=== design 1 ===
**config.mk**
```make
export PLATFORM = sky130hd
export DESIGN_NAME = gtfmac_tx_pattern_gen
export DESIGN_NICKNAME = d
export VERILOG_FILES = /design/src/rtl/gtfmac_tx_pattern_gen.sv
export SDC_FILE = /design/constraint.sdc
export NUM_CORES = 1
export LEC_CHECK = 0
export ABC_AREA = 1
export CORE_MARGIN = 2
export CORE_UTILIZATION = 30
export DETAILED_ROUTE_END_ITERATION = 8
export PLACE_DENSITY_LB_ADDON = 0.12
export REMOVE_ABC_BUFFERS = 1
export SLEW_MARGIN = 20
export SYNTH_ARGS = -nofsm -noshare
export SYNTH_HDL_FRONTEND = slang
export SYNTH_SLANG_ARGS = --single-unit
```
**constraint.sdc**
```tcl
create_clock -name tx_clk -period 2.8 [get_ports tx_clk]
set_input_delay 0.42 -clock tx_clk [delete_from_list [all_inputs] [get_ports tx_clk]]
set_output_delay 0.42 -clock tx_clk [all_outputs]
set_load 0.01 [all_outputs]
```
**src/rtl/gtfmac_tx_pattern_gen.sv**
```systemverilog
// TX AXI-stream frame generator for the GTF MAC: emits a 16-bit sequence pattern
// (skipping the checker's idle/fill words) in framed bursts with configurable gaps.
module gtfmac_tx_pattern_gen #(
    parameter int          MAX_FRAME_BEATS = 256,
    parameter int          GAP_W           = 8,
    parameter logic [15:0] SEED            = 16'h0001
) (
    input  logic             tx_clk,
    input  logic             tx_rst,
    input  logic             gen_enable,
    input  logic             gen_restart,
    input  logic [15:0]      frame_beats,
    input  logic [GAP_W-1:0] gap_cycles,
    input  logic [31:0]      frame_limit,
    input  logic             tx_axis_tready,
    input  logic             tx_axis_tcan_start,
    output logic             tx_axis_tvalid,
    output logic [63:0]      tx_axis_tdata,
    output logic [7:0]       tx_axis_tlast,
    output logic [1:0]       tx_axis_tsof,
    output logic             gen_busy,
    output logic             gen_done,
    output logic [31:0]      frames_sent,
    output logic [31:0]      words_sent
);

    localparam logic [15:0] MAX_B = 16'(MAX_FRAME_BEATS);

    typedef enum logic [2:0] {S_IDLE, S_WAIT_START, S_DATA, S_GAP, S_DONE} state_t;

    state_t           state, state_nxt;
    logic [15:0]      pat;
    logic [15:0]      beats_cfg, beats_left, beats_clamped;
    logic [GAP_W-1:0] gap_cfg, gap_cnt;
    logic             accept, last_beat, frame_end, limit_hit;

    function automatic logic [15:0] pattern_next(input logic [15:0] cur);
        logic [15:0] n;
        n = cur + 16'd1;
        // The two skipped words are far apart, so one extra step always lands on a legal value
        if (n == 16'hDF1C || n == 16'h2144)
            n = n + 16'd1;
        return n;
    endfunction

    function automatic logic [31:0] sat_inc(input logic [31:0] v);
        return (v == 32'hFFFF_FFFF) ? v : v + 32'd1;
    endfunction

    always_comb begin
        beats_clamped = frame_beats;
        if (frame_beats == 16'd0)
            beats_clamped = 16'd1;
        else if (frame_beats > MAX_B)
            beats_clamped = MAX_B;
    end

    always_ff @(posedge tx_clk or posedge tx_rst) begin
        if (tx_rst)
            state <= S_IDLE;
        else
            state <= state_nxt;
    end

    always_comb begin
        state_nxt = state;
        if (gen_restart) begin
            state_nxt = S_IDLE;
        end else begin
            case (state)
                S_IDLE:
                    if (gen_enable) state_nxt = S_WAIT_START;
                S_WAIT_START, S_DATA: begin
                    if (frame_end) begin
                        if (limit_hit)              state_nxt = S_DONE;
                        else if (!gen_enable)       state_nxt = S_IDLE;
                        else if (gap_cfg == '0)     state_nxt = S_WAIT_START;
                        else                        state_nxt = S_GAP;
                    end else if (tx_axis_tvalid) begin
                        state_nxt = S_DATA;
                    end
                end
                S_GAP: begin
                    if (!gen_enable)                state_nxt = S_IDLE;
                    else if (gap_cnt == GAP_W'(1))  state_nxt = S_WAIT_START;
                end
                S_DONE:  state_nxt = S_DONE;
                default: state_nxt = S_IDLE;
            endcase
        end
    end

    // tvalid rises combinationally with tcan_start so the first beat leaves in that same cycle
    always_comb begin
        tx_axis_tvalid = (state == S_DATA) || (state == S_WAIT_START && tx_axis_tcan_start);
        accept         = tx_axis_tvalid && tx_axis_tready;
        last_beat      = (beats_left == 16'd1);
        frame_end      = accept && last_beat;
        limit_hit      = (frame_limit != 32'd0) && (frames_sent + 32'd1 == frame_limit);
        tx_axis_tdata  = tx_axis_tvalid ? {4{pat}} : 64'd0;
        tx_axis_tlast  = (tx_axis_tvalid && last_beat) ? 8'h80 : 8'h00;
        tx_axis_tsof   = (tx_axis_tvalid && beats_left == beats_cfg) ? 2'b01 : 2'b00;
        gen_busy       = (state != S_IDLE) && (state != S_DONE);
        gen_done       = (state == S_DONE);
    end

    always_ff @(posedge tx_clk or posedge tx_rst) begin
        if (tx_rst) begin
            pat         <= SEED;
            frames_sent <= 32'd0;
            words_sent  <= 32'd0;
        end else if (gen_restart) begin
            pat         <= SEED;
            frames_sent <= 32'd0;
            words_sent  <= 32'd0;
        end else if (accept) begin
            pat        <= pattern_next(pat);
            words_sent <= sat_inc(words_sent);
            if (last_beat)
                frames_sent <= sat_inc(frames_sent);
        end
    end

    // Frame geometry is only meaningful once WAIT_START has been entered, so it carries no reset
    always_ff @(posedge tx_clk) begin
        if (state == S_IDLE) begin
            beats_cfg <= beats_clamped;
            gap_cfg   <= gap_cycles;
        end
        if (state_nxt == S_WAIT_START)
            beats_left <= (state == S_IDLE) ? beats_clamped : beats_cfg;
        else if (accept)
            beats_left <= beats_left - 16'd1;
        if (state != S_GAP && state_nxt == S_GAP)
            gap_cnt <= gap_cfg;
        else if (state == S_GAP)
            gap_cnt <= gap_cnt - GAP_W'(1);
    end

endmodule

```
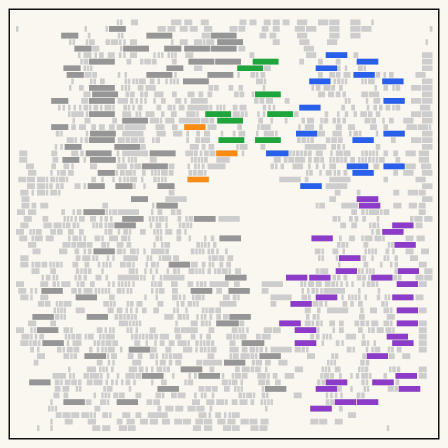
design_1/registers.png
Other sequential cells in the stronger grey, the rest of the logic in the fainter grey.
| colour | name in the netlist | placed flops |
|---|---|---|
| purple | `words_sent` | 32 |
| orange | `state` | 3 |
| green | `gap_cnt` | 8 |
| blue | `pat` | 16 |

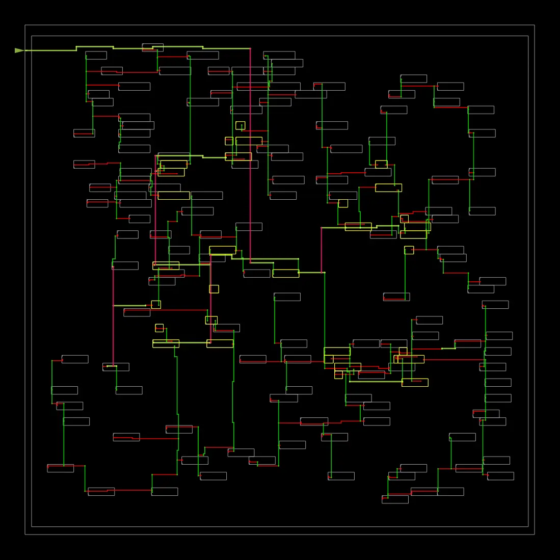
design_1/final_clocks.png
Final Skew: 0.01651 ns
Clock group: 2.27 mW
Num CTS Buffers: 17
CLK BUF: 18
clock sinks: 131

==> flow_summary.ini <==
; implementation run metrics
[logic_synthesis]
ys_seq_share_pct = 37.03
ys_sh_aoi_pct = 8.634
synthXorXnorAreaFrac_pct = 5.862
ys_types = 55
yosys.area_share.adder_pct = 1.103
synthTopCellsByCount = nand2_1, nor2_1, inv_1, nand3_1, dfrtp_1

[min_path]
hp-class = in -> async

[cts]
root_buffer = clkbuf_16
clock_latency_ns = 0.43
cts_tree = done
htree_levels = 4
clockBufferDepth = 2

[final_timing]
setup_violations = 46
worstMarginPinSlew_ns = 0.5060
max_freq_mhz = 343.1
relSlewSlack_pct = 66.17
worst_slack_ns = -0.1148

[power_and_ir_drop]
p_seq_share_pct = 41.6
power_density_mw_per_mm2 = 368.0
ir_drop_v = 0.0003811

[finish]
final_cell_area_sq_mm = 0.01340
ff_latch_area_sq_mm = 0.003362
clk_share_pct = 4.268
buf_share_pct = 25.25
fillers = 3086
ff_count = 131
comb_area_share_pct = 37.29
fin_util_pct = 45.08

[drt]
first_pass_iters = 5
vias_per_cell = 4.686
vias = 9362
drtIter0Drc = 580

[worst_setup_path]
worstSetupStartpointType = register
cp.required_ns = 2.93
path_class = reg -> reg

[outcome]
status = finished, violations left
violations = negative setup slack

[place]
place.gp.congestion = 0.8722
dpl.cell_count = 1953

[global_routing]
grt_max_degree = 46
grt_pass1_vias = 9119
-- critical path: stages, from the launching register on --
cell and delay, ns:
dfrtp_1 0.45, nand2_1 0.10, nor2_1 0.18, nand2_1 0.13
nor2_4 0.21, xor2_1 0.21, nor2_1 0.06, nor2_1 0.08
nand2_1 0.12, nor2_2 0.18, nand2_2 0.06, nor2_2 0.12
nand2_2 0.10, nand3_2 0.10, nand2_4 0.07, nor2_4 0.15
inv_2 0.07, nand2_2 0.08, buf_6 0.14
-- worst paths after layout --
kind	slack, ns	cells after the start	endpoint	startpoint
min in group tx_clk	0.46	2	beats_cfg[13]	beats_cfg[13]
worst max register to register	-0.11	18	beats_left[5]	frames_sent[10]
worst min-delay path	0.29	2	words_sent[27]	tx_rst
max in group asynchronous	1.83	3	pat[0]	tx_rst
worst min register to register	0.46	2	beats_cfg[13]	beats_cfg[13]
worst max-delay path	-0.11	18	beats_left[5]	frames_sent[10]
-- layer usage --
metal  share of wire, %  up-vias  GRT usage (%)  wire length [microns]
li1                   -     4766              -                      -
met1                 45     4316          24.29                  13330
met2                 48      243          31.75                  14240
met3                4.4       37          2.956                   1289
met4                2.1        0          5.977                    619
met5                  0        -              0                      0

=== design 2 ===
design_2/pins.png
Pins as bars across the die edge, other pins in grey.
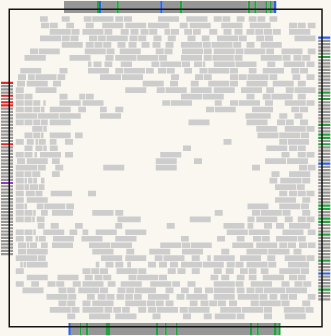
## config.mk

```make
export PLATFORM = sky130hd
export DESIGN_NAME = id_ex_stage
export DESIGN_NICKNAME = d
export VERILOG_FILES = /design/src/rtl/id_ex_stage.sv
export SDC_FILE = /design/constraint.sdc
export NUM_CORES = 1
export LEC_CHECK = 0
export CAP_MARGIN = 20
export CORE_AREA = 2 2 129 131
export DETAILED_ROUTE_END_ITERATION = 12
export DIE_AREA = 0 0 131 133
export PLACE_DENSITY = 0.75
export SYNTH_ARGS = -nofsm -noshare
export SYNTH_HDL_FRONTEND = slang
export SYNTH_SLANG_ARGS = --single-unit
```

## constraint.sdc

```tcl
create_clock -name clk -period 6.1 [get_ports clk]
set_input_delay 1.22 -clock clk [delete_from_list [all_inputs] [get_ports clk]]
set_output_delay 1.22 -clock clk [all_outputs]
set_load 0.005 [all_outputs]
```

## src/rtl/id_ex_stage.sv

```systemverilog
// id_ex_stage: ID/EX pipeline register with load-use hazard detection and bubble insertion.
// Latency: one cycle from id_* to ex_*. The stall output is combinational in the same cycle.
// Backpressure: stall holds the PC and the IF/ID register for exactly one cycle, and a bubble enters EX.
//
// Ports:
//   clk, reset              rising-edge clock; asynchronous active-high reset
//   id_* (controls)         ALUSrc, MemtoReg, RegWrite, MemRead, MemWrite, Branch, JalrSel, ALUOp[1:0]
//   id_* (data)             pc, rd1, rd2, imm [DATA_W], rs1, rs2, rd [5], funct3 [3], funct7 [7]
//   id_valid                the decode slot holds a real instruction
//   ex_flush                a branch or jump was taken in EX, so the decode-stage instruction is killed
//   ex_*                    registered copies of every id_* input, including ex_valid
//   stall                   hold PC and IF/ID this cycle (load-use hazard, suppressed by ex_flush)
//   stall_cnt, flush_cnt    saturating 32-bit event counters, present only when ID_EX_BUBBLE_CNT_EN is defined
//
// Optional feature macro: ID_EX_BUBBLE_CNT_EN

module id_ex_stage #(
   parameter int DATA_W = 32
) (
   input  logic              clk,
   input  logic              reset,

   // decode-stage control
   input  logic              id_ALUSrc,
   input  logic              id_MemtoReg,
   input  logic              id_RegWrite,
   input  logic              id_MemRead,
   input  logic              id_MemWrite,
   input  logic              id_Branch,
   input  logic              id_JalrSel,
   input  logic [1:0]        id_ALUOp,

   // decode-stage data
   input  logic [DATA_W-1:0] id_pc,
   input  logic [DATA_W-1:0] id_rd1,
   input  logic [DATA_W-1:0] id_rd2,
   input  logic [DATA_W-1:0] id_imm,
   input  logic [4:0]        id_rs1,
   input  logic [4:0]        id_rs2,
   input  logic [4:0]        id_rd,
   input  logic [2:0]        id_funct3,
   input  logic [6:0]        id_funct7,
   input  logic              id_valid,

   input  logic              ex_flush,

   // execute-stage control
   output logic              ex_ALUSrc,
   output logic              ex_MemtoReg,
   output logic              ex_RegWrite,
   output logic              ex_MemRead,
   output logic              ex_MemWrite,
   output logic              ex_Branch,
   output logic              ex_JalrSel,
   output logic [1:0]        ex_ALUOp,

   // execute-stage data
   output logic [DATA_W-1:0] ex_pc,
   output logic [DATA_W-1:0] ex_rd1,
   output logic [DATA_W-1:0] ex_rd2,
   output logic [DATA_W-1:0] ex_imm,
   output logic [4:0]        ex_rs1,
   output logic [4:0]        ex_rs2,
   output logic [4:0]        ex_rd,
   output logic [2:0]        ex_funct3,
   output logic [6:0]        ex_funct7,
   output logic              ex_valid,

   output logic              stall
`ifdef ID_EX_BUBBLE_CNT_EN
   ,
   output logic [31:0]       stall_cnt,
   output logic [31:0]       flush_cnt
`endif
);

   logic hazard;
   logic bubble;

   // A load in EX whose destination matches a source of the decode instruction.
   // Because rd=x0 is excluded, a load into x0 never stalls.
   always_comb begin
      hazard = ex_valid & ex_MemRead & (ex_rd != 5'd0) & id_valid &
               ((ex_rd == id_rs1) | (ex_rd == id_rs2));
   end

   // A flush kills the decode instruction anyway, so holding it would be pointless.
   // During reset the EX register is zero, so the hazard term is already low.
   // Gating with reset makes that zero independent of register timing.
   always_comb begin
      stall = hazard & ~ex_flush & ~reset;
   end

   // Any of the three conditions sends a bubble into EX.
   // After a bubble, ex_MemRead is 0, which clears the hazard, so a stall never exceeds one cycle.
   always_comb begin
      bubble = hazard | ex_flush | ~id_valid;
   end

   always_ff @(posedge clk or posedge reset) begin
      if (reset) begin
         ex_ALUSrc   <= 1'b0;
         ex_MemtoReg <= 1'b0;
         ex_RegWrite <= 1'b0;
         ex_MemRead  <= 1'b0;
         ex_MemWrite <= 1'b0;
         ex_Branch   <= 1'b0;
         ex_JalrSel  <= 1'b0;
         ex_ALUOp    <= 2'b00;
         ex_valid    <= 1'b0;
         ex_pc       <= '0;
         ex_rd1      <= '0;
         ex_rd2      <= '0;
         ex_imm      <= '0;
         ex_rs1      <= 5'd0;
         ex_rs2      <= 5'd0;
         ex_rd       <= 5'd0;
         ex_funct3   <= 3'd0;
         ex_funct7   <= 7'd0;
      end else begin
         // Data fields are don't-care inside a bubble.
         // Loading them unconditionally keeps the enables off the wide datapath.
         ex_pc     <= id_pc;
         ex_rd1    <= id_rd1;
         ex_rd2    <= id_rd2;
         ex_imm    <= id_imm;
         ex_rs1    <= id_rs1;
         ex_rs2    <= id_rs2;
         ex_rd     <= id_rd;
         ex_funct3 <= id_funct3;
         ex_funct7 <= id_funct7;

         if (bubble) begin
            // ALUSrc and MemtoReg are cleared as well, so that a bubble is a clean NOP.
            ex_ALUSrc   <= 1'b0;
            ex_MemtoReg <= 1'b0;
            ex_RegWrite <= 1'b0;
            ex_MemRead  <= 1'b0;
            ex_MemWrite <= 1'b0;
            ex_Branch   <= 1'b0;
            ex_JalrSel  <= 1'b0;
            ex_ALUOp    <= 2'b00;
            ex_valid    <= 1'b0;
         end else begin
            ex_ALUSrc   <= id_ALUSrc;
            ex_MemtoReg <= id_MemtoReg;
            ex_RegWrite <= id_RegWrite;
            ex_MemRead  <= id_MemRead;
            ex_MemWrite <= id_MemWrite;
            ex_Branch   <= id_Branch;
            ex_JalrSel  <= id_JalrSel;
            ex_ALUOp    <= id_ALUOp;
            ex_valid    <= 1'b1;
         end
      end
   end

`ifdef ID_EX_BUBBLE_CNT_EN
   // Saturating event counters: each edge adds at most one to each counter.
   always_ff @(posedge clk or posedge reset) begin
      if (reset) begin
         stall_cnt <= 32'd0;
         flush_cnt <= 32'd0;
      end else begin
         if (stall && (stall_cnt != 32'hFFFF_FFFF)) begin
            stall_cnt <= stall_cnt + 32'd1;
         end
         if (ex_flush && (flush_cnt != 32'hFFFF_FFFF)) begin
            flush_cnt <= flush_cnt + 32'd1;
         end
      end
   end
`endif

endmodule

```

==> flow_summary.ini <==
; implementation run metrics
[final_timing]
rsz0062_at_grt = false
hold_ws_ns = 0.8566
period_needed_ns = 4.564
relSlewSlack_pct = 54.80

[drt]
drtIter0Drc = 77
vias = 3037
first_pass_iters = 4

[finish]
ff_count = 163
clk_share_pct = 6.455
nNetsFinal = 722
final_cells = 789
seq_area_share_pct = 47.83
logic_gates = 41

[power_and_ir_drop]
power_frac_comb_pct = 11.2
ir_drop_v = 0.0002143
p_seq_share_pct = 47.7

[worst_setup_path]
r2r-start = ex_rd[0]
cp.required_ns = 4.88
arrival_ns = 3.34
crit_family = buffers and inverters
endpoint_kind = output pin
path_common_cell = clkdlybuf4s50_1

[outcome]
status = completed

[logic_synthesis]
netlist.area_leader.share_pct = 93.14
numSynthFlops = 163
synthCells = 208

[min_path]
hold_depth = 4
hp-class = reg -> reg

[global_routing]
grt_pass1_vias = 3480
track_usage_pct = 15.51
grt_pass1_wl_mm = 19.75

[place]
dp_slack_ns = 1.515
place_hpwl_mm = 10.34
io_buffers = 329

[die]
die_x_microns = 131
About design_2/pins.png:
| colour | port | pins | direction | edge |
|---|---|---|---|---|
| red | `ex_rd` | 5 | output | west |
| green | `ex_imm` | 32 | output | 14 east, 11 south, 7 north |
| blue | `ex_funct7` | 7 | output | 3 north, 3 east, 1 south |
| purple | `reset` | 1 | input | west |
all pins by edge: 97 north, 97 south, 82 east, 54 west

==> worst max path at each step <==
stage,to,from,slack [ns],cells after the start
final,stall,id_rs1[0],1.54,6
after global placement,stall,id_rs1[0],1.58,6
after CTS,stall,id_rs1[0],1.52,6
after floorplan,ex_ALUOp[0],reset,0.48,1
after global routing,stall,id_rs1[0],1.37,6
after detailed placement,stall,id_rs1[0],1.52,6
==> logic make-up after synthesis <==
family,count (synthesis),synth area share (%)
xor gates and xnor gates,10,2.000
and+or+nand+nor,19,1.857
buffers and inverters,4,0.5426
AOI/OAI and AO/OA,12,2.457
DFF,163,93.14
==> cells in the final DEF, fill, tap and decap left out <==
cell type,instances
clkbuf_8,1
a21oi_2,9
clkinvlp_4,3
a21oi_1,1
nor2_1,2
o22ai_2,1
nor3_1,1
clkbuf_1,1
inv_6,4
diode_2,1
nand3_1,3
nand2_1,11
buf_16,1
a21boi_2,1
clkinv_4,1
clkinv_2,4
buf_4,2
clkbuf_16,17
bufinv_16,1
xnor2_1,10
and3_1,1
clkdlybuf4s50_1,329
nor2b_1,1
dfrtp_1,163

=== design 3 ===
$ cat src/rtl/mem_arbiter_if.sv
// Bundle of both requester handshakes and the shared Memory bus for mem_arbiter.
// slave = arbiter side, master = requesters plus Memory side.
interface mem_arbiter_if #(
  parameter int DATA_WIDTH = 32,
  parameter int ADDR_WIDTH = 8
);
  logic                  req0;
  logic                  req1;
  logic                  rw0;
  logic                  rw1;
  logic [ADDR_WIDTH-1:0] addr0;
  logic [ADDR_WIDTH-1:0] addr1;
  logic [DATA_WIDTH-1:0] din0;
  logic [DATA_WIDTH-1:0] din1;
  logic                  gnt0;
  logic                  gnt1;
  logic                  ack0;
  logic                  ack1;
  logic [DATA_WIDTH-1:0] dout0;
  logic [DATA_WIDTH-1:0] dout1;
  logic [DATA_WIDTH-1:0] mem_din;
  logic [ADDR_WIDTH-1:0] mem_addr;
  logic                  mem_rw;
  logic                  mem_valid;
  logic [DATA_WIDTH-1:0] mem_dout;

  modport slave (
    input  req0, req1, rw0, rw1, addr0, addr1, din0, din1, mem_dout,
    output gnt0, gnt1, ack0, ack1, dout0, dout1, mem_din, mem_addr, mem_rw, mem_valid
  );

  modport master (
    output req0, req1, rw0, rw1, addr0, addr1, din0, din1, mem_dout,
    input  gnt0, gnt1, ack0, ack1, dout0, dout1, mem_din, mem_addr, mem_rw, mem_valid
  );
endinterface

$ cat src/rtl/mem_arbiter.sv
// Two-port round-robin arbiter/sequencer in front of the single Memory instance.
// Define MEM_ARB_FIXED_PRIO_EN to make port 0 win every tie (fixed priority).
module mem_arbiter #(
  parameter int DATA_WIDTH = 32,
  parameter int ADDR_WIDTH = 8,
  parameter int RD_LATENCY = 1
) (
  input  logic          clk,
  input  logic          reset,
  mem_arbiter_if.slave  bus
);

  localparam int CNT_W = (RD_LATENCY > 1) ? $clog2(RD_LATENCY + 1) : 1;

  typedef enum logic [1:0] {
    S_IDLE  = 2'd0,
    S_ISSUE = 2'd1,
    S_WAIT  = 2'd2,
    S_ACK   = 2'd3
  } state_t;

  state_t                state_r;
  logic                  owner_r;
  logic [CNT_W-1:0]      cnt_r;
  logic                  gnt0_r;
  logic                  gnt1_r;
  logic                  ack0_r;
  logic                  ack1_r;
  logic [DATA_WIDTH-1:0] dout0_r;
  logic [DATA_WIDTH-1:0] dout1_r;
  logic [DATA_WIDTH-1:0] mem_din_r;
  logic [ADDR_WIDTH-1:0] mem_addr_r;
  logic                  mem_rw_r;
  logic                  mem_valid_r;
  logic                  pick1_s;
`ifndef MEM_ARB_FIXED_PRIO_EN
  logic                  last_grant_r;
`endif

  // Winner selection for the IDLE decision: 1 selects port 1.
  always_comb begin
    pick1_s = 1'b0;
    if (bus.req0 && bus.req1) begin
`ifdef MEM_ARB_FIXED_PRIO_EN
      pick1_s = 1'b0;
`else
      pick1_s = ~last_grant_r;
`endif
    end else if (bus.req1) begin
      pick1_s = 1'b1;
    end else begin
      pick1_s = 1'b0;
    end
  end

  // Transaction sequencer; every output is a register set here.
  always_ff @(posedge clk or negedge reset) begin
    if (!reset) begin
      state_r     <= S_IDLE;
      owner_r     <= 1'b0;
      cnt_r       <= {CNT_W{1'b0}};
      gnt0_r      <= 1'b0;
      gnt1_r      <= 1'b0;
      ack0_r      <= 1'b0;
      ack1_r      <= 1'b0;
      dout0_r     <= {DATA_WIDTH{1'b0}};
      dout1_r     <= {DATA_WIDTH{1'b0}};
      mem_din_r   <= {DATA_WIDTH{1'b0}};
      mem_addr_r  <= {ADDR_WIDTH{1'b0}};
      mem_rw_r    <= 1'b0;
      mem_valid_r <= 1'b0;
`ifndef MEM_ARB_FIXED_PRIO_EN
      last_grant_r <= 1'b1;
`endif
    end else begin
      case (state_r)
        S_IDLE: begin
          if (bus.req0 || bus.req1) begin
            owner_r     <= pick1_s;
            gnt0_r      <= ~pick1_s;
            gnt1_r      <= pick1_s;
            mem_rw_r    <= pick1_s ? bus.rw1   : bus.rw0;
            mem_addr_r  <= pick1_s ? bus.addr1 : bus.addr0;
            mem_din_r   <= pick1_s ? bus.din1  : bus.din0;
            mem_valid_r <= 1'b1;
`ifndef MEM_ARB_FIXED_PRIO_EN
            last_grant_r <= pick1_s;
`endif
            state_r     <= S_ISSUE;
          end else begin
            state_r     <= S_IDLE;
          end
        end
        S_ISSUE: begin
          mem_valid_r <= 1'b0;
          if (mem_rw_r) begin
            if (owner_r) begin
              ack1_r <= 1'b1;
            end else begin
              ack0_r <= 1'b1;
            end
            state_r <= S_ACK;
          end else begin
            cnt_r   <= CNT_W'(RD_LATENCY);
            state_r <= S_WAIT;
          end
        end
        S_WAIT: begin
          // mem_dout carries the read data during the cnt==1 cycle
          if (cnt_r == CNT_W'(1)) begin
            if (owner_r) begin
              dout1_r <= bus.mem_dout;
              ack1_r  <= 1'b1;
            end else begin
              dout0_r <= bus.mem_dout;
              ack0_r  <= 1'b1;
            end
            state_r <= S_ACK;
          end else begin
            cnt_r   <= cnt_r - CNT_W'(1);
          end
        end
        S_ACK: begin
          ack0_r  <= 1'b0;
          ack1_r  <= 1'b0;
          gnt0_r  <= 1'b0;
          gnt1_r  <= 1'b0;
          state_r <= S_IDLE;
        end
        default: begin
          ack0_r      <= 1'b0;
          ack1_r      <= 1'b0;
          gnt0_r      <= 1'b0;
          gnt1_r      <= 1'b0;
          mem_valid_r <= 1'b0;
          state_r     <= S_IDLE;
        end
      endcase
    end
  end

  assign bus.gnt0      = gnt0_r;
  assign bus.gnt1      = gnt1_r;
  assign bus.ack0      = ack0_r;
  assign bus.ack1      = ack1_r;
  assign bus.dout0     = dout0_r;
  assign bus.dout1     = dout1_r;
  assign bus.mem_din   = mem_din_r;
  assign bus.mem_addr  = mem_addr_r;
  assign bus.mem_rw    = mem_rw_r;
  assign bus.mem_valid = mem_valid_r;

endmodule

$ cat src/flat_wrapper.sv
// flat-port wrapper written by rule: the top's interface ports become plain ports
module mem_arbiter_flat 
#(
  parameter int DATA_WIDTH = 32,
  parameter int ADDR_WIDTH = 8,
  parameter int RD_LATENCY = 1
)
  (clk, reset, bus_req0, bus_req1, bus_rw0, bus_rw1, bus_addr0, bus_addr1, bus_din0, bus_din1, bus_mem_dout, bus_gnt0, bus_gnt1, bus_ack0, bus_ack1, bus_dout0, bus_dout1, bus_mem_din, bus_mem_addr, bus_mem_rw, bus_mem_valid);
  mem_arbiter_if #(.DATA_WIDTH(DATA_WIDTH), .ADDR_WIDTH(ADDR_WIDTH)) bus_i ();
  input  logic clk;
  input  logic reset;
  input wire logic [$bits(bus_i.req0)-1:0] bus_req0;
  input wire logic [$bits(bus_i.req1)-1:0] bus_req1;
  input wire logic [$bits(bus_i.rw0)-1:0] bus_rw0;
  input wire logic [$bits(bus_i.rw1)-1:0] bus_rw1;
  input wire logic [$bits(bus_i.addr0)-1:0] bus_addr0;
  input wire logic [$bits(bus_i.addr1)-1:0] bus_addr1;
  input wire logic [$bits(bus_i.din0)-1:0] bus_din0;
  input wire logic [$bits(bus_i.din1)-1:0] bus_din1;
  input wire logic [$bits(bus_i.mem_dout)-1:0] bus_mem_dout;
  output wire logic [$bits(bus_i.gnt0)-1:0] bus_gnt0;
  output wire logic [$bits(bus_i.gnt1)-1:0] bus_gnt1;
  output wire logic [$bits(bus_i.ack0)-1:0] bus_ack0;
  output wire logic [$bits(bus_i.ack1)-1:0] bus_ack1;
  output wire logic [$bits(bus_i.dout0)-1:0] bus_dout0;
  output wire logic [$bits(bus_i.dout1)-1:0] bus_dout1;
  output wire logic [$bits(bus_i.mem_din)-1:0] bus_mem_din;
  output wire logic [$bits(bus_i.mem_addr)-1:0] bus_mem_addr;
  output wire logic [$bits(bus_i.mem_rw)-1:0] bus_mem_rw;
  output wire logic [$bits(bus_i.mem_valid)-1:0] bus_mem_valid;
  assign bus_i.req0 = bus_req0;
  assign bus_i.req1 = bus_req1;
  assign bus_i.rw0 = bus_rw0;
  assign bus_i.rw1 = bus_rw1;
  assign bus_i.addr0 = bus_addr0;
  assign bus_i.addr1 = bus_addr1;
  assign bus_i.din0 = bus_din0;
  assign bus_i.din1 = bus_din1;
  assign bus_i.mem_dout = bus_mem_dout;
  assign bus_gnt0 = bus_i.gnt0;
  assign bus_gnt1 = bus_i.gnt1;
  assign bus_ack0 = bus_i.ack0;
  assign bus_ack1 = bus_i.ack1;
  assign bus_dout0 = bus_i.dout0;
  assign bus_dout1 = bus_i.dout1;
  assign bus_mem_din = bus_i.mem_din;
  assign bus_mem_addr = bus_i.mem_addr;
  assign bus_mem_rw = bus_i.mem_rw;
  assign bus_mem_valid = bus_i.mem_valid;
  mem_arbiter #(.DATA_WIDTH(DATA_WIDTH), .ADDR_WIDTH(ADDR_WIDTH), .RD_LATENCY(RD_LATENCY)) u_core (.clk(clk), .reset(reset), .bus(bus_i));
endmodule
$ cat config.mk
export PLATFORM = sky130hd
export DESIGN_NAME = mem_arbiter_flat
export DESIGN_NICKNAME = d
export VERILOG_FILES = /design/src/rtl/mem_arbiter_if.sv /design/src/rtl/mem_arbiter.sv /design/src/flat_wrapper.sv
export SDC_FILE = /design/constraint.sdc
export NUM_CORES = 1
export LEC_CHECK = 0
export CAP_MARGIN = 15
export CORE_ASPECT_RATIO = 0.75
export CORE_MARGIN = 2
export CORE_UTILIZATION = 44
export DETAILED_ROUTE_END_ITERATION = 10
export GPL_TIMING_DRIVEN = 0
export HOLD_SLACK_MARGIN = 0.15
export PLACE_DENSITY = 0.84
export SLEW_MARGIN = 20
export SYNTH_ARGS = -nofsm -noshare
export SYNTH_HDL_FRONTEND = slang
export SYNTH_SLANG_ARGS = --single-unit
$ cat constraint.sdc
create_clock -name clk -period 2.35 [get_ports clk]
set_input_delay 0.5875 -clock clk [delete_from_list [all_inputs] [get_ports clk]]
set_output_delay 0.5875 -clock clk [all_outputs]
set_load 0.02 [all_outputs]
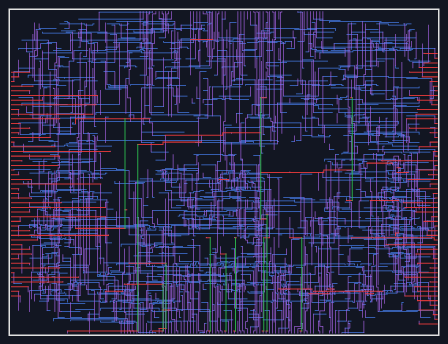
design_3/metal_stack.png
| colour | layer | wire length |
|---|---|---|
| red | met3 | 997 microns |
| blue | met1 | 5660 microns |
| purple | met2 | 6640 microns |
| green | met4 | 350 microns |

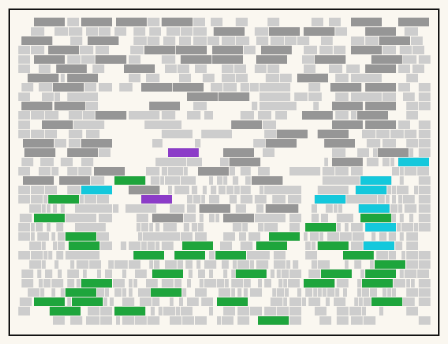
design_3/registers.png
Other sequential cells in the stronger grey, the rest of the logic in the fainter grey.
| colour | name in the netlist | placed flops |
|---|---|---|
| cyan | `u_core.bus.mem_addr` | 8 |
| purple | `u_core.state_r` | 2 |
| green | `u_core.bus.mem_din` | 32 |
not coloured: 73

==> flow_summary.ini <==
; implementation run metrics
[logic_synthesis]
syn-cell-area_sq_mm = 0.004821
top_cells_by_area = dfrtp_1, mux2_2, nand2_1, a31oi_1, nor2_1
numSynthFlops = 115
yosys.area_share.adder_pct = 1.557
synthTopCellsByCount = dfrtp_1, nand2_1, mux2_2, a31oi_1, nor2_1
top_area_cell = dfrtp_1
yosysCellCount = 415

[final_timing]
period_needed_ns = 2.021
finClkSkew_ns = 0.005022

[place]
place_hpwl_mm = 9.915
placed_cell_area_sq_mm = 0.007287
dpl.cell_count = 782
dp_slack_ns = 0.2743

[worst_setup_path]
endpoint_kind = output pin
cp.buffers_inverters = 1
cpPeakStageDelay_ns = 0.64
cp.required_ns = 1.76
worstSetupStartpointType = register
r2r-start = u_core.state_r[0]

[finish]
ff_count = 115
buf_share_pct = 31.03
fillers = 753
clk_share_pct = 8.460
layout-drive-gt1-share_pct = 18.67
ff_latch_area_sq_mm = 0.002879
comb_area_sq_mm = 0.001750
area_delta_synth_final_pct = 65.35

[drt]
vias_per_cell = 5.093

[die]
fp-utilization_pct = 44.56
die_x_microns = 124.9

[power_and_ir_drop]
power_density_mw_per_mm2 = 1543
clock_power_share_pct = 23.8

[min_path]
hp-class = in -> reg
holdCritStartpoint = bus_req0
whs_endpoint = u_core.last_grant_r

[run]
maxCapViolCount = 0

[outcome]
status = completed

[cts]
post_cts_buffers = 0
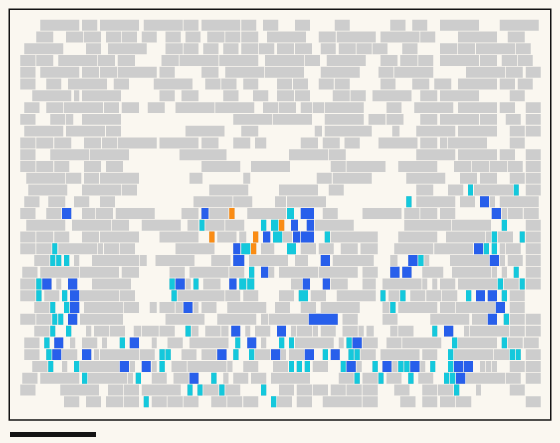
design_3/gate_families.png
Bar = 20 microns.
| colour | family | cells | most used |
|---|---|---|---|
| cyan | NAND gates | 94 | nand2_1 |
| orange | inverters | 5 | inv_1 |
| blue | inverting AOI/OAI gates | 56 | a31oi_1 |
fin cells: 815
Comb/total area: 21.96%
most common logic cell in the routed design: clkdlybuf4s50_1

cells in the final DEF, fill, tap and decap left out, types with 2 or more instances in the layout:
cell type	synthesis	routed
ha_1	6	6
clkinvlp_4	0	2
dfrtp_1	114	114
nand2b_1	4	4
clkdlybuf4s50_1	0	225
buf_2	15	15
mux2_2	65	65
nor2_1	42	42
buf_4	4	4
bufinv_16	0	6
nand2_1	86	86
clkinv_4	0	3
clkinv_2	0	2
a41oi_1	2	2
buf_6	6	7
inv_1	5	5
a21oi_1	6	6
nand3_1	4	4
a31oi_1	42	42
clkbuf_16	0	17
o21ai_0	3	3
cell families after synthesis:
kind of cell    count (synthesis)
compound gates                 59
fa+ha+maj                       6
buf+inv                        30
flops                         115
mux                            66
simple gates                  139
power groups by stage:
stage | Clock (mW) | Sequential [mW] | Combinational, mW
global route | 3.06 | 3.70 | 6.16
CTS | 2.97 | 3.58 | 5.86
floorplan | 0 | 4.72 | 1.90
finish | 2.93 | 3.58 | 5.79
global placement | 0 | 3.51 | 5.67
detailed placement | 0 | 3.59 | 5.82
per-layer routing:
layer  GRT usage [%]  wire length [microns]
met1           27.77                   5662
met2           38.57                   6638
met3           7.025                    997
met4           10.19                    349
met5               0                      0

=== design 4 ===
design_4/gate_families.png
Bar = 20 microns.
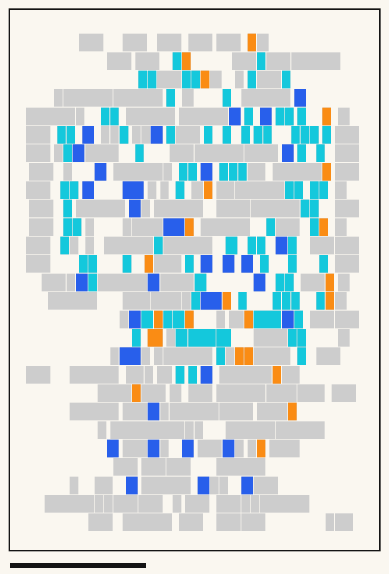
design_4/registers.png
Other sequential cells in the stronger grey, the rest of the logic in the fainter grey.
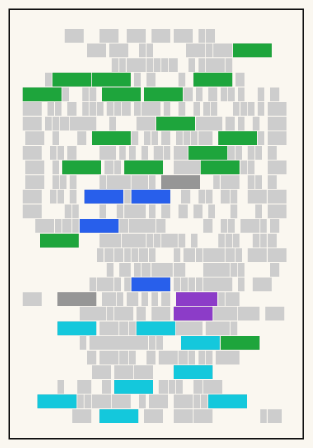
--- src/rtl/alu_mul_seq.sv ---
// Unsigned 8x8->16 shift-add multiplier that borrows an external ALU for the add step.
// Optional macro MUL_ZERO_BYPASS_EN: zero operands finish in one cycle without touching the ALU.
module alu_mul_seq #(
  parameter logic [2:0] OP_ADD = 3'b000,
  parameter int         ITER   = 8
) (
  input  logic        clk,
  input  logic        rst,
  input  logic        start,
  output logic        ready,
  input  logic [7:0]  mcand,
  input  logic [7:0]  mplier,
  output logic [15:0] product,
  output logic        product_valid,
  output logic        done,
  output logic [7:0]  alu_a,
  output logic [7:0]  alu_b,
  output logic [2:0]  alu_op,
  input  logic [7:0]  alu_y,
  input  logic        alu_c
);

  typedef enum logic [1:0] {S_IDLE, S_ADD, S_SHIFT, S_DONE} state_t;

  localparam logic [3:0] ITER_CNT = 4'(ITER);

  state_t      state_q, state_d;
  logic [7:0]  m_q, m_d;
  logic [15:0] p_q, p_d;
  logic        carry_q, carry_d;
  logic [3:0]  count_q, count_d;
  logic        pvld_q, pvld_d;

  always_ff @(posedge clk) begin
    if (rst) begin
      state_q <= S_IDLE;
      m_q     <= 8'h00;
      p_q     <= 16'h0000;
      carry_q <= 1'b0;
      count_q <= 4'd0;
      pvld_q  <= 1'b0;
    end else begin
      state_q <= state_d;
      m_q     <= m_d;
      p_q     <= p_d;
      carry_q <= carry_d;
      count_q <= count_d;
      pvld_q  <= pvld_d;
    end
  end

  always_comb begin
    state_d = state_q;
    m_d     = m_q;
    p_d     = p_q;
    carry_d = carry_q;
    count_d = count_q;
    pvld_d  = pvld_q;
    case (state_q)
      S_IDLE, S_DONE: begin
        if (start) begin
          m_d     = mcand;
          p_d     = {8'h00, mplier};
          count_d = ITER_CNT;
          carry_d = 1'b0;
          pvld_d  = 1'b0;
          state_d = S_ADD;
`ifdef MUL_ZERO_BYPASS_EN
          if (mcand == 8'h00 || mplier == 8'h00) begin
            p_d     = 16'h0000;
            count_d = 4'd0;
            pvld_d  = 1'b1;
            state_d = S_DONE;
          end
`endif
        end else begin
          state_d = S_IDLE;
        end
      end
      S_ADD: begin
        // Only add when the multiplier bit under examination is set.
        if (p_q[0]) begin
          p_d[15:8] = alu_y;
          carry_d   = alu_c;
        end else begin
          carry_d   = 1'b0;
        end
        state_d = S_SHIFT;
      end
      S_SHIFT: begin
        p_d     = {carry_q, p_q[15:1]};
        count_d = count_q - 4'd1;
        carry_d = 1'b0;
        if (count_q == 4'd1) begin
          pvld_d  = 1'b1;
          state_d = S_DONE;
        end else begin
          state_d = S_ADD;
        end
      end
      default: state_d = S_IDLE;
    endcase
  end

  assign ready         = (state_q == S_IDLE) || (state_q == S_DONE);
  assign done          = (state_q == S_DONE);
  assign product       = p_q;
  assign product_valid = pvld_q;
  assign alu_a         = (state_q == S_ADD) ? p_q[15:8] : 8'h00;
  assign alu_b         = m_q;
  assign alu_op        = OP_ADD;

endmodule

--- config.mk ---
export PLATFORM = sky130hd
export DESIGN_NAME = alu_mul_seq
export DESIGN_NICKNAME = d
export VERILOG_FILES = /design/src/rtl/alu_mul_seq.sv
export SDC_FILE = /design/constraint.sdc
export NUM_CORES = 1
export LEC_CHECK = 0
export ABC_AREA = 1
export CORE_ASPECT_RATIO = 1.5
export CORE_MARGIN = 2
export CORE_UTILIZATION = 42
export DETAILED_ROUTE_END_ITERATION = 8
export GPL_TIMING_DRIVEN = 0
export PLACE_DENSITY = 0.86
export SYNTH_ARGS = -nofsm -noshare
export SYNTH_HDL_FRONTEND = slang
export SYNTH_SLANG_ARGS = --single-unit
--- constraint.sdc ---
create_clock -name clk -period 1.9 [get_ports clk]
set_clock_uncertainty 0.2 [all_clocks]
set_input_delay 0.19 -clock clk [delete_from_list [all_inputs] [get_ports clk]]
set_output_delay 0.19 -clock clk [all_outputs]
set_load 0.02 [all_outputs]
==> flow_summary.ini <==
; implementation run metrics
[outcome]
status = completed

[global_routing]
grt_max_degree = 11
grt-busiest-layer = met2
grt_pass1_vias = 1509
use_met3_pct = 5.805

[place]
dpl.cell_count = 345
place.gp.congestion = 0.7691

[die]
die_height_microns = 79.60
core_area_sq_mm = 0.003649
chip_area_sq_mm = 0.004330
die_x_microns = 54.40

[finish]
comb_area_sq_um = 797.0
diodes = 0

[worst_setup_path]
cpPeakStageDelay_ns = 0.59
worstSetupStartpointType = register

[logic_synthesis]
flop_cell = dfxtp_1
yosysCellCount = 238

[cts]
root_buffer = clkbuf_8
cts_tree = done

[final_timing]
drv_slew = 0

[power_and_ir_drop]
power_frac_comb_pct = 19.1

[drt]
drtIter0Drc = 50
wl_per_cell_microns = 11.22

[min_path]
hp-class = reg -> reg
hold_depth = 2
About design_4/gate_families.png:
| colour | family | cells | most used |
|---|---|---|---|
| cyan | NAND gates | 90 | nand2_1 |
| blue | inverting AOI/OAI gates | 33 | o21ai_0 |
| orange | inverters | 22 | inv_1 |
most common logic cell in the routed design: nand2_1
Comb/total area: 33.70%
fin cells: 352

About design_4/registers.png:
| colour | name in the netlist | placed flops |
|---|---|---|
| purple | `state_q` | 2 |
| green | `product` | 16 |
| blue | `count_q` | 4 |
| cyan | `alu_b` | 8 |

## worst register-to-register path: cells and delay by family (launching register included)
kind	cells	cell delay (ns)
compound gates	1	0.18
simple gates	3	0.20
fa+ha+maj	1	0.40
flops	1	0.37
buf+inv	3	0.30
## final cells by class
class	instances	area share (%)
multi-input combinational	174	33.70
inverter	22	3.598
timing repair buffer	62	24.34
clock inverter	1	1.270
sequential	32	27.14
buffer	11	3.598
tap	43	2.275
clock buffer	7	4.074
## logic make-up (layout without fill, tap and decap cells)
family | after synthesis | after routing | share of synthesized area [%]
adders and majority gates | 6 | 6 | 4.691
DFF | 32 | 32 | 40.03
AOI/OAI and AO/OA | 34 | 34 | 11.73
buffers and inverters | 34 | 103 | 11.10
and+or+nand+nor | 131 | 131 | 32.21
other | 1 | 3 | 0.2343
## power by group through the flow
stage | clock network (mW) | logic [mW] | registers [mW]
finish | 0.710 | 0.343 | 0.741
global route | 0.759 | 0.380 | 0.746
CTS | 0.726 | 0.345 | 0.741
detailed placement | 0 | 0.344 | 0.755
global placement | 0 | 0.340 | 0.753
floorplan | 0 | 0.150 | 0.790

=== design 5 ===
design_5/pins.png
Pins as bars across the die edge, other pins in grey.
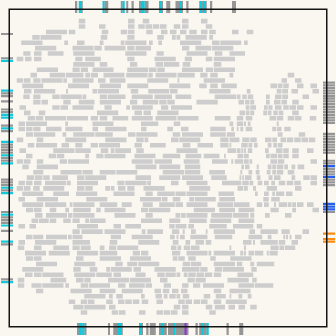
design_5/final_clocks.png
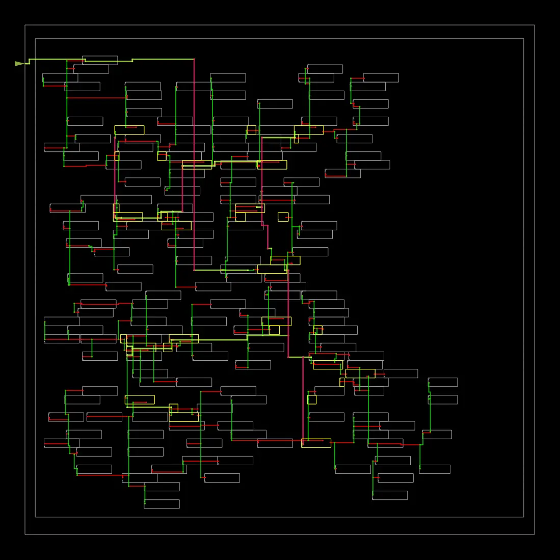
===== src/rtl/rf_wb_queue_pkg.sv =====
// Shared types and sizing for the register-file write-back queue.
// Holds the data/index widths, queue depth and the queued entry layout.
package rf_wb_queue_pkg;

   localparam int XLEN   = 32;
   localparam int REG_AW = 5;
   localparam int NREG   = 32;
   localparam int DEPTH  = 4;
   localparam int CNT_W  = $clog2(DEPTH) + 1;

   typedef struct packed {
      logic [REG_AW-1:0] rd;
      logic [XLEN-1:0]   data;
   } wb_entry_t;

   function automatic logic [NREG-1:0] rd_onehot(input logic [REG_AW-1:0] rd);
      rd_onehot     = '0;
      rd_onehot[rd] = 1'b1;
   endfunction

endpackage


===== src/rtl/rf_wb_queue_if.sv =====
// Producer/regfile-side bundle of the write-back queue.
// RF_WB_BYPASS_EN adds the decode bypass lookup signals.
interface rf_wb_queue_if;
   import rf_wb_queue_pkg::*;

   logic              ld_valid;
   logic              ld_ready;
   logic [REG_AW-1:0] ld_rd;
   logic [XLEN-1:0]   ld_data;
   logic              alu_valid;
   logic              alu_ready;
   logic [REG_AW-1:0] alu_rd;
   logic [XLEN-1:0]   alu_data;
   logic              rf_we;
   logic [REG_AW-1:0] rf_rd;
   logic [XLEN-1:0]   rf_data;
   logic [NREG-1:0]   pending;
   logic [CNT_W-1:0]  count;

`ifdef RF_WB_BYPASS_EN
   logic [REG_AW-1:0] byp_rs1;
   logic [REG_AW-1:0] byp_rs2;
   logic              byp_hit1;
   logic              byp_hit2;
   logic [XLEN-1:0]   byp_data1;
   logic [XLEN-1:0]   byp_data2;

   modport slave (
      input  ld_valid, ld_rd, ld_data, alu_valid, alu_rd, alu_data, byp_rs1, byp_rs2,
      output ld_ready, alu_ready, rf_we, rf_rd, rf_data, pending, count,
             byp_hit1, byp_hit2, byp_data1, byp_data2
   );
   modport master (
      output ld_valid, ld_rd, ld_data, alu_valid, alu_rd, alu_data, byp_rs1, byp_rs2,
      input  ld_ready, alu_ready, rf_we, rf_rd, rf_data, pending, count,
             byp_hit1, byp_hit2, byp_data1, byp_data2
   );
`else
   modport slave (
      input  ld_valid, ld_rd, ld_data, alu_valid, alu_rd, alu_data,
      output ld_ready, alu_ready, rf_we, rf_rd, rf_data, pending, count
   );
   modport master (
      output ld_valid, ld_rd, ld_data, alu_valid, alu_rd, alu_data,
      input  ld_ready, alu_ready, rf_we, rf_rd, rf_data, pending, count
   );
`endif

endinterface


===== src/rtl/rf_wb_fifo.sv =====
// Circular buffer of write-back entries: up to two pushes and one pop per cycle.
// Entries are exposed oldest-first so callers can scan them by age.
module rf_wb_fifo
   import rf_wb_queue_pkg::*;
#(
   parameter int ENTRIES = 4
) (
   input  logic                       clk,
   input  logic                       rst_n,
   input  logic [1:0]                 push_en,
   input  wb_entry_t                  push_data0,
   input  wb_entry_t                  push_data1,
   input  logic                       pop,
   output logic [$clog2(ENTRIES):0]   count,
   output wb_entry_t                  age_entry [ENTRIES],
   output logic [ENTRIES-1:0]         age_valid
);
   localparam int AW = $clog2(ENTRIES);
   localparam int CW = AW + 1;

   logic [AW-1:0] rd_ptr_reg, wr_ptr_reg, wr1_ptr;
   logic [CW-1:0] count_reg, count_next, push_cnt;
   logic          do_pop;
   wb_entry_t     mem_reg [ENTRIES];

   assign do_pop     = pop && (count_reg != '0);
   assign push_cnt   = CW'(push_en[0]) + CW'(push_en[1]);
   assign count_next = count_reg + push_cnt - CW'(do_pop);
   // Second push lands behind the first only when the first is present.
   assign wr1_ptr    = wr_ptr_reg + AW'(push_en[0]);

   always_ff @(posedge clk or negedge rst_n) begin
      if (!rst_n) begin
         rd_ptr_reg <= '0;
         wr_ptr_reg <= '0;
         count_reg  <= '0;
      end else begin
         rd_ptr_reg <= rd_ptr_reg + AW'(do_pop);
         wr_ptr_reg <= wr_ptr_reg + AW'(push_cnt);
         count_reg  <= count_next;
      end
   end

   always_ff @(posedge clk) begin
      if (push_en[0]) mem_reg[wr_ptr_reg] <= push_data0;
      if (push_en[1]) mem_reg[wr1_ptr]    <= push_data1;
   end

   generate
      for (genvar gi = 0; gi < ENTRIES; gi++) begin : g_age
         logic [AW-1:0] age_idx;
         assign age_idx       = rd_ptr_reg + AW'(gi);
         assign age_entry[gi] = mem_reg[age_idx];
         assign age_valid[gi] = CW'(gi) < count_reg;
      end
   endgenerate

   assign count = count_reg;

endmodule


===== src/rtl/rf_wb_queue.sv =====
// Write-side front end of the register file: load/ALU intake, in-order drain, pending scoreboard.
// Define RF_WB_BYPASS_EN to add the youngest-match bypass lookup for decode.
module rf_wb_queue
   import rf_wb_queue_pkg::*;
(
   input  logic          clk,
   input  logic          rst_n,
   rf_wb_queue_if.slave  bus
);
   logic [CNT_W-1:0] count, free;
   logic [1:0]       push_en;
   logic             ld_fire, alu_fire;
   wb_entry_t        ld_entry, alu_entry;
   wb_entry_t        age_entry [DEPTH];
   logic [DEPTH-1:0] age_valid;
   logic [NREG-1:0]  pending_vec;

   // Ready depends only on the registered count; the load owns the last slot.
   assign free          = CNT_W'(DEPTH) - count;
   assign bus.ld_ready  = free >= CNT_W'(1);
   assign bus.alu_ready = (free >= CNT_W'(2)) || ((free == CNT_W'(1)) && !bus.ld_valid);
   assign ld_fire       = bus.ld_valid && bus.ld_ready;
   assign alu_fire      = bus.alu_valid && bus.alu_ready;

   // Writes to x0 complete the handshake but are dropped here.
   assign push_en   = {alu_fire && (bus.alu_rd != '0), ld_fire && (bus.ld_rd != '0)};
   assign ld_entry  = '{rd: bus.ld_rd, data: bus.ld_data};
   assign alu_entry = '{rd: bus.alu_rd, data: bus.alu_data};

   rf_wb_fifo #(.ENTRIES(DEPTH)) u_fifo (
      .clk        (clk),
      .rst_n      (rst_n),
      .push_en    (push_en),
      .push_data0 (ld_entry),
      .push_data1 (alu_entry),
      .pop        (bus.rf_we),
      .count      (count),
      .age_entry  (age_entry),
      .age_valid  (age_valid)
   );

   assign bus.rf_we   = count != '0;
   assign bus.rf_rd   = bus.rf_we ? age_entry[0].rd   : '0;
   assign bus.rf_data = bus.rf_we ? age_entry[0].data : '0;
   assign bus.count   = count;

   always_comb begin
      pending_vec = '0;
      for (int k = 0; k < DEPTH; k++) begin
         if (age_valid[k]) pending_vec = pending_vec | rd_onehot(age_entry[k].rd);
      end
   end
   assign bus.pending = pending_vec;

`ifdef RF_WB_BYPASS_EN
   // Scan oldest to youngest so the youngest match wins.
   always_comb begin
      bus.byp_hit1  = 1'b0;
      bus.byp_data1 = '0;
      bus.byp_hit2  = 1'b0;
      bus.byp_data2 = '0;
      for (int k = 0; k < DEPTH; k++) begin
         if (age_valid[k] && (bus.byp_rs1 != '0) && (age_entry[k].rd == bus.byp_rs1)) begin
            bus.byp_hit1  = 1'b1;
            bus.byp_data1 = age_entry[k].data;
         end
         if (age_valid[k] && (bus.byp_rs2 != '0) && (age_entry[k].rd == bus.byp_rs2)) begin
            bus.byp_hit2  = 1'b1;
            bus.byp_data2 = age_entry[k].data;
         end
      end
   end
`endif

endmodule

===== src/flat_wrapper.sv =====
// flat-port wrapper written by rule: the top's interface ports become plain ports
module rf_wb_queue_flat import rf_wb_queue_pkg::*;
  (clk, rst_n, bus_ld_valid, bus_ld_rd, bus_ld_data, bus_alu_valid, bus_alu_rd, bus_alu_data, bus_ld_ready, bus_alu_ready, bus_rf_we, bus_rf_rd, bus_rf_data, bus_pending, bus_count);
  rf_wb_queue_if bus_i ();
  input  logic clk;
  input  logic rst_n;
  input wire logic [$bits(bus_i.ld_valid)-1:0] bus_ld_valid;
  input wire logic [$bits(bus_i.ld_rd)-1:0] bus_ld_rd;
  input wire logic [$bits(bus_i.ld_data)-1:0] bus_ld_data;
  input wire logic [$bits(bus_i.alu_valid)-1:0] bus_alu_valid;
  input wire logic [$bits(bus_i.alu_rd)-1:0] bus_alu_rd;
  input wire logic [$bits(bus_i.alu_data)-1:0] bus_alu_data;
  output wire logic [$bits(bus_i.ld_ready)-1:0] bus_ld_ready;
  output wire logic [$bits(bus_i.alu_ready)-1:0] bus_alu_ready;
  output wire logic [$bits(bus_i.rf_we)-1:0] bus_rf_we;
  output wire logic [$bits(bus_i.rf_rd)-1:0] bus_rf_rd;
  output wire logic [$bits(bus_i.rf_data)-1:0] bus_rf_data;
  output wire logic [$bits(bus_i.pending)-1:0] bus_pending;
  output wire logic [$bits(bus_i.count)-1:0] bus_count;
  assign bus_i.ld_valid = bus_ld_valid;
  assign bus_i.ld_rd = bus_ld_rd;
  assign bus_i.ld_data = bus_ld_data;
  assign bus_i.alu_valid = bus_alu_valid;
  assign bus_i.alu_rd = bus_alu_rd;
  assign bus_i.alu_data = bus_alu_data;
  assign bus_ld_ready = bus_i.ld_ready;
  assign bus_alu_ready = bus_i.alu_ready;
  assign bus_rf_we = bus_i.rf_we;
  assign bus_rf_rd = bus_i.rf_rd;
  assign bus_rf_data = bus_i.rf_data;
  assign bus_pending = bus_i.pending;
  assign bus_count = bus_i.count;
  rf_wb_queue u_core (.clk(clk), .rst_n(rst_n), .bus(bus_i));
endmodule

===== config.mk =====
export PLATFORM = sky130hd
export DESIGN_NAME = rf_wb_queue_flat
export DESIGN_NICKNAME = d
export VERILOG_FILES = /design/src/rtl/rf_wb_queue_pkg.sv /design/src/rtl/rf_wb_queue_if.sv /design/src/rtl/rf_wb_fifo.sv /design/src/rtl/rf_wb_queue.sv /design/src/flat_wrapper.sv
export SDC_FILE = /design/constraint.sdc
export NUM_CORES = 1
export LEC_CHECK = 0
export CAP_MARGIN = 10
export CORE_MARGIN = 3
export CORE_UTILIZATION = 40
export CTS_CLUSTER_DIAMETER = 150
export DETAILED_ROUTE_END_ITERATION = 10
export GPL_ROUTABILITY_DRIVEN = 0
export PLACE_DENSITY_LB_ADDON = 0.15
export SETUP_SLACK_MARGIN = 0.3
export SLEW_MARGIN = 20
export SYNTH_ARGS = -nofsm -noshare
export SYNTH_HDL_FRONTEND = slang
export SYNTH_HIERARCHICAL = 1
export SYNTH_SLANG_ARGS = --single-unit

===== constraint.sdc =====
create_clock -name clk -period 13.01 [get_ports clk]
set_input_delay 1.9515 -clock clk [delete_from_list [all_inputs] [get_ports clk]]
set_output_delay 1.9515 -clock clk [all_outputs]
set_load 0.05 [all_outputs]

==> flow_summary.ini <==
; implementation run metrics
[finish]
seq_area_share_pct = 39.57
clk_share_pct = 4.507
buf_share_pct = 13.77
lay_top_count = clkdlybuf4s50_1
diodes = 0
ff_latch_area_sq_mm = 0.004624
area_delta_synth_final_pct = 24.32

[logic_synthesis]
synthCells = 621
yosys_warnings = 6
fp_nets = 709

[global_routing]
gr-total-overflow = 0
antenna_found_initial = 0
grt_max_degree = 55
grt_pass1_wl_mm = 38.02
met1_usage_pct = 23.88

[drt]
vias_per_cell = 5.737
first_pass_iters = 7
top_layer_used = met4
wl_per_cell_microns = 22.58
met2_length_mm = 12.66
drtIter0Drc = 383

[worst_setup_path]
endpoint_kind = output pin
cp.buffers_inverters = 2
crit_family = buffers and inverters
cpPeakStageDelay_ns = 0.82
path_max_fanout = 54
r2r_slack_ns = 8.36

[outcome]
status = completed

[cts]
root_buffer = clkbuf_16
htree_levels = 4
clockBufferDepth = 2
post_cts_buffers = 0

[die]
core_area_sq_mm = 0.02285
fp-utilization_pct = 41.15

[place]
dp_slack_ns = 7.011
place_hpwl_mm = 15.77

[final_timing]
finalCritPeriodShare_pct = 44.58
tns_ns = 0
worst_slack_ns = 7.210
worstMarginPinSlew_ns = 1.132

[min_path]
hp-class = reg -> reg

[run]
warnings = 28
About design_5/pins.png:
| colour | port | pins | direction | edge |
|---|---|---|---|---|
| purple | `bus_ld_valid` | 1 | input | south |
| cyan | `bus_alu_data` | 32 | input | 14 west, 9 north, 9 south |
| orange | `bus_count` | 3 | output | east |
| blue | `bus_rf_rd` | 5 | output | east |
all pins by edge: 41 south, 41 east, 40 west, 31 north
PortBufs: 152
chip width: 159.3 microns

About design_5/final_clocks.png:
Num CTS Buffers: 17
CLK BUF: 19
worst-skew pair later-pin latency: 0.43 ns

[worst paths after layout]
| kind | from | to | cells past startpoint |
|---|---|---|---|
| min reg2reg | u_core/u_fifo/wr_ptr_reg[0] | u_core/u_fifo/wr_ptr_reg[0] | 1 |
| min in group asynchronous | rst_n | u_core/u_fifo/wr_ptr_reg[0] | 1 |
| min | u_core/u_fifo/wr_ptr_reg[0] | u_core/u_fifo/wr_ptr_reg[0] | 1 |
| max in group asynchronous | rst_n | u_core/u_fifo/rd_ptr_reg[1] | 1 |
| max reg2reg | u_core/u_fifo/count[0] | u_core/u_fifo/mem_reg[1][8] | 10 |
| max | u_core/u_fifo/rd_ptr_reg[0] | bus_pending[3] | 6 |
[stage by stage]
step | cells | instance area (sq um) | hold WS, ns | util, %
after floorplan | 621 | 9402 | 0.5386 | -
after global placement | 1040 | 11130 | 0.5708 | 48.73
after detailed placement | 1040 | 11130 | 0.5969 | 48.73
after CTS | 1072 | 11660 | 0.6092 | 51.04
after global routing | 1073 | 11690 | 0.6385 | 51.16
final | 1073 | 11690 | 0.6121 | 51.16

=== design 6 ===
design_6/registers.png
Other sequential cells in the stronger grey, the rest of the logic in the fainter grey.
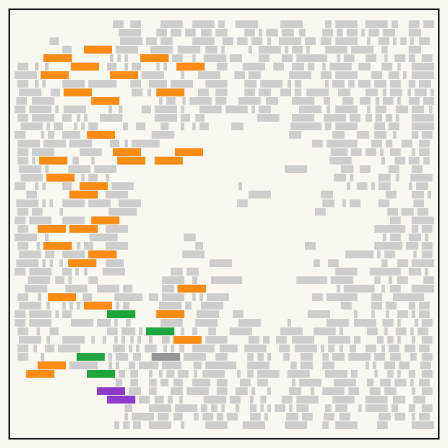
design_6/gate_families.png
Bar = 50 microns.
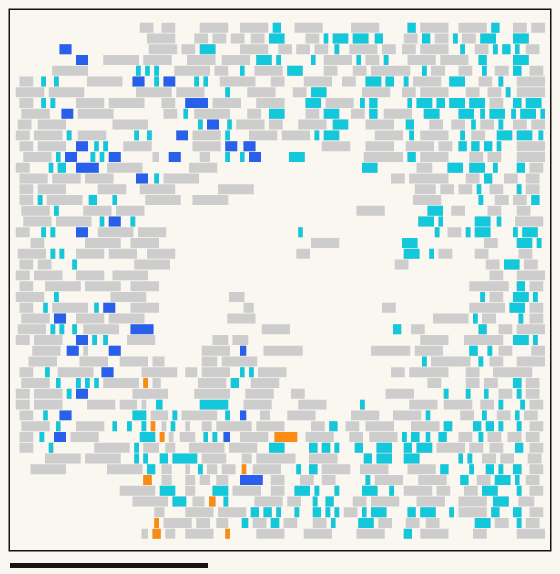
## src/rtl/dmem_arbiter.sv

```systemverilog
// dmem_arbiter: shares the data memory between the CPU MEM stage and a
// debug/loader port. The CPU has priority. A waiting debug request is
// granted on the first CPU-idle cycle. If it has waited too long, the CPU is
// stalled for one cycle so that the debug access can be forced through.
module dmem_arbiter #(
    parameter int WIDTH    = 32,
    parameter int ADDR_W   = 32,
    parameter int MAX_WAIT = 8
) (
    input  logic              clk_i,
    input  logic              rst_n_i,
    input  logic              cpu_mem_write_i,
    input  logic              cpu_mem_read_i,
    input  logic [ADDR_W-1:0] cpu_addr_i,
    input  logic [WIDTH-1:0]  cpu_wdata_i,
    output logic [WIDTH-1:0]  cpu_rdata_o,
    output logic              cpu_stall_o,
    input  logic              dbg_req_i,
    input  logic              dbg_we_i,
    input  logic [ADDR_W-1:0] dbg_addr_i,
    input  logic [WIDTH-1:0]  dbg_wdata_i,
    output logic              dbg_gnt_o,
    output logic              dbg_rvalid_o,
    output logic [WIDTH-1:0]  dbg_rdata_o,
    output logic              mem_write_o,
    output logic              mem_read_o,
    output logic [ADDR_W-1:0] mem_addr_o,
    output logic [WIDTH-1:0]  mem_wdata_o,
    input  logic [WIDTH-1:0]  mem_rdata_i
);

    localparam int CW = $clog2(MAX_WAIT + 1);

    typedef enum logic [1:0] {
        ST_IDLE  = 2'd0,
        ST_WAIT  = 2'd1,
        ST_FORCE = 2'd2
    } state_t;

    state_t            r_state;
    logic [CW-1:0]     r_cnt;
    logic              r_rvalid;
    logic [WIDTH-1:0]  r_rdata;

    logic              w_cpu_acc;
    logic              w_force;
    logic              w_grant;

    assign w_cpu_acc = cpu_mem_write_i | cpu_mem_read_i;
    // The stall comes from the registered state, so the CPU sees it at the start of the cycle.
    assign w_force   = (r_state == ST_FORCE);
    assign w_grant   = rst_n_i & dbg_req_i & (w_force | ~w_cpu_acc);

    assign cpu_rdata_o  = mem_rdata_i;
    assign cpu_stall_o  = w_force;
    assign dbg_gnt_o    = w_grant;
    assign dbg_rvalid_o = r_rvalid;
    assign dbg_rdata_o  = r_rdata;

    // Memory port mux: debug on a grant, nothing while the CPU is stalled, otherwise the CPU.
    always_comb begin
        mem_write_o = 1'b0;
        mem_read_o  = 1'b0;
        mem_addr_o  = cpu_addr_i;
        mem_wdata_o = cpu_wdata_i;
        if (w_grant) begin
            mem_write_o = dbg_we_i;
            mem_read_o  = ~dbg_we_i;
            mem_addr_o  = dbg_addr_i;
            mem_wdata_o = dbg_wdata_i;
        end else if (w_force) begin
            // The stalled CPU replays this access next cycle.
            mem_write_o = 1'b0;
            mem_read_o  = 1'b0;
        end else begin
            mem_write_o = rst_n_i & cpu_mem_write_i;
            mem_read_o  = rst_n_i & cpu_mem_read_i;
        end
    end

    // Arbitration FSM and wait counter that bounds how long debug can starve.
    always_ff @(posedge clk_i or negedge rst_n_i) begin
        if (!rst_n_i) begin
            r_state <= ST_IDLE;
            r_cnt   <= '0;
        end else begin
            case (r_state)
                ST_IDLE: begin
                    if (dbg_req_i && !w_grant) begin
                        r_state <= ST_WAIT;
                        r_cnt   <= CW'(1);
                    end else begin
                        r_state <= ST_IDLE;
                        r_cnt   <= '0;
                    end
                end
                ST_WAIT: begin
                    if (w_grant || !dbg_req_i) begin
                        r_state <= ST_IDLE;
                        r_cnt   <= '0;
                    end else if (r_cnt == CW'(MAX_WAIT)) begin
                        r_state <= ST_FORCE;
                    end else begin
                        r_cnt   <= r_cnt + CW'(1);
                    end
                end
                ST_FORCE: begin
                    r_state <= ST_IDLE;
                    r_cnt   <= '0;
                end
                default: begin
                    r_state <= ST_IDLE;
                    r_cnt   <= '0;
                end
            endcase
        end
    end

    // Capture debug read data at the end of a read grant; rvalid pulses for one cycle.
    always_ff @(posedge clk_i or negedge rst_n_i) begin
        if (!rst_n_i) begin
            r_rvalid <= 1'b0;
            r_rdata  <= '0;
        end else if (w_grant && !dbg_we_i) begin
            r_rvalid <= 1'b1;
            r_rdata  <= mem_rdata_i;
        end else begin
            r_rvalid <= 1'b0;
        end
    end

endmodule

```

## config.mk

```make
export PLATFORM = sky130hd
export DESIGN_NAME = dmem_arbiter
export DESIGN_NICKNAME = d
export VERILOG_FILES = /design/src/rtl/dmem_arbiter.sv
export SDC_FILE = /design/constraint.sdc
export NUM_CORES = 1
export LEC_CHECK = 0
export ABC_AREA = 1
export CAP_MARGIN = 40
export CELL_PAD_IN_SITES_DETAIL_PLACEMENT = 1
export CELL_PAD_IN_SITES_GLOBAL_PLACEMENT = 1
export CORE_MARGIN = 1
export CORE_UTILIZATION = 15
export DETAILED_ROUTE_END_ITERATION = 16
export PLACE_DENSITY = 0.76
export REMOVE_ABC_BUFFERS = 1
export SLEW_MARGIN = 40
export SYNTH_ARGS = -nofsm -noshare
export SYNTH_HDL_FRONTEND = slang
export SYNTH_SLANG_ARGS = --single-unit
export TNS_END_PERCENT = 100
```

## constraint.sdc

```tcl
create_clock -name clk_i -period 1.5 [get_ports clk_i]
set_input_delay 0.3 -clock clk_i [delete_from_list [all_inputs] [get_ports clk_i]]
set_output_delay 0.3 -clock clk_i [all_outputs]
set_load 0.1 [all_outputs]
```

==> flow_summary.ini <==
; implementation run metrics
[outcome]
status = finished, violations left
violations = negative setup slack

[logic_synthesis]
syn_avg_cell_area_sq_um = 6.344
syn-cell-area_sq_mm = 0.002709
ys_sh_mux_pct = 0
ys_seq_share_pct = 36.03

[final_timing]
worst_slack_ns = -0.5649
setup_violations = 106

[worst_setup_path]
path_class = reg -> out
crit_chain = inv_2, nand2_4, nand2_4, nand2_8, buf_12, buf_12, clkbuf_16, nand2_2, nand2_2, buf_12
path_common_cell = buf_12
crit_slowest_cell = dfrtp_1

[cts]
cts_tree = done
cts_hold_buf = 0
cts_num_sinks = 39

[die]
fp-utilization_pct = 15.50

[global_routing]
gr-total-overflow = 0
met1_usage_pct = 21.67
use_met3_pct = 4.586

[place]
placed_cell_area_sq_mm = 0.007111

[drt]
met1Wirelength_mm = 6.878
Notes on design_6/registers.png above:
| colour | name in the netlist | placed flops |
|---|---|---|
| orange | `dbg_rdata_o` | 32 |
| purple | `r_state` | 2 |
| green | `r_cnt` | 4 |
fraction of area in registers: 11.23%
final core utilization: 49.74%
FF/Latch Area: 975.9 sq um
seq pwr: 1.49 mW

Notes on design_6/gate_families.png above:
| colour | family | cells | most used |
|---|---|---|---|
| cyan | NAND gates | 277 | nand2_1 |
| blue | inverting AOI/OAI gates | 33 | o21ai_2 |
| orange | inverters | 10 | inv_1 |

==> synthesized netlist by cell type (all sizes together) <==
library cell,n,area share (%)
a31o,1,0.32
nand2,271,38
clkinv,1,0.14
dfrtp,39,36
inv,9,1.2
buf,53,14
nand4,1,0.23
xnor2,1,0.32
a21oi,1,0.18
xor2,1,0.32
o21ai,32,5.9
ha,2,0.92
nand3,5,1.1
nor2,7,1.3
clkbuf,3,0.42
==> stage by stage <==
stage / hold WS [ns] / instances
finish: 0.2216 / 951
global route: 0.2819 / 951
floorplan: 0.004409 / 371
CTS: 0.2449 / 949
global placement: 0.5274 / 911
detailed placement: 0.5370 / 911
==> path summary, 6_finish.rpt <==
| check | cells after the start | to | slack (ns) | start |
|---|---|---|---|---|
| setup / recovery | 10 | mem_addr_o[13] | -0.56 | r_state[0] |
| hold / removal | 3 | dbg_rdata_o[23] | 0.22 | rst_n_i |
| setup reg to reg | 14 | r_state[0] | -0.37 | r_state[0] |
| hold reg to reg | 2 | dbg_rdata_o[2] | 0.54 | dbg_rdata_o[2] |
| max in group asynchronous | 3 | dbg_rdata_o[18] | 0.91 | rst_n_i |
| min in group clk_i | 2 | dbg_rdata_o[2] | 0.54 | dbg_rdata_o[2] |

=== design 7 ===
design_7/wire_density.png
The die is cut into 11 by 11 equal tiles; dark blue is low, red is high, scaled to the fullest tile. Values are wire area over tile area, all layers added.
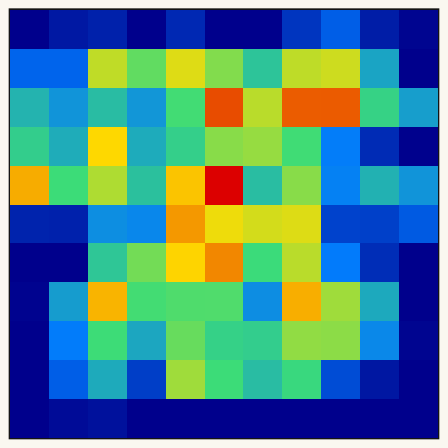
design_7/gate_families.png
Bar = 20 microns.
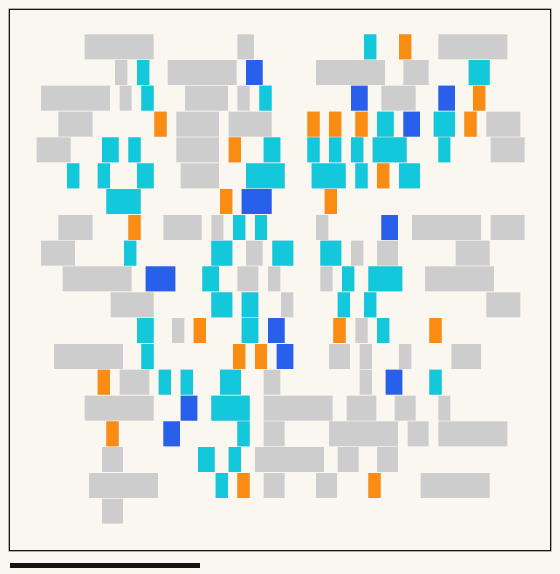
<file path="src/rtl/ehgu_clksw_ctrl.sv">
// Clock-switch sequencer driving the select of the glitch-free clock mux.
// Handshakes a request, quiesces the consumer, flips sel, then waits out the settle window.
module ehgu_clksw_ctrl #(
   parameter logic RESET_SEL       = 1'b0,
   parameter int   SETTLE_CYCLES   = 8,
   parameter int   QUIESCE_TIMEOUT = 64,
   parameter int   CNT_W           = 8
) (
   input  logic clk,
   input  logic rstn,
   input  logic req_valid,
   input  logic req_sel,
   output logic req_ready,
   output logic quiesce_req,
   input  logic quiesce_ack,
   output logic sel,
   output logic busy,
   output logic done,
   output logic err
);

   typedef enum logic [1:0] {
      S_IDLE,
      S_QUIESCE,
      S_SETTLE
   } state_e;

   localparam bit             TO_EN       = (QUIESCE_TIMEOUT != 0);
   localparam logic [CNT_W-1:0] TO_LAST   = CNT_W'(QUIESCE_TIMEOUT - 1);
   localparam logic [CNT_W-1:0] SET_LAST  = CNT_W'(SETTLE_CYCLES - 1);
   localparam logic [CNT_W-1:0] CNT_ONE   = CNT_W'(1);

   state_e           state_q, state_d;
   logic             sel_q, sel_d;
   logic             tgt_q, tgt_d;
   logic [CNT_W-1:0] cnt_q, cnt_d;
   logic             qreq_q, qreq_d;
   logic             busy_q, busy_d;
   logic             rdy_q, rdy_d;
   logic             done_q, done_d;
   logic             err_q, err_d;

   always_ff @(posedge clk) begin
      if (!rstn) begin
         state_q <= S_IDLE;
         sel_q   <= RESET_SEL;
         tgt_q   <= RESET_SEL;
         cnt_q   <= '0;
         qreq_q  <= 1'b0;
         busy_q  <= 1'b0;
         rdy_q   <= 1'b1;
         done_q  <= 1'b0;
         err_q   <= 1'b0;
      end else begin
         state_q <= state_d;
         sel_q   <= sel_d;
         tgt_q   <= tgt_d;
         cnt_q   <= cnt_d;
         qreq_q  <= qreq_d;
         busy_q  <= busy_d;
         rdy_q   <= rdy_d;
         done_q  <= done_d;
         err_q   <= err_d;
      end
   end

   always_comb begin
      state_d = state_q;
      sel_d   = sel_q;
      tgt_d   = tgt_q;
      cnt_d   = cnt_q;
      qreq_d  = qreq_q;
      busy_d  = busy_q;
      rdy_d   = rdy_q;
      done_d  = 1'b0;
      err_d   = 1'b0;
      unique case (state_q)
         S_IDLE: begin
            if (req_valid && rdy_q) begin
               if (req_sel == sel_q) begin
                  done_d = 1'b1;
               end else begin
                  tgt_d   = req_sel;
                  state_d = S_QUIESCE;
                  qreq_d  = 1'b1;
                  busy_d  = 1'b1;
                  rdy_d   = 1'b0;
                  cnt_d   = '0;
               end
            end
         end
         S_QUIESCE: begin
            // an ack on the timeout edge still wins
            if (quiesce_ack) begin
               sel_d   = tgt_q;
               cnt_d   = '0;
               state_d = S_SETTLE;
            end else if (TO_EN && cnt_q == TO_LAST) begin
               err_d   = 1'b1;
               qreq_d  = 1'b0;
               busy_d  = 1'b0;
               rdy_d   = 1'b1;
               cnt_d   = '0;
               state_d = S_IDLE;
            end else begin
               cnt_d = cnt_q + CNT_ONE;
            end
         end
         S_SETTLE: begin
            if (cnt_q == SET_LAST) begin
               done_d  = 1'b1;
               qreq_d  = 1'b0;
               busy_d  = 1'b0;
               rdy_d   = 1'b1;
               cnt_d   = '0;
               state_d = S_IDLE;
            end else begin
               cnt_d = cnt_q + CNT_ONE;
            end
         end
         default: begin
            state_d = S_IDLE;
         end
      endcase
   end

   assign req_ready   = rdy_q;
   assign quiesce_req = qreq_q;
   assign sel         = sel_q;
   assign busy        = busy_q;
   assign done        = done_q;
   assign err         = err_q;

endmodule

</file>
<file path="config.mk">
export PLATFORM = sky130hd
export DESIGN_NAME = ehgu_clksw_ctrl
export DESIGN_NICKNAME = d
export VERILOG_FILES = /design/src/rtl/ehgu_clksw_ctrl.sv
export SDC_FILE = /design/constraint.sdc
export NUM_CORES = 1
export LEC_CHECK = 0
export ABC_AREA = 1
export CELL_PAD_IN_SITES_DETAIL_PLACEMENT = 1
export CELL_PAD_IN_SITES_GLOBAL_PLACEMENT = 1
export CORE_MARGIN = 2
export CORE_UTILIZATION = 35
export CTS_BUF_LIST = sky130_fd_sc_hd__clkbuf_2
export CTS_CLUSTER_DIAMETER = 200
export DETAILED_ROUTE_END_ITERATION = 10
export PLACE_DENSITY_LB_ADDON = 0.1
export SYNTH_ARGS = -nofsm -noshare
export SYNTH_HDL_FRONTEND = slang
export SYNTH_SLANG_ARGS = --single-unit
</file>
<file path="constraint.sdc">
create_clock -name clk -period 1.9 [get_ports clk]
set_input_delay 0.19 -clock clk [delete_from_list [all_inputs] [get_ports clk]]
set_output_delay 0.19 -clock clk [all_outputs]
set_load 0.02 [all_outputs]
</file>
==> flow_summary.ini <==
; implementation run metrics
[outcome]
status = completed

[drt]
drtIter0Drc = 21
first_pass_iters = 4

[final_timing]
tns_ns = 0
period_needed_ns = 1.697
worstMarginPinSlew_ns = 0.2766
finalCritPeriodShare_pct = 89.34

[finish]
diodes = 0
final_cell_area_sq_mm = 0.001126
final_cells = 180
lay_top_cells = nand2_1, inv_1, dfxtp_1, nor2_1, nor2_2
signal_buffers = 11
lay_top_count = nand2_1
buf_share_pct = 9.556

[logic_synthesis]
ys_sh_aoi_pct = 6.897
top_cells_by_area = dfxtp_1, nand2_1, inv_1, nor2_2, ha_1
fp_nets = 146
ys_top_logic_family = simple AND/OR/NAND/NOR gates
ys_types = 24

[die]
fp-utilization_pct = 36.15
io_pins = 11

[worst_setup_path]
path_class = reg -> reg
timing.rr.end = cnt_q[4]
crit_family = simple AND/OR/NAND/NOR gates
path_max_fanout = 11
worst-r2r-cell-count = 8

[cts]
htree_levels = 1
post_cts_buffers = 0
cts_made_buffers = 3
cts_resized = 0

[global_routing]
grt-busiest-layer = met2

[run]
warnings = 29
## Picture notes: design_7/wire_density.png
fullest tile: 0.30
tiles over half the peak: 32%
mean over tiles: 0.11
drt wl/cell: 12.25 microns
total wire length: 2.205 mm

## Picture notes: design_7/gate_families.png
| colour | family | cells | most used |
|---|---|---|---|
| orange | inverters | 21 | inv_1 |
| cyan | NAND gates | 49 | nand2_1 |
| blue | inverting AOI/OAI gates | 12 | a21oi_1 |

[worst max-delay path by stage]
stage	cells after the start	endpoint	startpoint	slack, ns
4_1_cts	8	cnt_q[4]	state_q[0]	0.19
5_1_grt	8	cnt_q[5]	state_q[0]	0.08
3_5_place_dp	8	cnt_q[4]	req_sel	0.15
6_report	8	cnt_q[4]	state_q[0]	0.20
3_3_place_gp	8	cnt_q[5]	req_sel	0.20
2_1_floorplan	8	cnt_q[6]	state_q[0]	0.50
[where the power goes]
group | total (mW) | internal (mW) | switching [mW]
logic | 0.764 | 0.292 | 0.472
clock network | 0.166 | 0.0457 | 0.120
registers | 0.443 | 0.396 | 0.0464
total | 1.37 | 0.734 | 0.639
[routing by layer]
layer / share of wire [%] / up-vias
met3: 3.5 / 5
met1: 51 / 395
met4: 2.1 / 0
met2: 43 / 15
li1: - / 444
met5: 0 / -
[logic make-up after synthesis]
group | after synthesis
and+or+nand+nor | 77
buffers and inverters | 23
DFF | 16
AOI/OAI and AO/OA | 12
adders and majority gates | 5
xor gates and xnor gates | 3

=== design 8 ===
File: src/rtl/uarch_pkg.sv
// Shared micro-architecture constants and the fetch packet type used by the
// front end.
package uarch_pkg;
  localparam int CPU_ADDR_BITS      = 32;
  localparam int CPU_INST_BITS      = 32;
  localparam int PIPE_WIDTH         = 2;
  localparam int IBUF_DEPTH_DEFAULT = 4;

  typedef struct packed {
    logic [PIPE_WIDTH-1:0][CPU_ADDR_BITS-1:0] pcs;
    logic [PIPE_WIDTH-1:0][CPU_INST_BITS-1:0] insts;
  } fetch_packet_t;
endpackage

File: src/rtl/fifo_sync.sv
// Synchronous circular FIFO with flush; DEPTH must be a power of two so the
// pointers wrap naturally. Entry storage is intentionally not reset.
module fifo_sync #(
  parameter int WIDTH = 8,
  parameter int DEPTH = 4
) (
  input  logic                     clk,
  input  logic                     rst,
  input  logic                     flush,
  input  logic                     enq,
  input  logic [WIDTH-1:0]         enq_data,
  input  logic                     deq,
  output logic [WIDTH-1:0]         deq_data,
  output logic [$clog2(DEPTH):0]   count
);
  localparam int AW = $clog2(DEPTH);
  localparam int CW = AW + 1;

  logic [WIDTH-1:0] mem_q [DEPTH];
  logic [AW-1:0]    head_q, head_d;
  logic [AW-1:0]    tail_q, tail_d;
  logic [CW-1:0]    count_q, count_d;

  // Flush discards everything, including a same-cycle enq/deq.
  always_comb begin
    head_d  = head_q;
    tail_d  = tail_q;
    count_d = count_q;
    if (flush) begin
      head_d  = '0;
      tail_d  = '0;
      count_d = '0;
    end else begin
      if (enq) tail_d = tail_q + AW'(1);
      if (deq) head_d = head_q + AW'(1);
      if (enq && !deq) begin
        count_d = count_q + CW'(1);
      end else if (deq && !enq) begin
        count_d = count_q - CW'(1);
      end else begin
        count_d = count_q;
      end
    end
  end

  always_ff @(posedge clk) begin
    if (rst) begin
      head_q  <= '0;
      tail_q  <= '0;
      count_q <= '0;
    end else begin
      head_q  <= head_d;
      tail_q  <= tail_d;
      count_q <= count_d;
    end
  end

  always_ff @(posedge clk) begin
    if (enq && !flush && !rst) mem_q[tail_q] <= enq_data;
  end

  assign deq_data = mem_q[head_q];
  assign count    = count_q;
endmodule

File: src/rtl/inst_buffer.sv
// Instruction buffer between fetch and decode: whole-packet FIFO with valid/ready
// handshakes. Define INST_BUF_BYPASS_EN to forward a packet straight to decode when empty.
module inst_buffer
  import uarch_pkg::*;
#(
  parameter int IBUF_DEPTH = IBUF_DEPTH_DEFAULT
) (
  input  logic                                   clk,
  input  logic                                   rst,
  input  logic                                   flush,
  input  logic [PIPE_WIDTH-1:0][CPU_ADDR_BITS-1:0] fetch_pcs,
  input  logic [PIPE_WIDTH-1:0][CPU_INST_BITS-1:0] fetch_insts,
  input  logic                                   fetch_pkt_val,
  output logic                                   ibuf_rdy,
  input  logic                                   decode_rdy,
  output logic [PIPE_WIDTH-1:0][CPU_ADDR_BITS-1:0] inst_pcs,
  output logic [PIPE_WIDTH-1:0][CPU_INST_BITS-1:0] insts,
  output logic                                   fetch_val,
  output logic [$clog2(IBUF_DEPTH):0]            ibuf_count
);
  localparam int CW = $clog2(IBUF_DEPTH) + 1;
  localparam logic [CW-1:0] FULL_CNT = CW'(IBUF_DEPTH);

  fetch_packet_t enq_pkt_s, head_pkt_s;
  logic          enq_s, deq_s, empty_s;
  logic [CW-1:0] count_s;

  assign enq_pkt_s.pcs   = fetch_pcs;
  assign enq_pkt_s.insts = fetch_insts;
  assign empty_s         = (count_s == '0);
  assign ibuf_rdy        = (count_s != FULL_CNT);
  assign ibuf_count      = count_s;
  assign deq_s           = !empty_s && decode_rdy && !flush;

`ifdef INST_BUF_BYPASS_EN
  logic bypass_s;
  assign bypass_s  = empty_s && fetch_pkt_val && !flush;
  // A bypassed packet taken by decode in the same cycle never touches storage.
  assign enq_s     = fetch_pkt_val && ibuf_rdy && !flush && !(bypass_s && decode_rdy);
  assign fetch_val = !empty_s || bypass_s;
  assign inst_pcs  = empty_s ? fetch_pcs   : head_pkt_s.pcs;
  assign insts     = empty_s ? fetch_insts : head_pkt_s.insts;
`else
  assign enq_s     = fetch_pkt_val && ibuf_rdy && !flush;
  assign fetch_val = !empty_s;
  assign inst_pcs  = head_pkt_s.pcs;
  assign insts     = head_pkt_s.insts;
`endif

  fifo_sync #(
    .WIDTH ($bits(fetch_packet_t)),
    .DEPTH (IBUF_DEPTH)
  ) u_fifo (
    .clk      (clk),
    .rst      (rst),
    .flush    (flush),
    .enq      (enq_s),
    .enq_data (enq_pkt_s),
    .deq      (deq_s),
    .deq_data (head_pkt_s),
    .count    (count_s)
  );
endmodule
File: config.mk
export PLATFORM = sky130hd
export DESIGN_NAME = inst_buffer
export DESIGN_NICKNAME = d
export VERILOG_FILES = /design/src/rtl/uarch_pkg.sv /design/src/rtl/fifo_sync.sv /design/src/rtl/inst_buffer.sv
export SDC_FILE = /design/constraint.sdc
export NUM_CORES = 1
export LEC_CHECK = 0
export CAP_MARGIN = 20
export CORE_MARGIN = 1
export CORE_UTILIZATION = 51
export CTS_BUF_LIST = sky130_fd_sc_hd__clkbuf_8
export CTS_CLUSTER_SIZE = 24
export DETAILED_ROUTE_END_ITERATION = 8
export PLACE_DENSITY = 0.9
export SLEW_MARGIN = 20
export SYNTH_ARGS = -nofsm -noshare
export SYNTH_HDL_FRONTEND = slang
export SYNTH_SLANG_ARGS = --single-unit
File: constraint.sdc
create_clock -name clk -period 4.9 [get_ports clk]
set_input_delay 1.225 -clock clk [delete_from_list [all_inputs] [get_ports clk]]
set_output_delay 1.225 -clock clk [all_outputs]
set_load 0.02 [all_outputs]
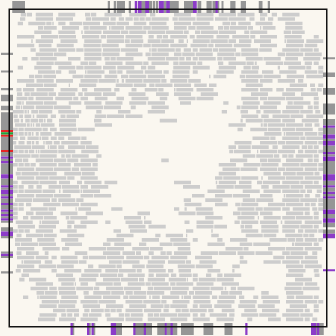
design_8/pins.png
Pins as bars across the die edge, other pins in grey.
| colour | port | pins | direction | edge |
|---|---|---|---|---|
| red | `ibuf_count` | 3 | output | west |
| purple | `insts` | 64 | output | 21 east, 15 south, 15 west, 13 north |
| green | `fetch_pkt_val` | 1 | input | west |
Die H: 194.6 microns
chip width: 194.6 microns
PortBufs: 265

==> flow_summary.ini <==
; implementation run metrics
[worst_setup_path]
r2r_slack_ns = 2.43
timing.rr.end = u_fifo.count[2]
cp.buffers_inverters = 2
cp_num_cells = 3
arrival_ns = 3.00

[place]
placed_cell_area_sq_mm = 0.02221

[cts]
cts_resized = 0
cts_made_buffers = 82
clock_latency_ns = 0.62

[finish]
logic_gates = 165
fillers = 2270
clk_share_pct = 6.600

[logic_synthesis]
yosysChipArea_sq_mm = 0.01892
ys_types = 27
top_cells_by_area = edfxtp_1, mux4_2, dfxtp_1, buf_4, buf_2
yosysCellCount = 718
fp_nets = 857

[global_routing]
grt_pass1_vias = 9522

[drt]
vias = 8779
vias_per_cell = 5.553

[outcome]
status = completed

[min_path]
whs_endpoint = u_fifo.tail_q[0]
hold_depth = 2
holdCritStartpoint = u_fifo.tail_q[0]

[power_and_ir_drop]
p_seq_share_pct = 55.7
p_total_mw = 8.920

[final_timing]
hold_ws_ns = 0.5217
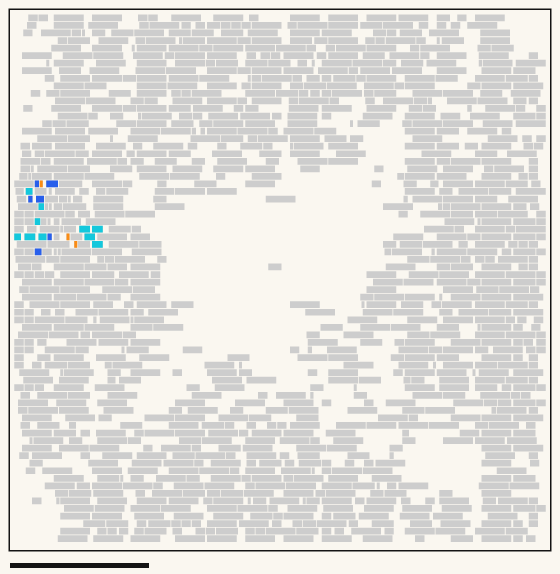
design_8/gate_families.png
Bar = 50 microns.
| colour | family | cells | most used |
|---|---|---|---|
| cyan | AND and OR gates | 10 | and3_4 |
| blue | inverting AOI/OAI gates | 6 | o21ai_0 |
| orange | inverters | 3 | inv_1 |
fin cells: 1581
Comb/total area: 13.42%

cells by family (layout without fill, tap and decap cells):
group                    after synthesis  after routing  synth area share (%)
AND-OR/OR-AND                          6              6                0.2315
multiplexers                         129            129                 15.29
flip-flops                           521            521                 82.22
buffers and inverters                 32            424                 1.018
XOR/XNOR                               4              4                0.1852
other                                  0              3                     0
AND/OR/NAND/NOR                       20             20                0.6216
adder cells (fa/ha/maj)                6              6                0.4365
Yosys cell counts, drive strengths merged:
master	count
a21oi	1
and2	1
and3	4
buf	27
clkbuf	2
dfxtp	9
edfxtp	512
fa	1
ha	5
inv	3
mux2i	1
mux4	128
nand2	1
nand4	2
nor2	6
nor2b	1
o21ai	2
o311ai	1
o31ai	2
or2	2
or3	2
or3b	1
xor2	4
per-layer routing:
| metal | up-vias | GRT usage [%] | share of wire, % |
|---|---|---|---|
| li1 | 3802 | - | - |
| met1 | 4579 | 24.17 | 40 |
| met2 | 336 | 31.51 | 50 |
| met3 | 60 | 5.674 | 7.3 |
| met4 | 2 | 9.259 | 2.6 |
| met5 | - | 0 | 0.036 |
state kept, by name (all words and copies together), names as in the netlist, named ones only:
register	count
u_fifo.count	3
u_fifo.head_q	2
u_fifo.mem_q	512
u_fifo.tail_q	2

=== design 9 ===
design_9/gate_families.png
Bar = 100 microns.
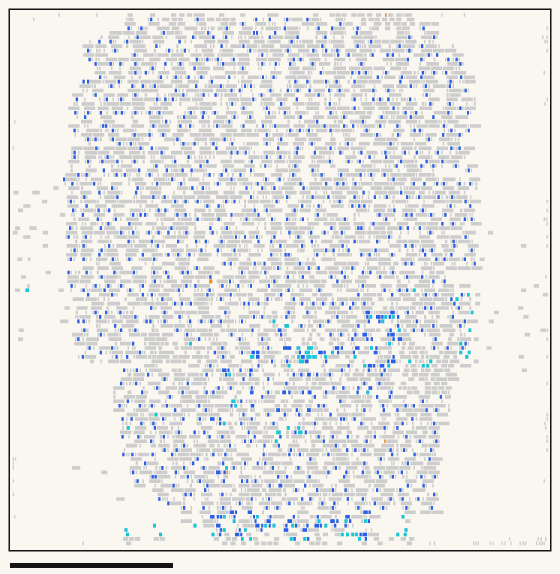
design_9/pins.png
Pins as bars across the die edge, other pins in grey.
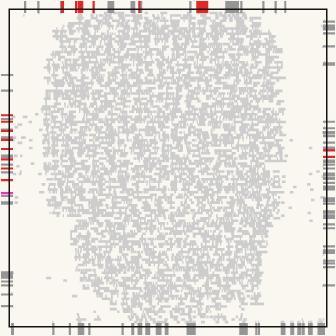
design_9/final_clocks.png
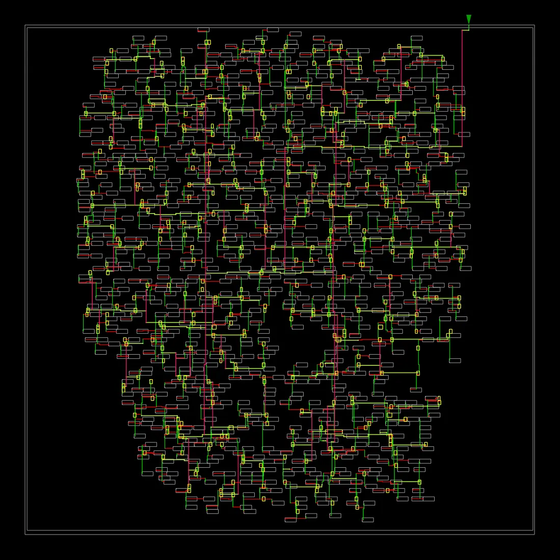
### src/rtl/cpu_types_pkg.sv
// Shared CPU types: the machine word plus the instruction-cache frame and
// address-split layouts used by icache.
package cpu_types_pkg;

    typedef logic [31:0] word_t;

    localparam int unsigned ICACHE_SETS  = 16;
    localparam int unsigned ICACHE_IDX_W = 4;
    localparam int unsigned ICACHE_TAG_W = 30 - ICACHE_IDX_W;

    typedef struct packed {
        logic [ICACHE_TAG_W-1:0] tag;
        logic [ICACHE_IDX_W-1:0] idx;
        logic [1:0]              bytoff;
    } icachef_t;

    typedef struct packed {
        logic                    valid;
        logic [ICACHE_TAG_W-1:0] tag;
        word_t                   data;
    } icache_frame_t;

endpackage

### src/rtl/icache.sv
// Direct-mapped, one-word-per-frame instruction cache with single-word fills.
// Optional hit/miss statistics counters are built when ICACHE_STATS_EN is defined.
module icache
    import cpu_types_pkg::*;
#(
    parameter int unsigned SETS  = ICACHE_SETS,
    parameter int unsigned IDX_W = ICACHE_IDX_W
) (
    input  logic        CLK,
    input  logic        nRST,
    input  logic        dp_imemREN,
    input  logic [31:0] dp_imemaddr,
    output logic        dp_ihit,
    output logic [31:0] dp_imemload,
    output logic        mem_iREN,
    output logic [31:0] mem_iaddr,
    input  logic        mem_iwait,
    input  logic [31:0] mem_iload,
    input  logic        inv,
    output logic [31:0] hit_count,
    output logic [31:0] miss_count
);

    localparam int unsigned TAG_W = 30 - IDX_W;

    typedef enum logic {
        IDLE,
        FETCH
    } state_e;

    state_e           state_q, state_d;
    word_t            fill_addr_q, fill_addr_d;
    icache_frame_t    frames_q [SETS];
    icache_frame_t    req_frame;
    logic [IDX_W-1:0] req_idx, fill_idx;
    logic [TAG_W-1:0] req_tag, fill_tag;
    logic             hit;
    logic             fill_done;
    logic             unused_bytoff;

    assign req_idx       = dp_imemaddr[IDX_W+1:2];
    assign req_tag       = dp_imemaddr[31:IDX_W+2];
    assign fill_idx      = fill_addr_q[IDX_W+1:2];
    assign fill_tag      = fill_addr_q[31:IDX_W+2];
    assign req_frame     = frames_q[req_idx];
    assign unused_bytoff = ^dp_imemaddr[1:0];

    assign hit = dp_imemREN && (state_q == IDLE) && req_frame.valid
                 && (req_frame.tag == req_tag);

    always_comb begin
        state_d     = state_q;
        fill_addr_d = fill_addr_q;
        dp_ihit     = 1'b0;
        dp_imemload = '0;
        mem_iREN    = 1'b0;
        mem_iaddr   = '0;
        fill_done   = 1'b0;
        case (state_q)
            IDLE: begin
                if (hit) begin
                    dp_ihit     = 1'b1;
                    dp_imemload = req_frame.data;
                end else if (dp_imemREN) begin
                    state_d     = FETCH;
                    fill_addr_d = {dp_imemaddr[31:2], 2'b00};
                end
            end
            FETCH: begin
                mem_iREN  = 1'b1;
                mem_iaddr = fill_addr_q;
                if (!mem_iwait) begin
                    fill_done = 1'b1;
                    state_d   = IDLE;
                end
            end
            default: state_d = IDLE;
        endcase
    end

    // The invalidate sweep follows the fill write so a coincident inv leaves the new frame invalid.
    always_ff @(posedge CLK) begin
        if (nRST) begin
            state_q     <= IDLE;
            fill_addr_q <= '0;
            frames_q    <= '{default: '0};
        end else begin
            state_q     <= state_d;
            fill_addr_q <= fill_addr_d;
            if (fill_done) begin
                frames_q[fill_idx] <= '{valid: 1'b1, tag: fill_tag, data: mem_iload};
            end
            if (inv) begin
                for (int unsigned i = 0; i < SETS; i++) begin
                    frames_q[i[IDX_W-1:0]].valid <= 1'b0;
                end
            end
        end
    end

`ifdef ICACHE_STATS_EN
    word_t hit_cnt_q, miss_cnt_q;
    logic  miss_start;

    assign miss_start = (state_q == IDLE) && (state_d == FETCH);

    always_ff @(posedge CLK) begin
        if (nRST) begin
            hit_cnt_q  <= '0;
            miss_cnt_q <= '0;
        end else begin
            if (dp_ihit)    hit_cnt_q  <= hit_cnt_q + 32'd1;
            if (miss_start) miss_cnt_q <= miss_cnt_q + 32'd1;
        end
    end

    assign hit_count  = hit_cnt_q;
    assign miss_count = miss_cnt_q;
`else
    assign hit_count  = '0;
    assign miss_count = '0;
`endif

endmodule

### config.mk
export PLATFORM = sky130hd
export DESIGN_NAME = icache
export DESIGN_NICKNAME = d
export VERILOG_FILES = /design/src/rtl/cpu_types_pkg.sv /design/src/rtl/icache.sv
export SDC_FILE = /design/constraint.sdc
export NUM_CORES = 2
export LEC_CHECK = 0
export CAP_MARGIN = 25
export CORE_UTILIZATION = 40
export CTS_BUF_LIST = sky130_fd_sc_hd__clkbuf_2
export DETAILED_ROUTE_END_ITERATION = 16
export GPL_TIMING_DRIVEN = 1
export PLACE_DENSITY = 0.64
export SLEW_MARGIN = 40
export SYNTH_ARGS = -nofsm -noshare
export SYNTH_HDL_FRONTEND = slang
export SYNTH_SLANG_ARGS = --single-unit
export TNS_END_PERCENT = 20
### constraint.sdc
create_clock -name CLK -period 12.7 [get_ports CLK]
set_clock_uncertainty 0.05 [all_clocks]
set_input_delay 2.54 -clock CLK [delete_from_list [all_inputs] [get_ports CLK]]
set_output_delay 2.54 -clock CLK [all_outputs]
set_load 0.02 [all_outputs]
==> flow_summary.ini <==
; implementation run metrics
[power_and_ir_drop]
clock_power_mw = 1.99
combinationalPower_uw = 391
sequentialPower_mw = 3.15
p_leak_nw = 15.38
maxPowerGroup = registers

[cts]
cts_tree = done

[min_path]
holdCritStartpoint = frames_q[508]

[final_timing]
worstMarginPinSlew_ns = 0.9602
hold_ws_ns = 0.4049
max_freq_mhz = 100.5
final-hold-violation-count = 0
rsz0062_at_grt = false

[finish]
lay_top_cells = nand2_1, dfxtp_1, a21oi_1, clkbuf_2, mux4_2
nNonClkInverters = 4
lay_top_count = nand2_1
signal_buffers = 205

[global_routing]
gr-total-overflow = 0
antenna_found_initial = 5
track_usage_pct = 25.81
grt_max_degree = 185

[worst_setup_path]
crit_chain = buf_8, buf_6, mux4_2, mux2i_1, mux2i_1, xor2_1, or4_1, or4_4, buf_12, buf_4, nor2b_4, clkdlybuf4s50_1
path_common_cell = mux2i_1
path_max_fanout = 66

[run]
maxCapViolCount = 0

[outcome]
status = completed

[place]
io_buffers = 130

[logic_synthesis]
flop_cell = dfxtp_1
async_reset_ff_share_pct = 0
yosys.area_share.adder_pct = 0
yosysChipArea_sq_mm = 0.04326
top_cells_by_area = dfxtp_1, nand2_1, mux4_2, a21oi_1, clkbuf_1
syn_avg_cell_area_sq_um = 8.436

[die]
std_cell_rows = 120
chip_area_sq_mm = 0.1095
die_x_microns = 330.9

[drt]
wl_mm = 143.6
Notes on design_9/gate_families.png above:
| colour | family | cells | most used |
|---|---|---|---|
| cyan | AND and OR gates | 82 | and2_1 |
| blue | inverting AOI/OAI gates | 1046 | a21oi_1 |
| orange | inverters | 4 | inv_1 |

Notes on design_9/pins.png above:
| colour | port | pins | direction | edge |
|---|---|---|---|---|
| magenta | `nRST` | 1 | input | west |
| red | `mem_iload` | 32 | input | 22 north, 8 west, 2 east |
all pins by edge: 64 south, 54 north, 50 east, 31 west

Notes on design_9/final_clocks.png above:
worst-skew pair later-pin latency: 1.50 ns
CLK BUF: 333

-- critical path, delay by kind of cell --
| family | cells | cell delay (ns) |
|---|---|---|
| muxes | 3 | 0.84 |
| buffers and inverters | 5 | 2.21 |
| xor gates and xnor gates | 1 | 0.23 |
| and+or+nand+nor | 3 | 1.35 |
-- layer usage --
layer | vias up | track usage, %
met2 | 1778 | 41.23
li1 | 17010 | -
met3 | 317 | 5.522
met4 | 2 | 10.13
met5 | - | 0
met1 | 17760 | 34.02
-- worst max path at each step --
stage	endpoint	cells after the start
2_1_floorplan	dp_imemload[10]	12
3_3_place_gp	dp_imemload[13]	11
3_5_place_dp	dp_imemload[11]	11
4_1_cts	dp_imemload[11]	11
5_1_grt	dp_imemload[10]	12
6_report	dp_imemload[11]	12
-- metrics by stage --
stage | util [%] | power [mW] | worst slack [ns] | instance area [sq um] | std cells
after floorplan | - | 3.475 | 4.815 | 43500 | 5193
after global placement | 41.68 | 3.598 | 2.487 | 44680 | 6202
after detailed placement | 41.97 | 3.604 | 2.495 | 45000 | 6211
after CTS | 43.78 | 5.556 | 2.479 | 46940 | 6594
after global routing | 43.87 | 5.746 | 2.585 | 47030 | 6601
final | 43.87 | 5.530 | 2.752 | 47030 | 6601

=== design 10 ===
design_10/gate_families.png
Bar = 20 microns.
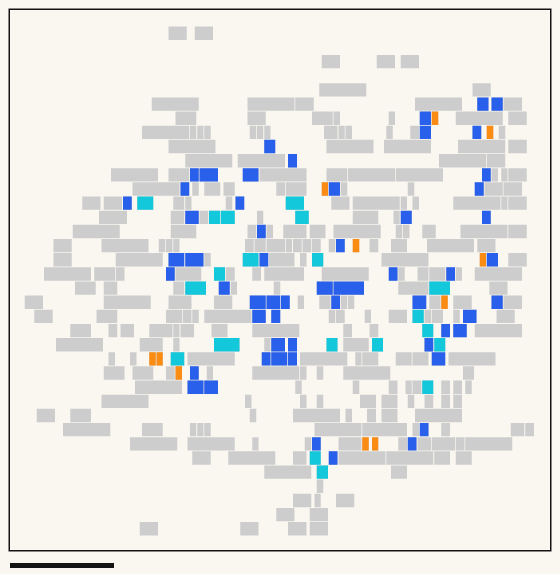
design_10/final_clocks.png
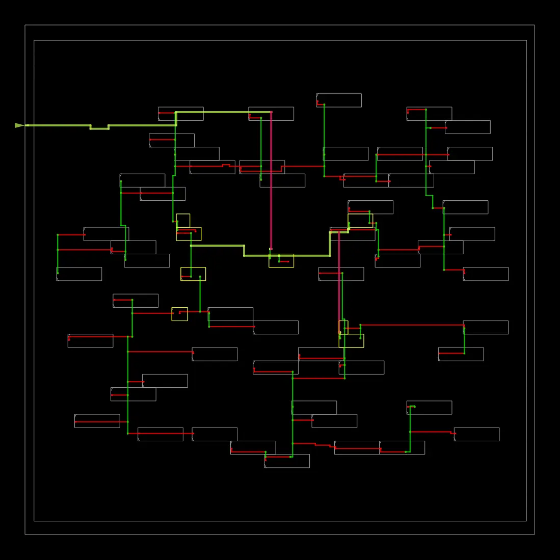
==> src/rtl/uart_tx_engine_pkg.sv <==
// Shared UART transmit definitions: FSM state encoding, data-width limits and clamp helper.
// PARITY only exists when UART_TX_PARITY_EN is defined.
package UART_tx_pkg;

  localparam int unsigned MIN_DATA_BITS = 5;
  localparam int unsigned MAX_DATA_BITS = 8;

  typedef enum logic [2:0] {
    IDLE   = 3'd0,
    START  = 3'd1,
    DATA   = 3'd2,
`ifdef UART_TX_PARITY_EN
    PARITY = 3'd3,
`endif
    STOP   = 3'd4
  } tx_state_e;

  function automatic logic [3:0] clamp_data_bits(input logic [3:0] n);
    if (n < 4'(MIN_DATA_BITS)) return 4'(MIN_DATA_BITS);
    if (n > 4'(MAX_DATA_BITS)) return 4'(MAX_DATA_BITS);
    return n;
  endfunction

endpackage

==> src/rtl/uart_tx_engine_baud_tick.sv <==
// Bit-period down-counter: load sets the count, tick fires while enabled at zero.
// Caller reloads on every tick, so one bit lasts div_i+1 enabled clocks.
module uart_baud_tick #(
  parameter int unsigned DIV_W = 16
) (
  input  logic             clk,
  input  logic             rst_n,
  input  logic             load_i,
  input  logic             enable_i,
  input  logic [DIV_W-1:0] div_i,
  output logic             tick_o
);

  logic [DIV_W-1:0] cnt_q, cnt_d;

  always_comb begin
    cnt_d = cnt_q;
    if (load_i) begin
      cnt_d = div_i;
    end else if (enable_i && (cnt_q != '0)) begin
      cnt_d = cnt_q - 1'b1;
    end
  end

  always_ff @(posedge clk or negedge rst_n) begin
    if (!rst_n) cnt_q <= '0;
    else        cnt_q <= cnt_d;
  end

  assign tick_o = enable_i && (cnt_q == '0);

endmodule

==> src/rtl/uart_tx_engine.sv <==
// UART frame serializer: start, 5..8 data bits LSB first, optional parity (UART_TX_PARITY_EN), 1-2 stops.
// tx goes low the cycle after accept; tx_ready only in IDLE or the last stop-bit clock (back-to-back).
module uart_tx_engine
  import UART_tx_pkg::*;
#(
  parameter int unsigned DIV_W = 16
) (
  input  logic             clk,
  input  logic             rst_n,
  input  logic             tx_valid,
  input  logic [7:0]       tx_data,
  output logic             tx_ready,
  input  logic [3:0]       data_bits,
  input  logic             parity_en,
  input  logic             parity_odd,
  input  logic             two_stop,
  input  logic [DIV_W-1:0] baud_div,
  output logic             tx,
  output logic             busy,
  output logic             done
);

  tx_state_e        state_q, state_d;
  logic [7:0]       sh_q, sh_d;
  logic [3:0]       nb_q, nb_d;
  logic [3:0]       bit_q, bit_d;
  logic             two_q, two_d;
  logic [DIV_W-1:0] div_q, div_d;
  logic             arm_q;
  logic             tick, last_stop, ready_int, accept, tx_bit;
`ifdef UART_TX_PARITY_EN
  logic             par_q, par_d, pen_q, pen_d, odd_q, odd_d;
`else
  logic             unused_parity_cfg;
  assign unused_parity_cfg = parity_en ^ parity_odd;
`endif

  assign last_stop = (state_q == STOP) && tick && (bit_q == (two_q ? 4'd1 : 4'd0));
  // arm_q keeps the first clock after reset release from accepting a frame.
  assign ready_int = ((state_q == IDLE) && arm_q) || last_stop;
  assign accept    = tx_valid && ready_int;
  assign tx_ready  = ready_int || !rst_n;

  uart_baud_tick #(.DIV_W(DIV_W)) u_baud (
    .clk      (clk),
    .rst_n    (rst_n),
    .load_i   (accept || tick),
    .enable_i (state_q != IDLE),
    .div_i    (accept ? baud_div : div_q),
    .tick_o   (tick)
  );

  always_comb begin
    state_d = state_q;
    sh_d    = sh_q;
    nb_d    = nb_q;
    bit_d   = bit_q;
    two_d   = two_q;
    div_d   = div_q;
`ifdef UART_TX_PARITY_EN
    par_d   = par_q;
    pen_d   = pen_q;
    odd_d   = odd_q;
`endif
    tx_bit  = 1'b1;
    case (state_q)
      IDLE: tx_bit = 1'b1;
      START: begin
        tx_bit = 1'b0;
        if (tick) state_d = DATA;
      end
      DATA: begin
        tx_bit = sh_q[0];
        if (tick) begin
          sh_d = {1'b0, sh_q[7:1]};
`ifdef UART_TX_PARITY_EN
          par_d = par_q ^ sh_q[0];
`endif
          if (bit_q == nb_q - 4'd1) begin
            bit_d = '0;
`ifdef UART_TX_PARITY_EN
            state_d = pen_q ? PARITY : STOP;
`else
            state_d = STOP;
`endif
          end else begin
            bit_d = bit_q + 4'd1;
          end
        end
      end
`ifdef UART_TX_PARITY_EN
      PARITY: begin
        tx_bit = par_q ^ odd_q;
        if (tick) state_d = STOP;
      end
`endif
      STOP: begin
        tx_bit = 1'b1;
        if (tick) begin
          if (last_stop) state_d = IDLE;
          else           bit_d   = bit_q + 4'd1;
        end
      end
      default: state_d = IDLE;
    endcase
    // Capture overrides the STOP->IDLE return so a waiting frame starts with no idle bit.
    if (accept) begin
      state_d = START;
      sh_d    = tx_data;
      nb_d    = clamp_data_bits(data_bits);
      bit_d   = '0;
      two_d   = two_stop;
      div_d   = baud_div;
`ifdef UART_TX_PARITY_EN
      par_d   = 1'b0;
      pen_d   = parity_en;
      odd_d   = parity_odd;
`endif
    end
  end

  always_ff @(posedge clk or negedge rst_n) begin
    if (!rst_n) begin
      state_q <= IDLE;
      sh_q    <= '0;
      nb_q    <= '0;
      bit_q   <= '0;
      two_q   <= 1'b0;
      div_q   <= '0;
      arm_q   <= 1'b0;
`ifdef UART_TX_PARITY_EN
      par_q   <= 1'b0;
      pen_q   <= 1'b0;
      odd_q   <= 1'b0;
`endif
    end else begin
      state_q <= state_d;
      sh_q    <= sh_d;
      nb_q    <= nb_d;
      bit_q   <= bit_d;
      two_q   <= two_d;
      div_q   <= div_d;
      arm_q   <= 1'b1;
`ifdef UART_TX_PARITY_EN
      par_q   <= par_d;
      pen_q   <= pen_d;
      odd_q   <= odd_d;
`endif
    end
  end

  assign tx   = tx_bit;
  assign busy = (state_q != IDLE);
  assign done = last_stop;

endmodule

==> config.mk <==
export PLATFORM = sky130hd
export DESIGN_NAME = uart_tx_engine
export DESIGN_NICKNAME = d
export VERILOG_FILES = /design/src/rtl/uart_tx_engine_pkg.sv /design/src/rtl/uart_tx_engine_baud_tick.sv /design/src/rtl/uart_tx_engine.sv
export SDC_FILE = /design/constraint.sdc
export NUM_CORES = 1
export LEC_CHECK = 0
export CORE_MARGIN = 1.5
export CORE_UTILIZATION = 29
export DETAILED_ROUTE_END_ITERATION = 10
export HOLD_SLACK_MARGIN = 0.03
export SETUP_SLACK_MARGIN = 0.02
export SYNTH_ARGS = -nofsm -noshare
export SYNTH_HDL_FRONTEND = slang
export SYNTH_SLANG_ARGS = --single-unit
==> constraint.sdc <==
create_clock -name clk -period 6.95 [get_ports clk]
set_input_delay 0.695 -clock clk [delete_from_list [all_inputs] [get_ports clk]]
set_output_delay 0.695 -clock clk [all_outputs]
set_load 0.005 [all_outputs]
==> flow_summary.ini <==
; implementation run metrics
[place]
place.gp.congestion = 0.8276
io_buffers = 35

[final_timing]
tns_ns = 0
worstMarginPinSlew_ns = 1.038

[finish]
fillers = 1062
nNetsFinal = 384

[min_path]
hold_depth = 2
whs_endpoint = div_q[5]

[logic_synthesis]
ys_top_logic_family = simple AND/OR/NAND/NOR gates
fp_nets = 350
ys_types = 67
async_reset_ff_share_pct = 100.0

[outcome]
status = completed

[power_and_ir_drop]
p_int_uw = 396.7
maxPowerGroup = registers
sequentialPower_uw = 309
clock_power_share_pct = 35.6

[worst_setup_path]
timing.rr.end = sh_q[3]
path_class = reg -> out
worst-r2r-cell-count = 7

[run]
maxCapViolCount = 0

[global_routing]
met1_usage_pct = 20.03
## Picture notes: design_10/gate_families.png
| colour | family | cells | most used |
|---|---|---|---|
| orange | inverters | 11 | inv_1 |
| cyan | AND and OR gates | 20 | or3_1 |
| blue | inverting AOI/OAI gates | 56 | o21ai_0 |
most common logic cell in the routed design: nand2_1
fin cells: 480
Comb/total area: 43.49%

## Picture notes: design_10/final_clocks.png
clock sinks: 53
Flops: 53
Num CTS Buffers: 5
Final Skew: 0.01491 ns
Clock group: 185 uW

==> area by class of cell <==
type | instances | area, sq um | share of cell area (%)
clock buffer | 5 | 68.82 | 1.952
multi-input combinational | 237 | 1533 | 43.49
timing repair buffer | 38 | 367.9 | 10.44
sequential | 53 | 1326 | 37.63
tap | 133 | 166.4 | 4.721
clock inverter | 3 | 21.27 | 0.6035
inverter | 11 | 41.29 | 1.171
==> sequential cells by signal (all words and copies together), names as in the netlist <==
register      flops
nb_q              4
div_q            16
state_q           3
u_baud.cnt_q     16
two_q             1
sh_q              8
bit_q             4
arm_q             1
==> Yosys cell counts (3+ instances only) <==
master,count
a211oi_1,3
a21oi_1,10
a31oi_1,5
buf_2,5
clkbuf_1,5
dfrtp_1,53
ha_1,4
inv_1,10
mux2_2,6
mux2i_1,4
nand2_1,56
nand3_1,19
nand4_1,3
nor2_1,16
nor3_1,9
o211ai_1,3
o21a_1,3
o21ai_0,18
o221a_1,6
o22ai_1,5
o2bb2ai_1,3
or3_1,9
or4_1,3
xnor2_1,4
==> routing by layer <==
metal | part of all wire (%) | vias up
met1 | 48 | 1205
met4 | 0.65 | 0
met5 | 0 | -
li1 | - | 1220
met3 | 5.3 | 4
met2 | 46 | 58

=== design 11 ===
==> src/rtl/vga_timing.sv <==
`default_nettype none
// ============================================================================
// Module   : vga_timing
// Brief    : VGA raster timing generator with a half-rate pixel clock, x/y
//            counters, sync/blank decode and a start-of-vertical-blank tick.
// Revision : 1.0
// ============================================================================
module vga_timing #(
    parameter int H_ACTIVE = 640,
    parameter int H_FP     = 16,
    parameter int H_SYNC   = 96,
    parameter int H_BP     = 48,
    parameter int V_ACTIVE = 480,
    parameter int V_FP     = 10,
    parameter int V_SYNC   = 2,
    parameter int V_BP     = 33
) (
    input  logic       clk,
    input  logic       rst,
    input  logic       enable,
    output logic [9:0] x,
    output logic [9:0] y,
    output logic       active_pixels,
    output logic       VGA_HS,
    output logic       VGA_VS,
    output logic       VGA_BLANK_N,
    output logic       VGA_SYNC_N,
    output logic       VGA_CLK,
    output logic       frame_tick
);

    localparam int         c_h_total    = H_ACTIVE + H_FP + H_SYNC + H_BP;
    localparam int         c_v_total    = V_ACTIVE + V_FP + V_SYNC + V_BP;
    localparam logic [9:0] c_x_max      = 10'(c_h_total - 1);
    localparam logic [9:0] c_y_max      = 10'(c_v_total - 1);
    localparam logic [9:0] c_h_active   = 10'(H_ACTIVE);
    localparam logic [9:0] c_v_active   = 10'(V_ACTIVE);
    localparam logic [9:0] c_hs_first   = 10'(H_ACTIVE + H_FP);
    localparam logic [9:0] c_hs_last    = 10'(H_ACTIVE + H_FP + H_SYNC - 1);
    localparam logic [9:0] c_vs_first   = 10'(V_ACTIVE + V_FP);
    localparam logic [9:0] c_vs_last    = 10'(V_ACTIVE + V_FP + V_SYNC - 1);

    logic       r_phase;
    logic [9:0] r_x;
    logic [9:0] r_y;
    logic       r_frame_tick;

    logic       w_step;
    logic       w_x_wrap;
    logic       w_y_wrap;
    logic [9:0] w_x_next;
    logic [9:0] w_y_next;
    logic       w_active;

    // A pixel lasts two clks; the counters advance at the end of phase 1.
    assign w_step   = enable & r_phase;
    assign w_x_wrap = (r_x == c_x_max);
    assign w_y_wrap = (r_y == c_y_max);

    always_comb begin
        w_x_next = r_x;
        w_y_next = r_y;
        if (w_step) begin
            if (w_x_wrap) begin
                w_x_next = '0;
                w_y_next = w_y_wrap ? '0 : r_y + 10'd1;
            end else begin
                w_x_next = r_x + 10'd1;
            end
        end
    end

    always_ff @(posedge clk or posedge rst) begin
        if (rst) begin
            r_phase      <= 1'b0;
            r_x          <= '0;
            r_y          <= '0;
            r_frame_tick <= 1'b0;
        end else begin
            if (enable) begin
                r_phase <= ~r_phase;
            end
            r_x          <= w_x_next;
            r_y          <= w_y_next;
            // High in the clk right after the step that lands on (0, V_ACTIVE).
            r_frame_tick <= w_step & w_x_wrap & (w_y_next == c_v_active);
        end
    end

    assign w_active      = (r_x < c_h_active) && (r_y < c_v_active);

    assign x             = r_x;
    assign y             = r_y;
    assign active_pixels = w_active;
    assign VGA_BLANK_N   = w_active;
    assign VGA_HS        = ~((r_x >= c_hs_first) && (r_x <= c_hs_last));
    assign VGA_VS        = ~((r_y >= c_vs_first) && (r_y <= c_vs_last));
    assign VGA_SYNC_N    = 1'b0;
    assign VGA_CLK       = r_phase;
    assign frame_tick    = r_frame_tick;

endmodule
`default_nettype wire

==> config.mk <==
export PLATFORM = sky130hd
export DESIGN_NAME = vga_timing
export DESIGN_NICKNAME = d
export VERILOG_FILES = /design/src/rtl/vga_timing.sv
export SDC_FILE = /design/constraint.sdc
export NUM_CORES = 1
export LEC_CHECK = 0
export CAP_MARGIN = 25
export CORE_AREA = 2 2 57 64
export CTS_BUF_LIST = sky130_fd_sc_hd__clkbuf_4 sky130_fd_sc_hd__clkbuf_8 sky130_fd_sc_hd__clkbuf_16
export DETAILED_ROUTE_END_ITERATION = 16
export DIE_AREA = 0 0 59 66
export GPL_TIMING_DRIVEN = 0
export PLACE_DENSITY_LB_ADDON = 0.05
export SLEW_MARGIN = 0
export SYNTH_ARGS = -nofsm -noshare
export SYNTH_HDL_FRONTEND = slang
export SYNTH_SLANG_ARGS = --single-unit
==> constraint.sdc <==
create_clock -name clk -period 2 [get_ports clk]
set_input_delay 0.6 -clock clk [delete_from_list [all_inputs] [get_ports clk]]
set_output_delay 0.6 -clock clk [all_outputs]
set_load 0.02 [all_outputs]
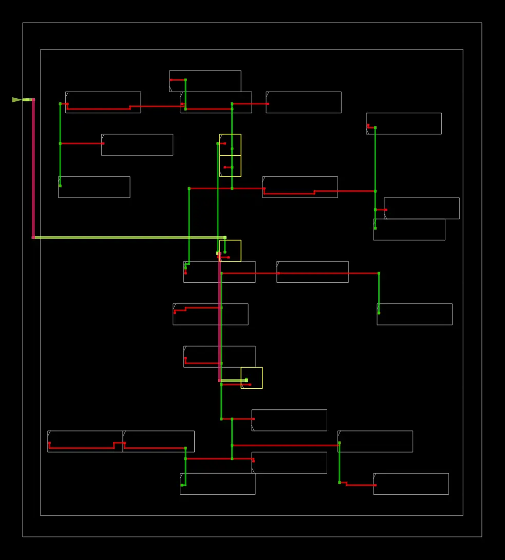
design_11/final_clocks.png
clock sinks: 22
CLK BUF: 4
Final Skew: 0.001060 ns
Clock group: 235 uW

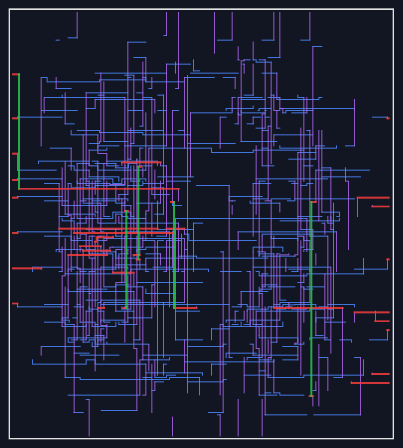
design_11/metal_stack.png
| colour | layer | wire length |
|---|---|---|
| red | met3 | 135 microns |
| green | met4 | 93.2 microns |
| purple | met2 | 1710 microns |
| blue | met1 | 1400 microns |

[synthesized netlist by cell type (3+ instances only)]
cell / instances
and3_1: 3
dfrtp_1: 22
ha_1: 5
inv_1: 7
nand2_1: 15
nand3_1: 8
nor2_1: 12
nor3_1: 6
o21ai_0: 8
o31ai_1: 3
xnor2_1: 8
xor2_1: 6
[critical path, stage by stage, from the launching register on]
cell     delay (ns)
dfrtp_2        0.40
buf_6          0.12
nand2_2        0.04
or4_4          0.50
buf_6          0.14
[cells by family after synthesis]
logic type / synth area share (%)
DFF: 44.22
AOI/OAI and AO/OA: 10.75
adders and majority gates: 5.025
xor gates and xnor gates: 9.849
buffers and inverters: 4.422
and+or+nand+nor: 25.43
other: 0.3012
[registers in the layout, indices dropped and copies added (netlist names)]
register / flops
frame_tick: 1
x: 10
y: 10
VGA_CLK: 1
[area by class of cell]
| cell class | instances | area, sq um |
|---|---|---|
| Buffer | 4 | 28.78 |
| Inverter | 7 | 26.28 |
| Timing Repair Buffer | 50 | 457.9 |
| Sequential cell | 22 | 566.8 |
| Tap cell | 36 | 45.04 |
| Clock buffer | 4 | 30.03 |
| Fill cell | 301 | 1306 |
| Multi-Input combinational cell | 100 | 787.0 |
==> flow_summary.ini <==
; implementation run metrics
[drt]
met2_length_mm = 1.709
vias_per_cell = 5.453
ant_nets = 0
drtIter0Drc = 53

[die]
fp-utilization_pct = 38.33
die_height_microns = 66

[cts]
clockBufferDepth = 2

[logic_synthesis]
syn_avg_cell_area_sq_um = 9.291
flop_cell = dfrtp_1
async_reset_ff_share_pct = 100.0
syn-cell-area_sq_mm = 0.001245

[finish]
area_delta_synth_final_pct = 55.98

[global_routing]
track_usage_pct = 19.24

[power_and_ir_drop]
netSwitchingFraction_pct = 36.06
combinationalPower_uw = 396
clock_power_share_pct = 18.9

[worst_setup_path]
endpoint_kind = output pin

[outcome]
violations = negative setup slack
status = finished, violations left

[final_timing]
worst_slack_ns = -0.1181
setup_violations = 3

=== design 12 ===
<file path="config.mk">
export PLATFORM = sky130hd
export DESIGN_NAME = fifo_sync_param
export DESIGN_NICKNAME = d
export VERILOG_FILES = /design/src/rtl/fifo_sync_param_pkg.sv /design/src/rtl/fifo_ram_dp.sv /design/src/rtl/fifo_sync_param.sv
export SDC_FILE = /design/constraint.sdc
export NUM_CORES = 1
export LEC_CHECK = 0
export ABC_AREA = 1
export ABC_CLOCK_PERIOD_IN_PS = 2450
export CAP_MARGIN = 20
export CORE_ASPECT_RATIO = 1.75
export CORE_MARGIN = 8
export CORE_UTILIZATION = 35
export CTS_BUF_LIST = sky130_fd_sc_hd__clkbuf_8
export CTS_CLUSTER_DIAMETER = 200
export DETAILED_ROUTE_END_ITERATION = 10
export MAX_ROUTING_LAYER = met4
export PLACE_DENSITY = 0.5
export SLEW_MARGIN = 40
export SYNTH_ARGS = -nofsm -noshare
export SYNTH_HDL_FRONTEND = slang
export SYNTH_SLANG_ARGS = --single-unit
</file>
<file path="constraint.sdc">
create_clock -name CLK -period 2.45 [get_ports CLK]
set_clock_uncertainty 0.1 [all_clocks]
set_input_delay 0.245 -clock CLK [delete_from_list [all_inputs] [get_ports CLK]]
set_output_delay 0.245 -clock CLK [all_outputs]
set_load 0.02 [all_outputs]
</file>
<file path="src/rtl/fifo_sync_param_pkg.sv">
// Shared defaults and helpers for the parametrised synchronous FIFO.
package fifo_sync_param_pkg;

  localparam int DEF_DATA_W    = 8;
  localparam int DEF_ADDR_W    = 5;
  localparam int DEF_AFULL_TH  = 28;
  localparam int DEF_AEMPTY_TH = 4;

  // Pointers carry one extra wrap bit above the storage address.
  function automatic int ptr_w(input int addr_w);
    return addr_w + 1;
  endfunction

endpackage

</file>
<file path="src/rtl/fifo_ram_dp.sv">
// DEPTH x DATA_W storage: one synchronous write port, one registered read port.
module fifo_ram_dp
  import fifo_sync_param_pkg::*;
#(
  parameter int DATA_W = DEF_DATA_W,
  parameter int ADDR_W = DEF_ADDR_W
) (
  input  logic              CLK,
  input  logic              i_we,
  input  logic [ADDR_W-1:0] i_waddr,
  input  logic [DATA_W-1:0] i_wdata,
  input  logic              i_re,
  input  logic [ADDR_W-1:0] i_raddr,
  output logic [DATA_W-1:0] o_rdata
);

  logic [DATA_W-1:0] r_mem [2**ADDR_W];

  // NOTE: the array has no reset so it maps onto RAM primitives; the top masks
  // the read register until a word has actually been popped.
  always_ff @(posedge CLK) begin
    if (i_we) r_mem[i_waddr] <= i_wdata;
    if (i_re) o_rdata <= r_mem[i_raddr];
  end

endmodule

</file>
<file path="src/rtl/fifo_sync_param.sv">
// Parametrised single-clock FIFO with occupancy count, threshold flags,
// sticky overflow/underflow and synchronous flush.
module fifo_sync_param
  import fifo_sync_param_pkg::*;
#(
  parameter int DATA_W    = DEF_DATA_W,
  parameter int ADDR_W    = DEF_ADDR_W,
  parameter int AFULL_TH  = DEF_AFULL_TH,
  parameter int AEMPTY_TH = DEF_AEMPTY_TH
) (
  input  logic              CLK,
  input  logic              RESET_N,
  input  logic              flush,
  input  logic              wr_en,
  input  logic [DATA_W-1:0] wr_data,
  input  logic              rd_en,
  output logic [DATA_W-1:0] rd_data,
  output logic              rd_valid,
  output logic              full,
  output logic              empty,
  output logic              almost_full,
  output logic              almost_empty,
  output logic [ADDR_W:0]   count,
  output logic              overflow,
  output logic              underflow
);

  localparam int PTR_W = ptr_w(ADDR_W);
  localparam logic [PTR_W-1:0] PTR_ONE   = {{ADDR_W{1'b0}}, 1'b1};
  localparam logic [PTR_W-1:0] AFULL_C   = AFULL_TH[PTR_W-1:0];
  localparam logic [PTR_W-1:0] AEMPTY_C  = AEMPTY_TH[PTR_W-1:0];

  logic [PTR_W-1:0]  r_wr_ptr, r_rd_ptr;
  logic              r_rd_valid, r_rd_seen, r_overflow, r_underflow;
  logic              w_full, w_empty, w_push, w_pop;
  logic [DATA_W-1:0] w_ram_q;

  assign w_empty = (r_wr_ptr == r_rd_ptr);
  assign w_full  = (r_wr_ptr[ADDR_W-1:0] == r_rd_ptr[ADDR_W-1:0]) &&
                   (r_wr_ptr[ADDR_W] != r_rd_ptr[ADDR_W]);

  // Flush wins over both ports, so neither storage nor the read register moves.
  assign w_push = wr_en && !w_full  && !flush;
  assign w_pop  = rd_en && !w_empty && !flush;

  fifo_ram_dp #(
    .DATA_W (DATA_W),
    .ADDR_W (ADDR_W)
  ) u_ram (
    .CLK     (CLK),
    .i_we    (w_push),
    .i_waddr (r_wr_ptr[ADDR_W-1:0]),
    .i_wdata (wr_data),
    .i_re    (w_pop),
    .i_raddr (r_rd_ptr[ADDR_W-1:0]),
    .o_rdata (w_ram_q)
  );

  // NOTE: all state below uses non-blocking assignments so every register
  // samples pre-edge values, e.g. the full flag that gates a push.
  always_ff @(posedge CLK or negedge RESET_N) begin
    if (!RESET_N) begin
      r_wr_ptr    <= '0;
      r_rd_ptr    <= '0;
      r_rd_valid  <= 1'b0;
      r_rd_seen   <= 1'b0;
      r_overflow  <= 1'b0;
      r_underflow <= 1'b0;
    end else if (flush) begin
      r_wr_ptr    <= '0;
      r_rd_ptr    <= '0;
      r_rd_valid  <= 1'b0;
      r_overflow  <= 1'b0;
      r_underflow <= 1'b0;
    end else begin
      if (w_push) r_wr_ptr <= r_wr_ptr + PTR_ONE;
      if (w_pop)  r_rd_ptr <= r_rd_ptr + PTR_ONE;
      r_rd_valid <= w_pop;
      if (w_pop)              r_rd_seen   <= 1'b1;
      if (wr_en && w_full)    r_overflow  <= 1'b1;
      if (rd_en && w_empty)   r_underflow <= 1'b1;
    end
  end

  // Read data reads as zero from reset until the first accepted pop.
  assign rd_data      = r_rd_seen ? w_ram_q : '0;
  assign rd_valid     = r_rd_valid;
  assign full         = w_full;
  assign empty        = w_empty;
  assign count        = r_wr_ptr - r_rd_ptr;
  assign almost_full  = (count >= AFULL_C);
  assign almost_empty = (count <= AEMPTY_C);
  assign overflow     = r_overflow;
  assign underflow    = r_underflow;

endmodule

</file>
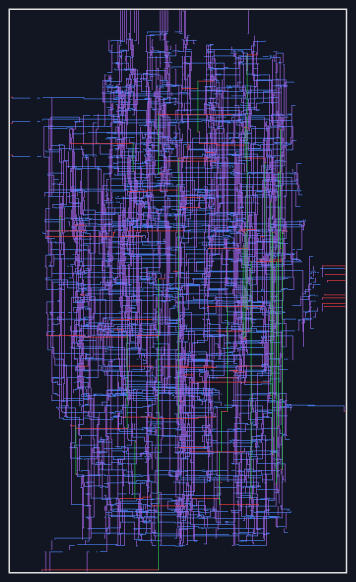
design_12/metal_stack.png
| colour | layer | wire length |
|---|---|---|
| red | met3 | 901 microns |
| purple | met2 | 17600 microns |
| blue | met1 | 12000 microns |
| green | met4 | 1470 microns |
total wire length: 31.87 mm
DR vias: 8239
GRT Total Usage: 16.22%
drt wl/cell: 18.09 microns

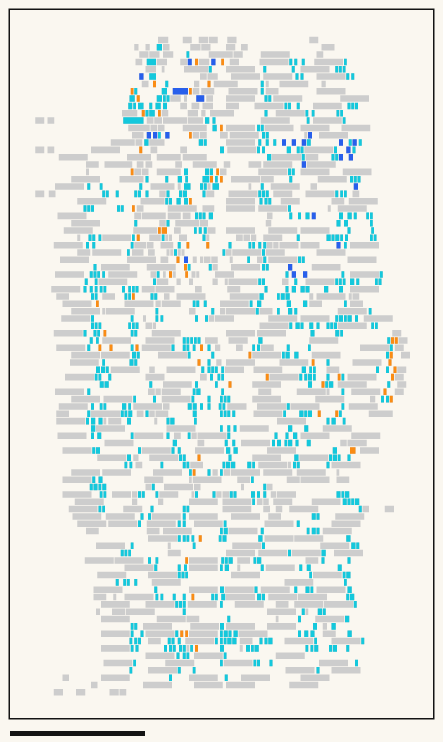
design_12/gate_families.png
Bar = 50 microns.
| colour | family | cells | most used |
|---|---|---|---|
| cyan | NAND gates | 659 | nand2_1 |
| blue | inverting AOI/OAI gates | 25 | a21oi_1 |
| orange | inverters | 60 | inv_1 |
most common logic cell in the routed design: nand2_1
Comb/total area: 23.82%

==> flow_summary.ini <==
; implementation run metrics
[outcome]
status = finished, violations left
violations = negative setup slack

[logic_synthesis]
synthCells = 1161
top_cells_by_area = edfxtp_1, nand2_1, nand3_1, dfrtp_1, inv_1

[drt]
top_layer_used = met4
first_pass_iters = 6

[final_timing]
worst_slack_ns = -0.1036
hold_ws_ns = 0.2212
setup_violations = 3

[global_routing]
grt_max_degree = 65
grt_pass1_wl_mm = 48.78

[place]
placed_cell_area_sq_mm = 0.01380
place_hpwl_mm = 20.66

[power_and_ir_drop]
power_density_mw_per_mm2 = 708.6
p_leak_nw = 5.755

[cts]
cts_resized = 52
root_buffer = clkbuf_8

[die]
chip_area_sq_mm = 0.04124
core_area_sq_mm = 0.03435
std_cell_rows = 90

[finish]
nNetsFinal = 1295
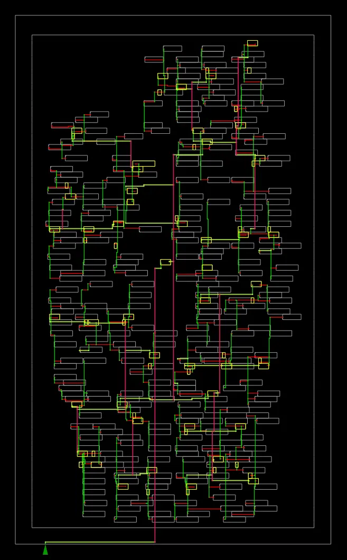
design_12/final_clocks.png
Num CTS Buffers: 42
CLK BUF: 43
Flops: 280

[cell usage in the layout, fill, tap and decap left out, types with 5 or more instances in the layout]
cell	n
dfrtp_1	15
clkdlybuf4s50_1	24
nand2_1	512
buf_12	23
ha_1	6
clkbuf_8	43
buf_4	65
xor2_1	7
a21oi_1	21
inv_1	66
nor2_2	32
nand3_1	134
inv_2	5
edfxtp_1	264
clkinv_1	11
nor2_1	18
clkinv_2	5
[critical path, cell delays in order, from the launching register on]
cell and delay (ns):
dfrtp_1 0.39, inv_2 0.08, ha_4 0.13, inv_2 0.04, fa_2 0.36, nand2_2 0.09, nand2_1 0.05, nand2_1 0.07
nand2_2 0.06, nand3b_1 0.15, nor2_1 0.10, buf_4 0.15
[layout make-up]
class,instances,area [sq um]
antenna,1,2.502
clock buffer,43,591.8
clock inverter,31,153.9
fill,3255,19680
inverter,60,230.2
multi-input combinational,765,3493
sequential,280,8332
tap,460,575.6
timing repair buffer,122,1287


==> screenshots <==
Routed metal, one colour a layer.
shot_01.png
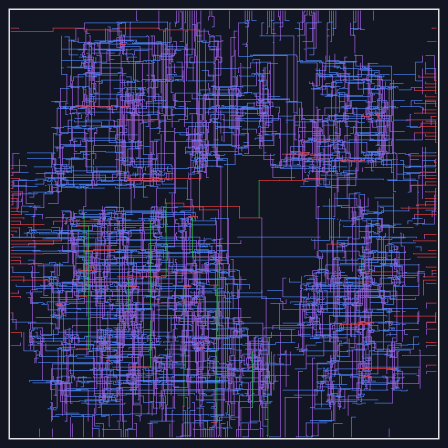
shot_02.png
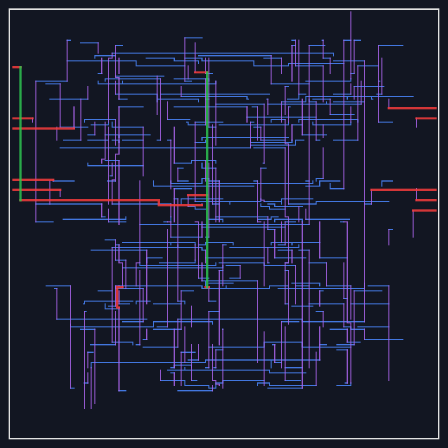
shot_03.png
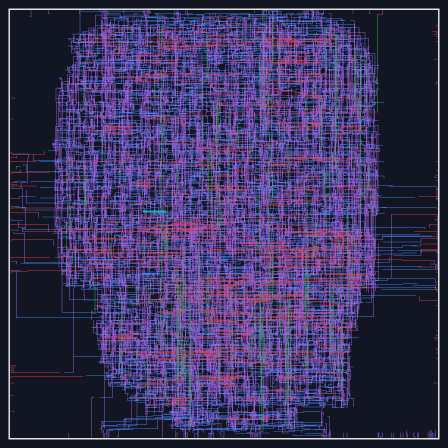
shot_04.png
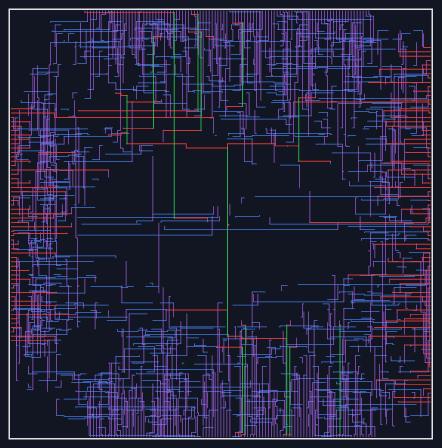
shot_05.png
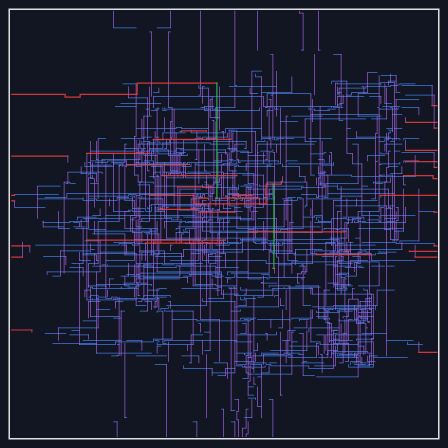
shot_06.png
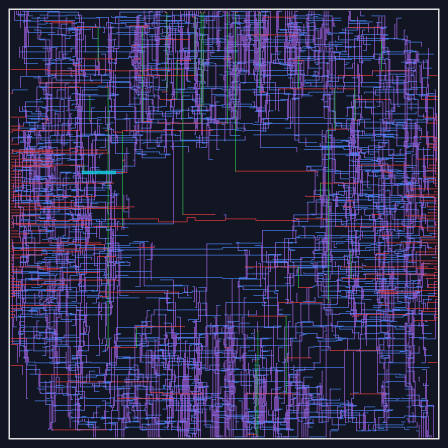
For design 7, see shot_02.png.
For design 2, see shot_04.png.
For design 10, see shot_05.png.
For design 1, see shot_01.png.
For design 9, see shot_03.png.
For design 8, see shot_06.png.
Of these, most wire: shot_03.png


==> layout pictures side by side <==
Clock wiring as the flow saved it.
picture 1
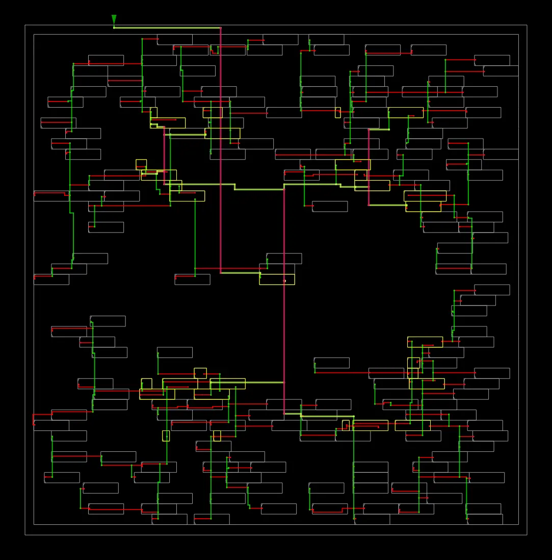
picture 2
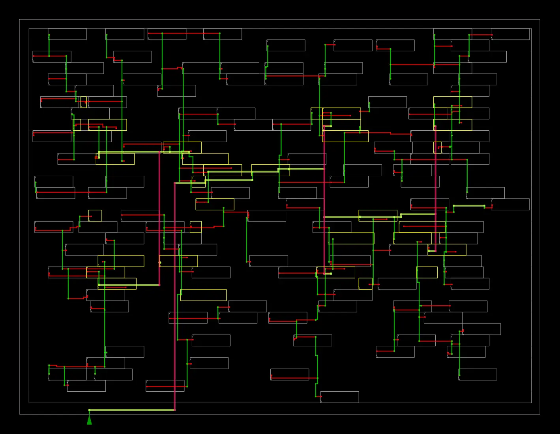
picture 3
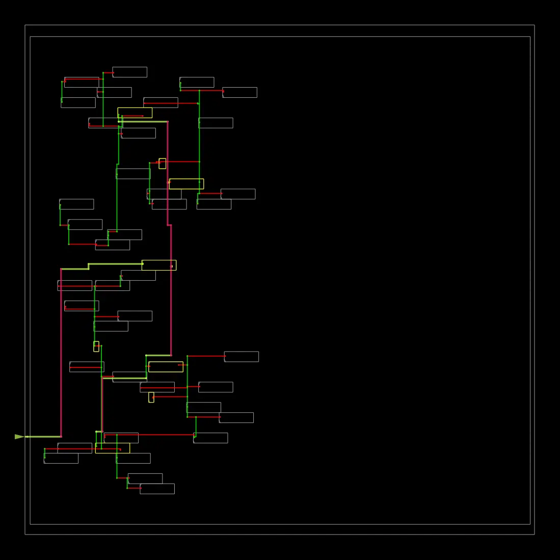
picture 4
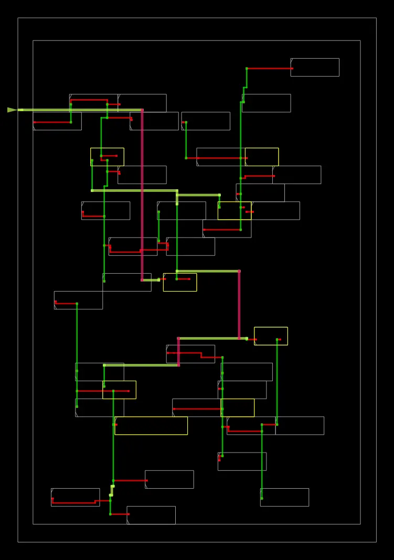
picture 5
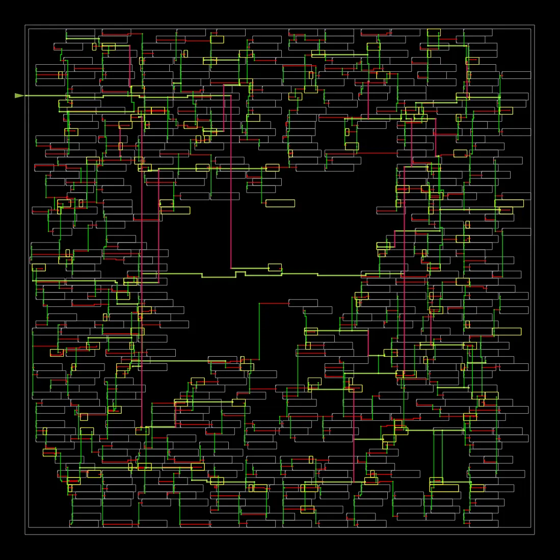
Of these, most sequential cells: picture 5
Of these, fewest sequential cells: picture 4
Design 6 is picture 3.
Design 2 is picture 1.
Design 4 is picture 4.
Design 3 is picture 2.
Design 8 is picture 5.

Power is estimated from default activity; no workload was simulated.
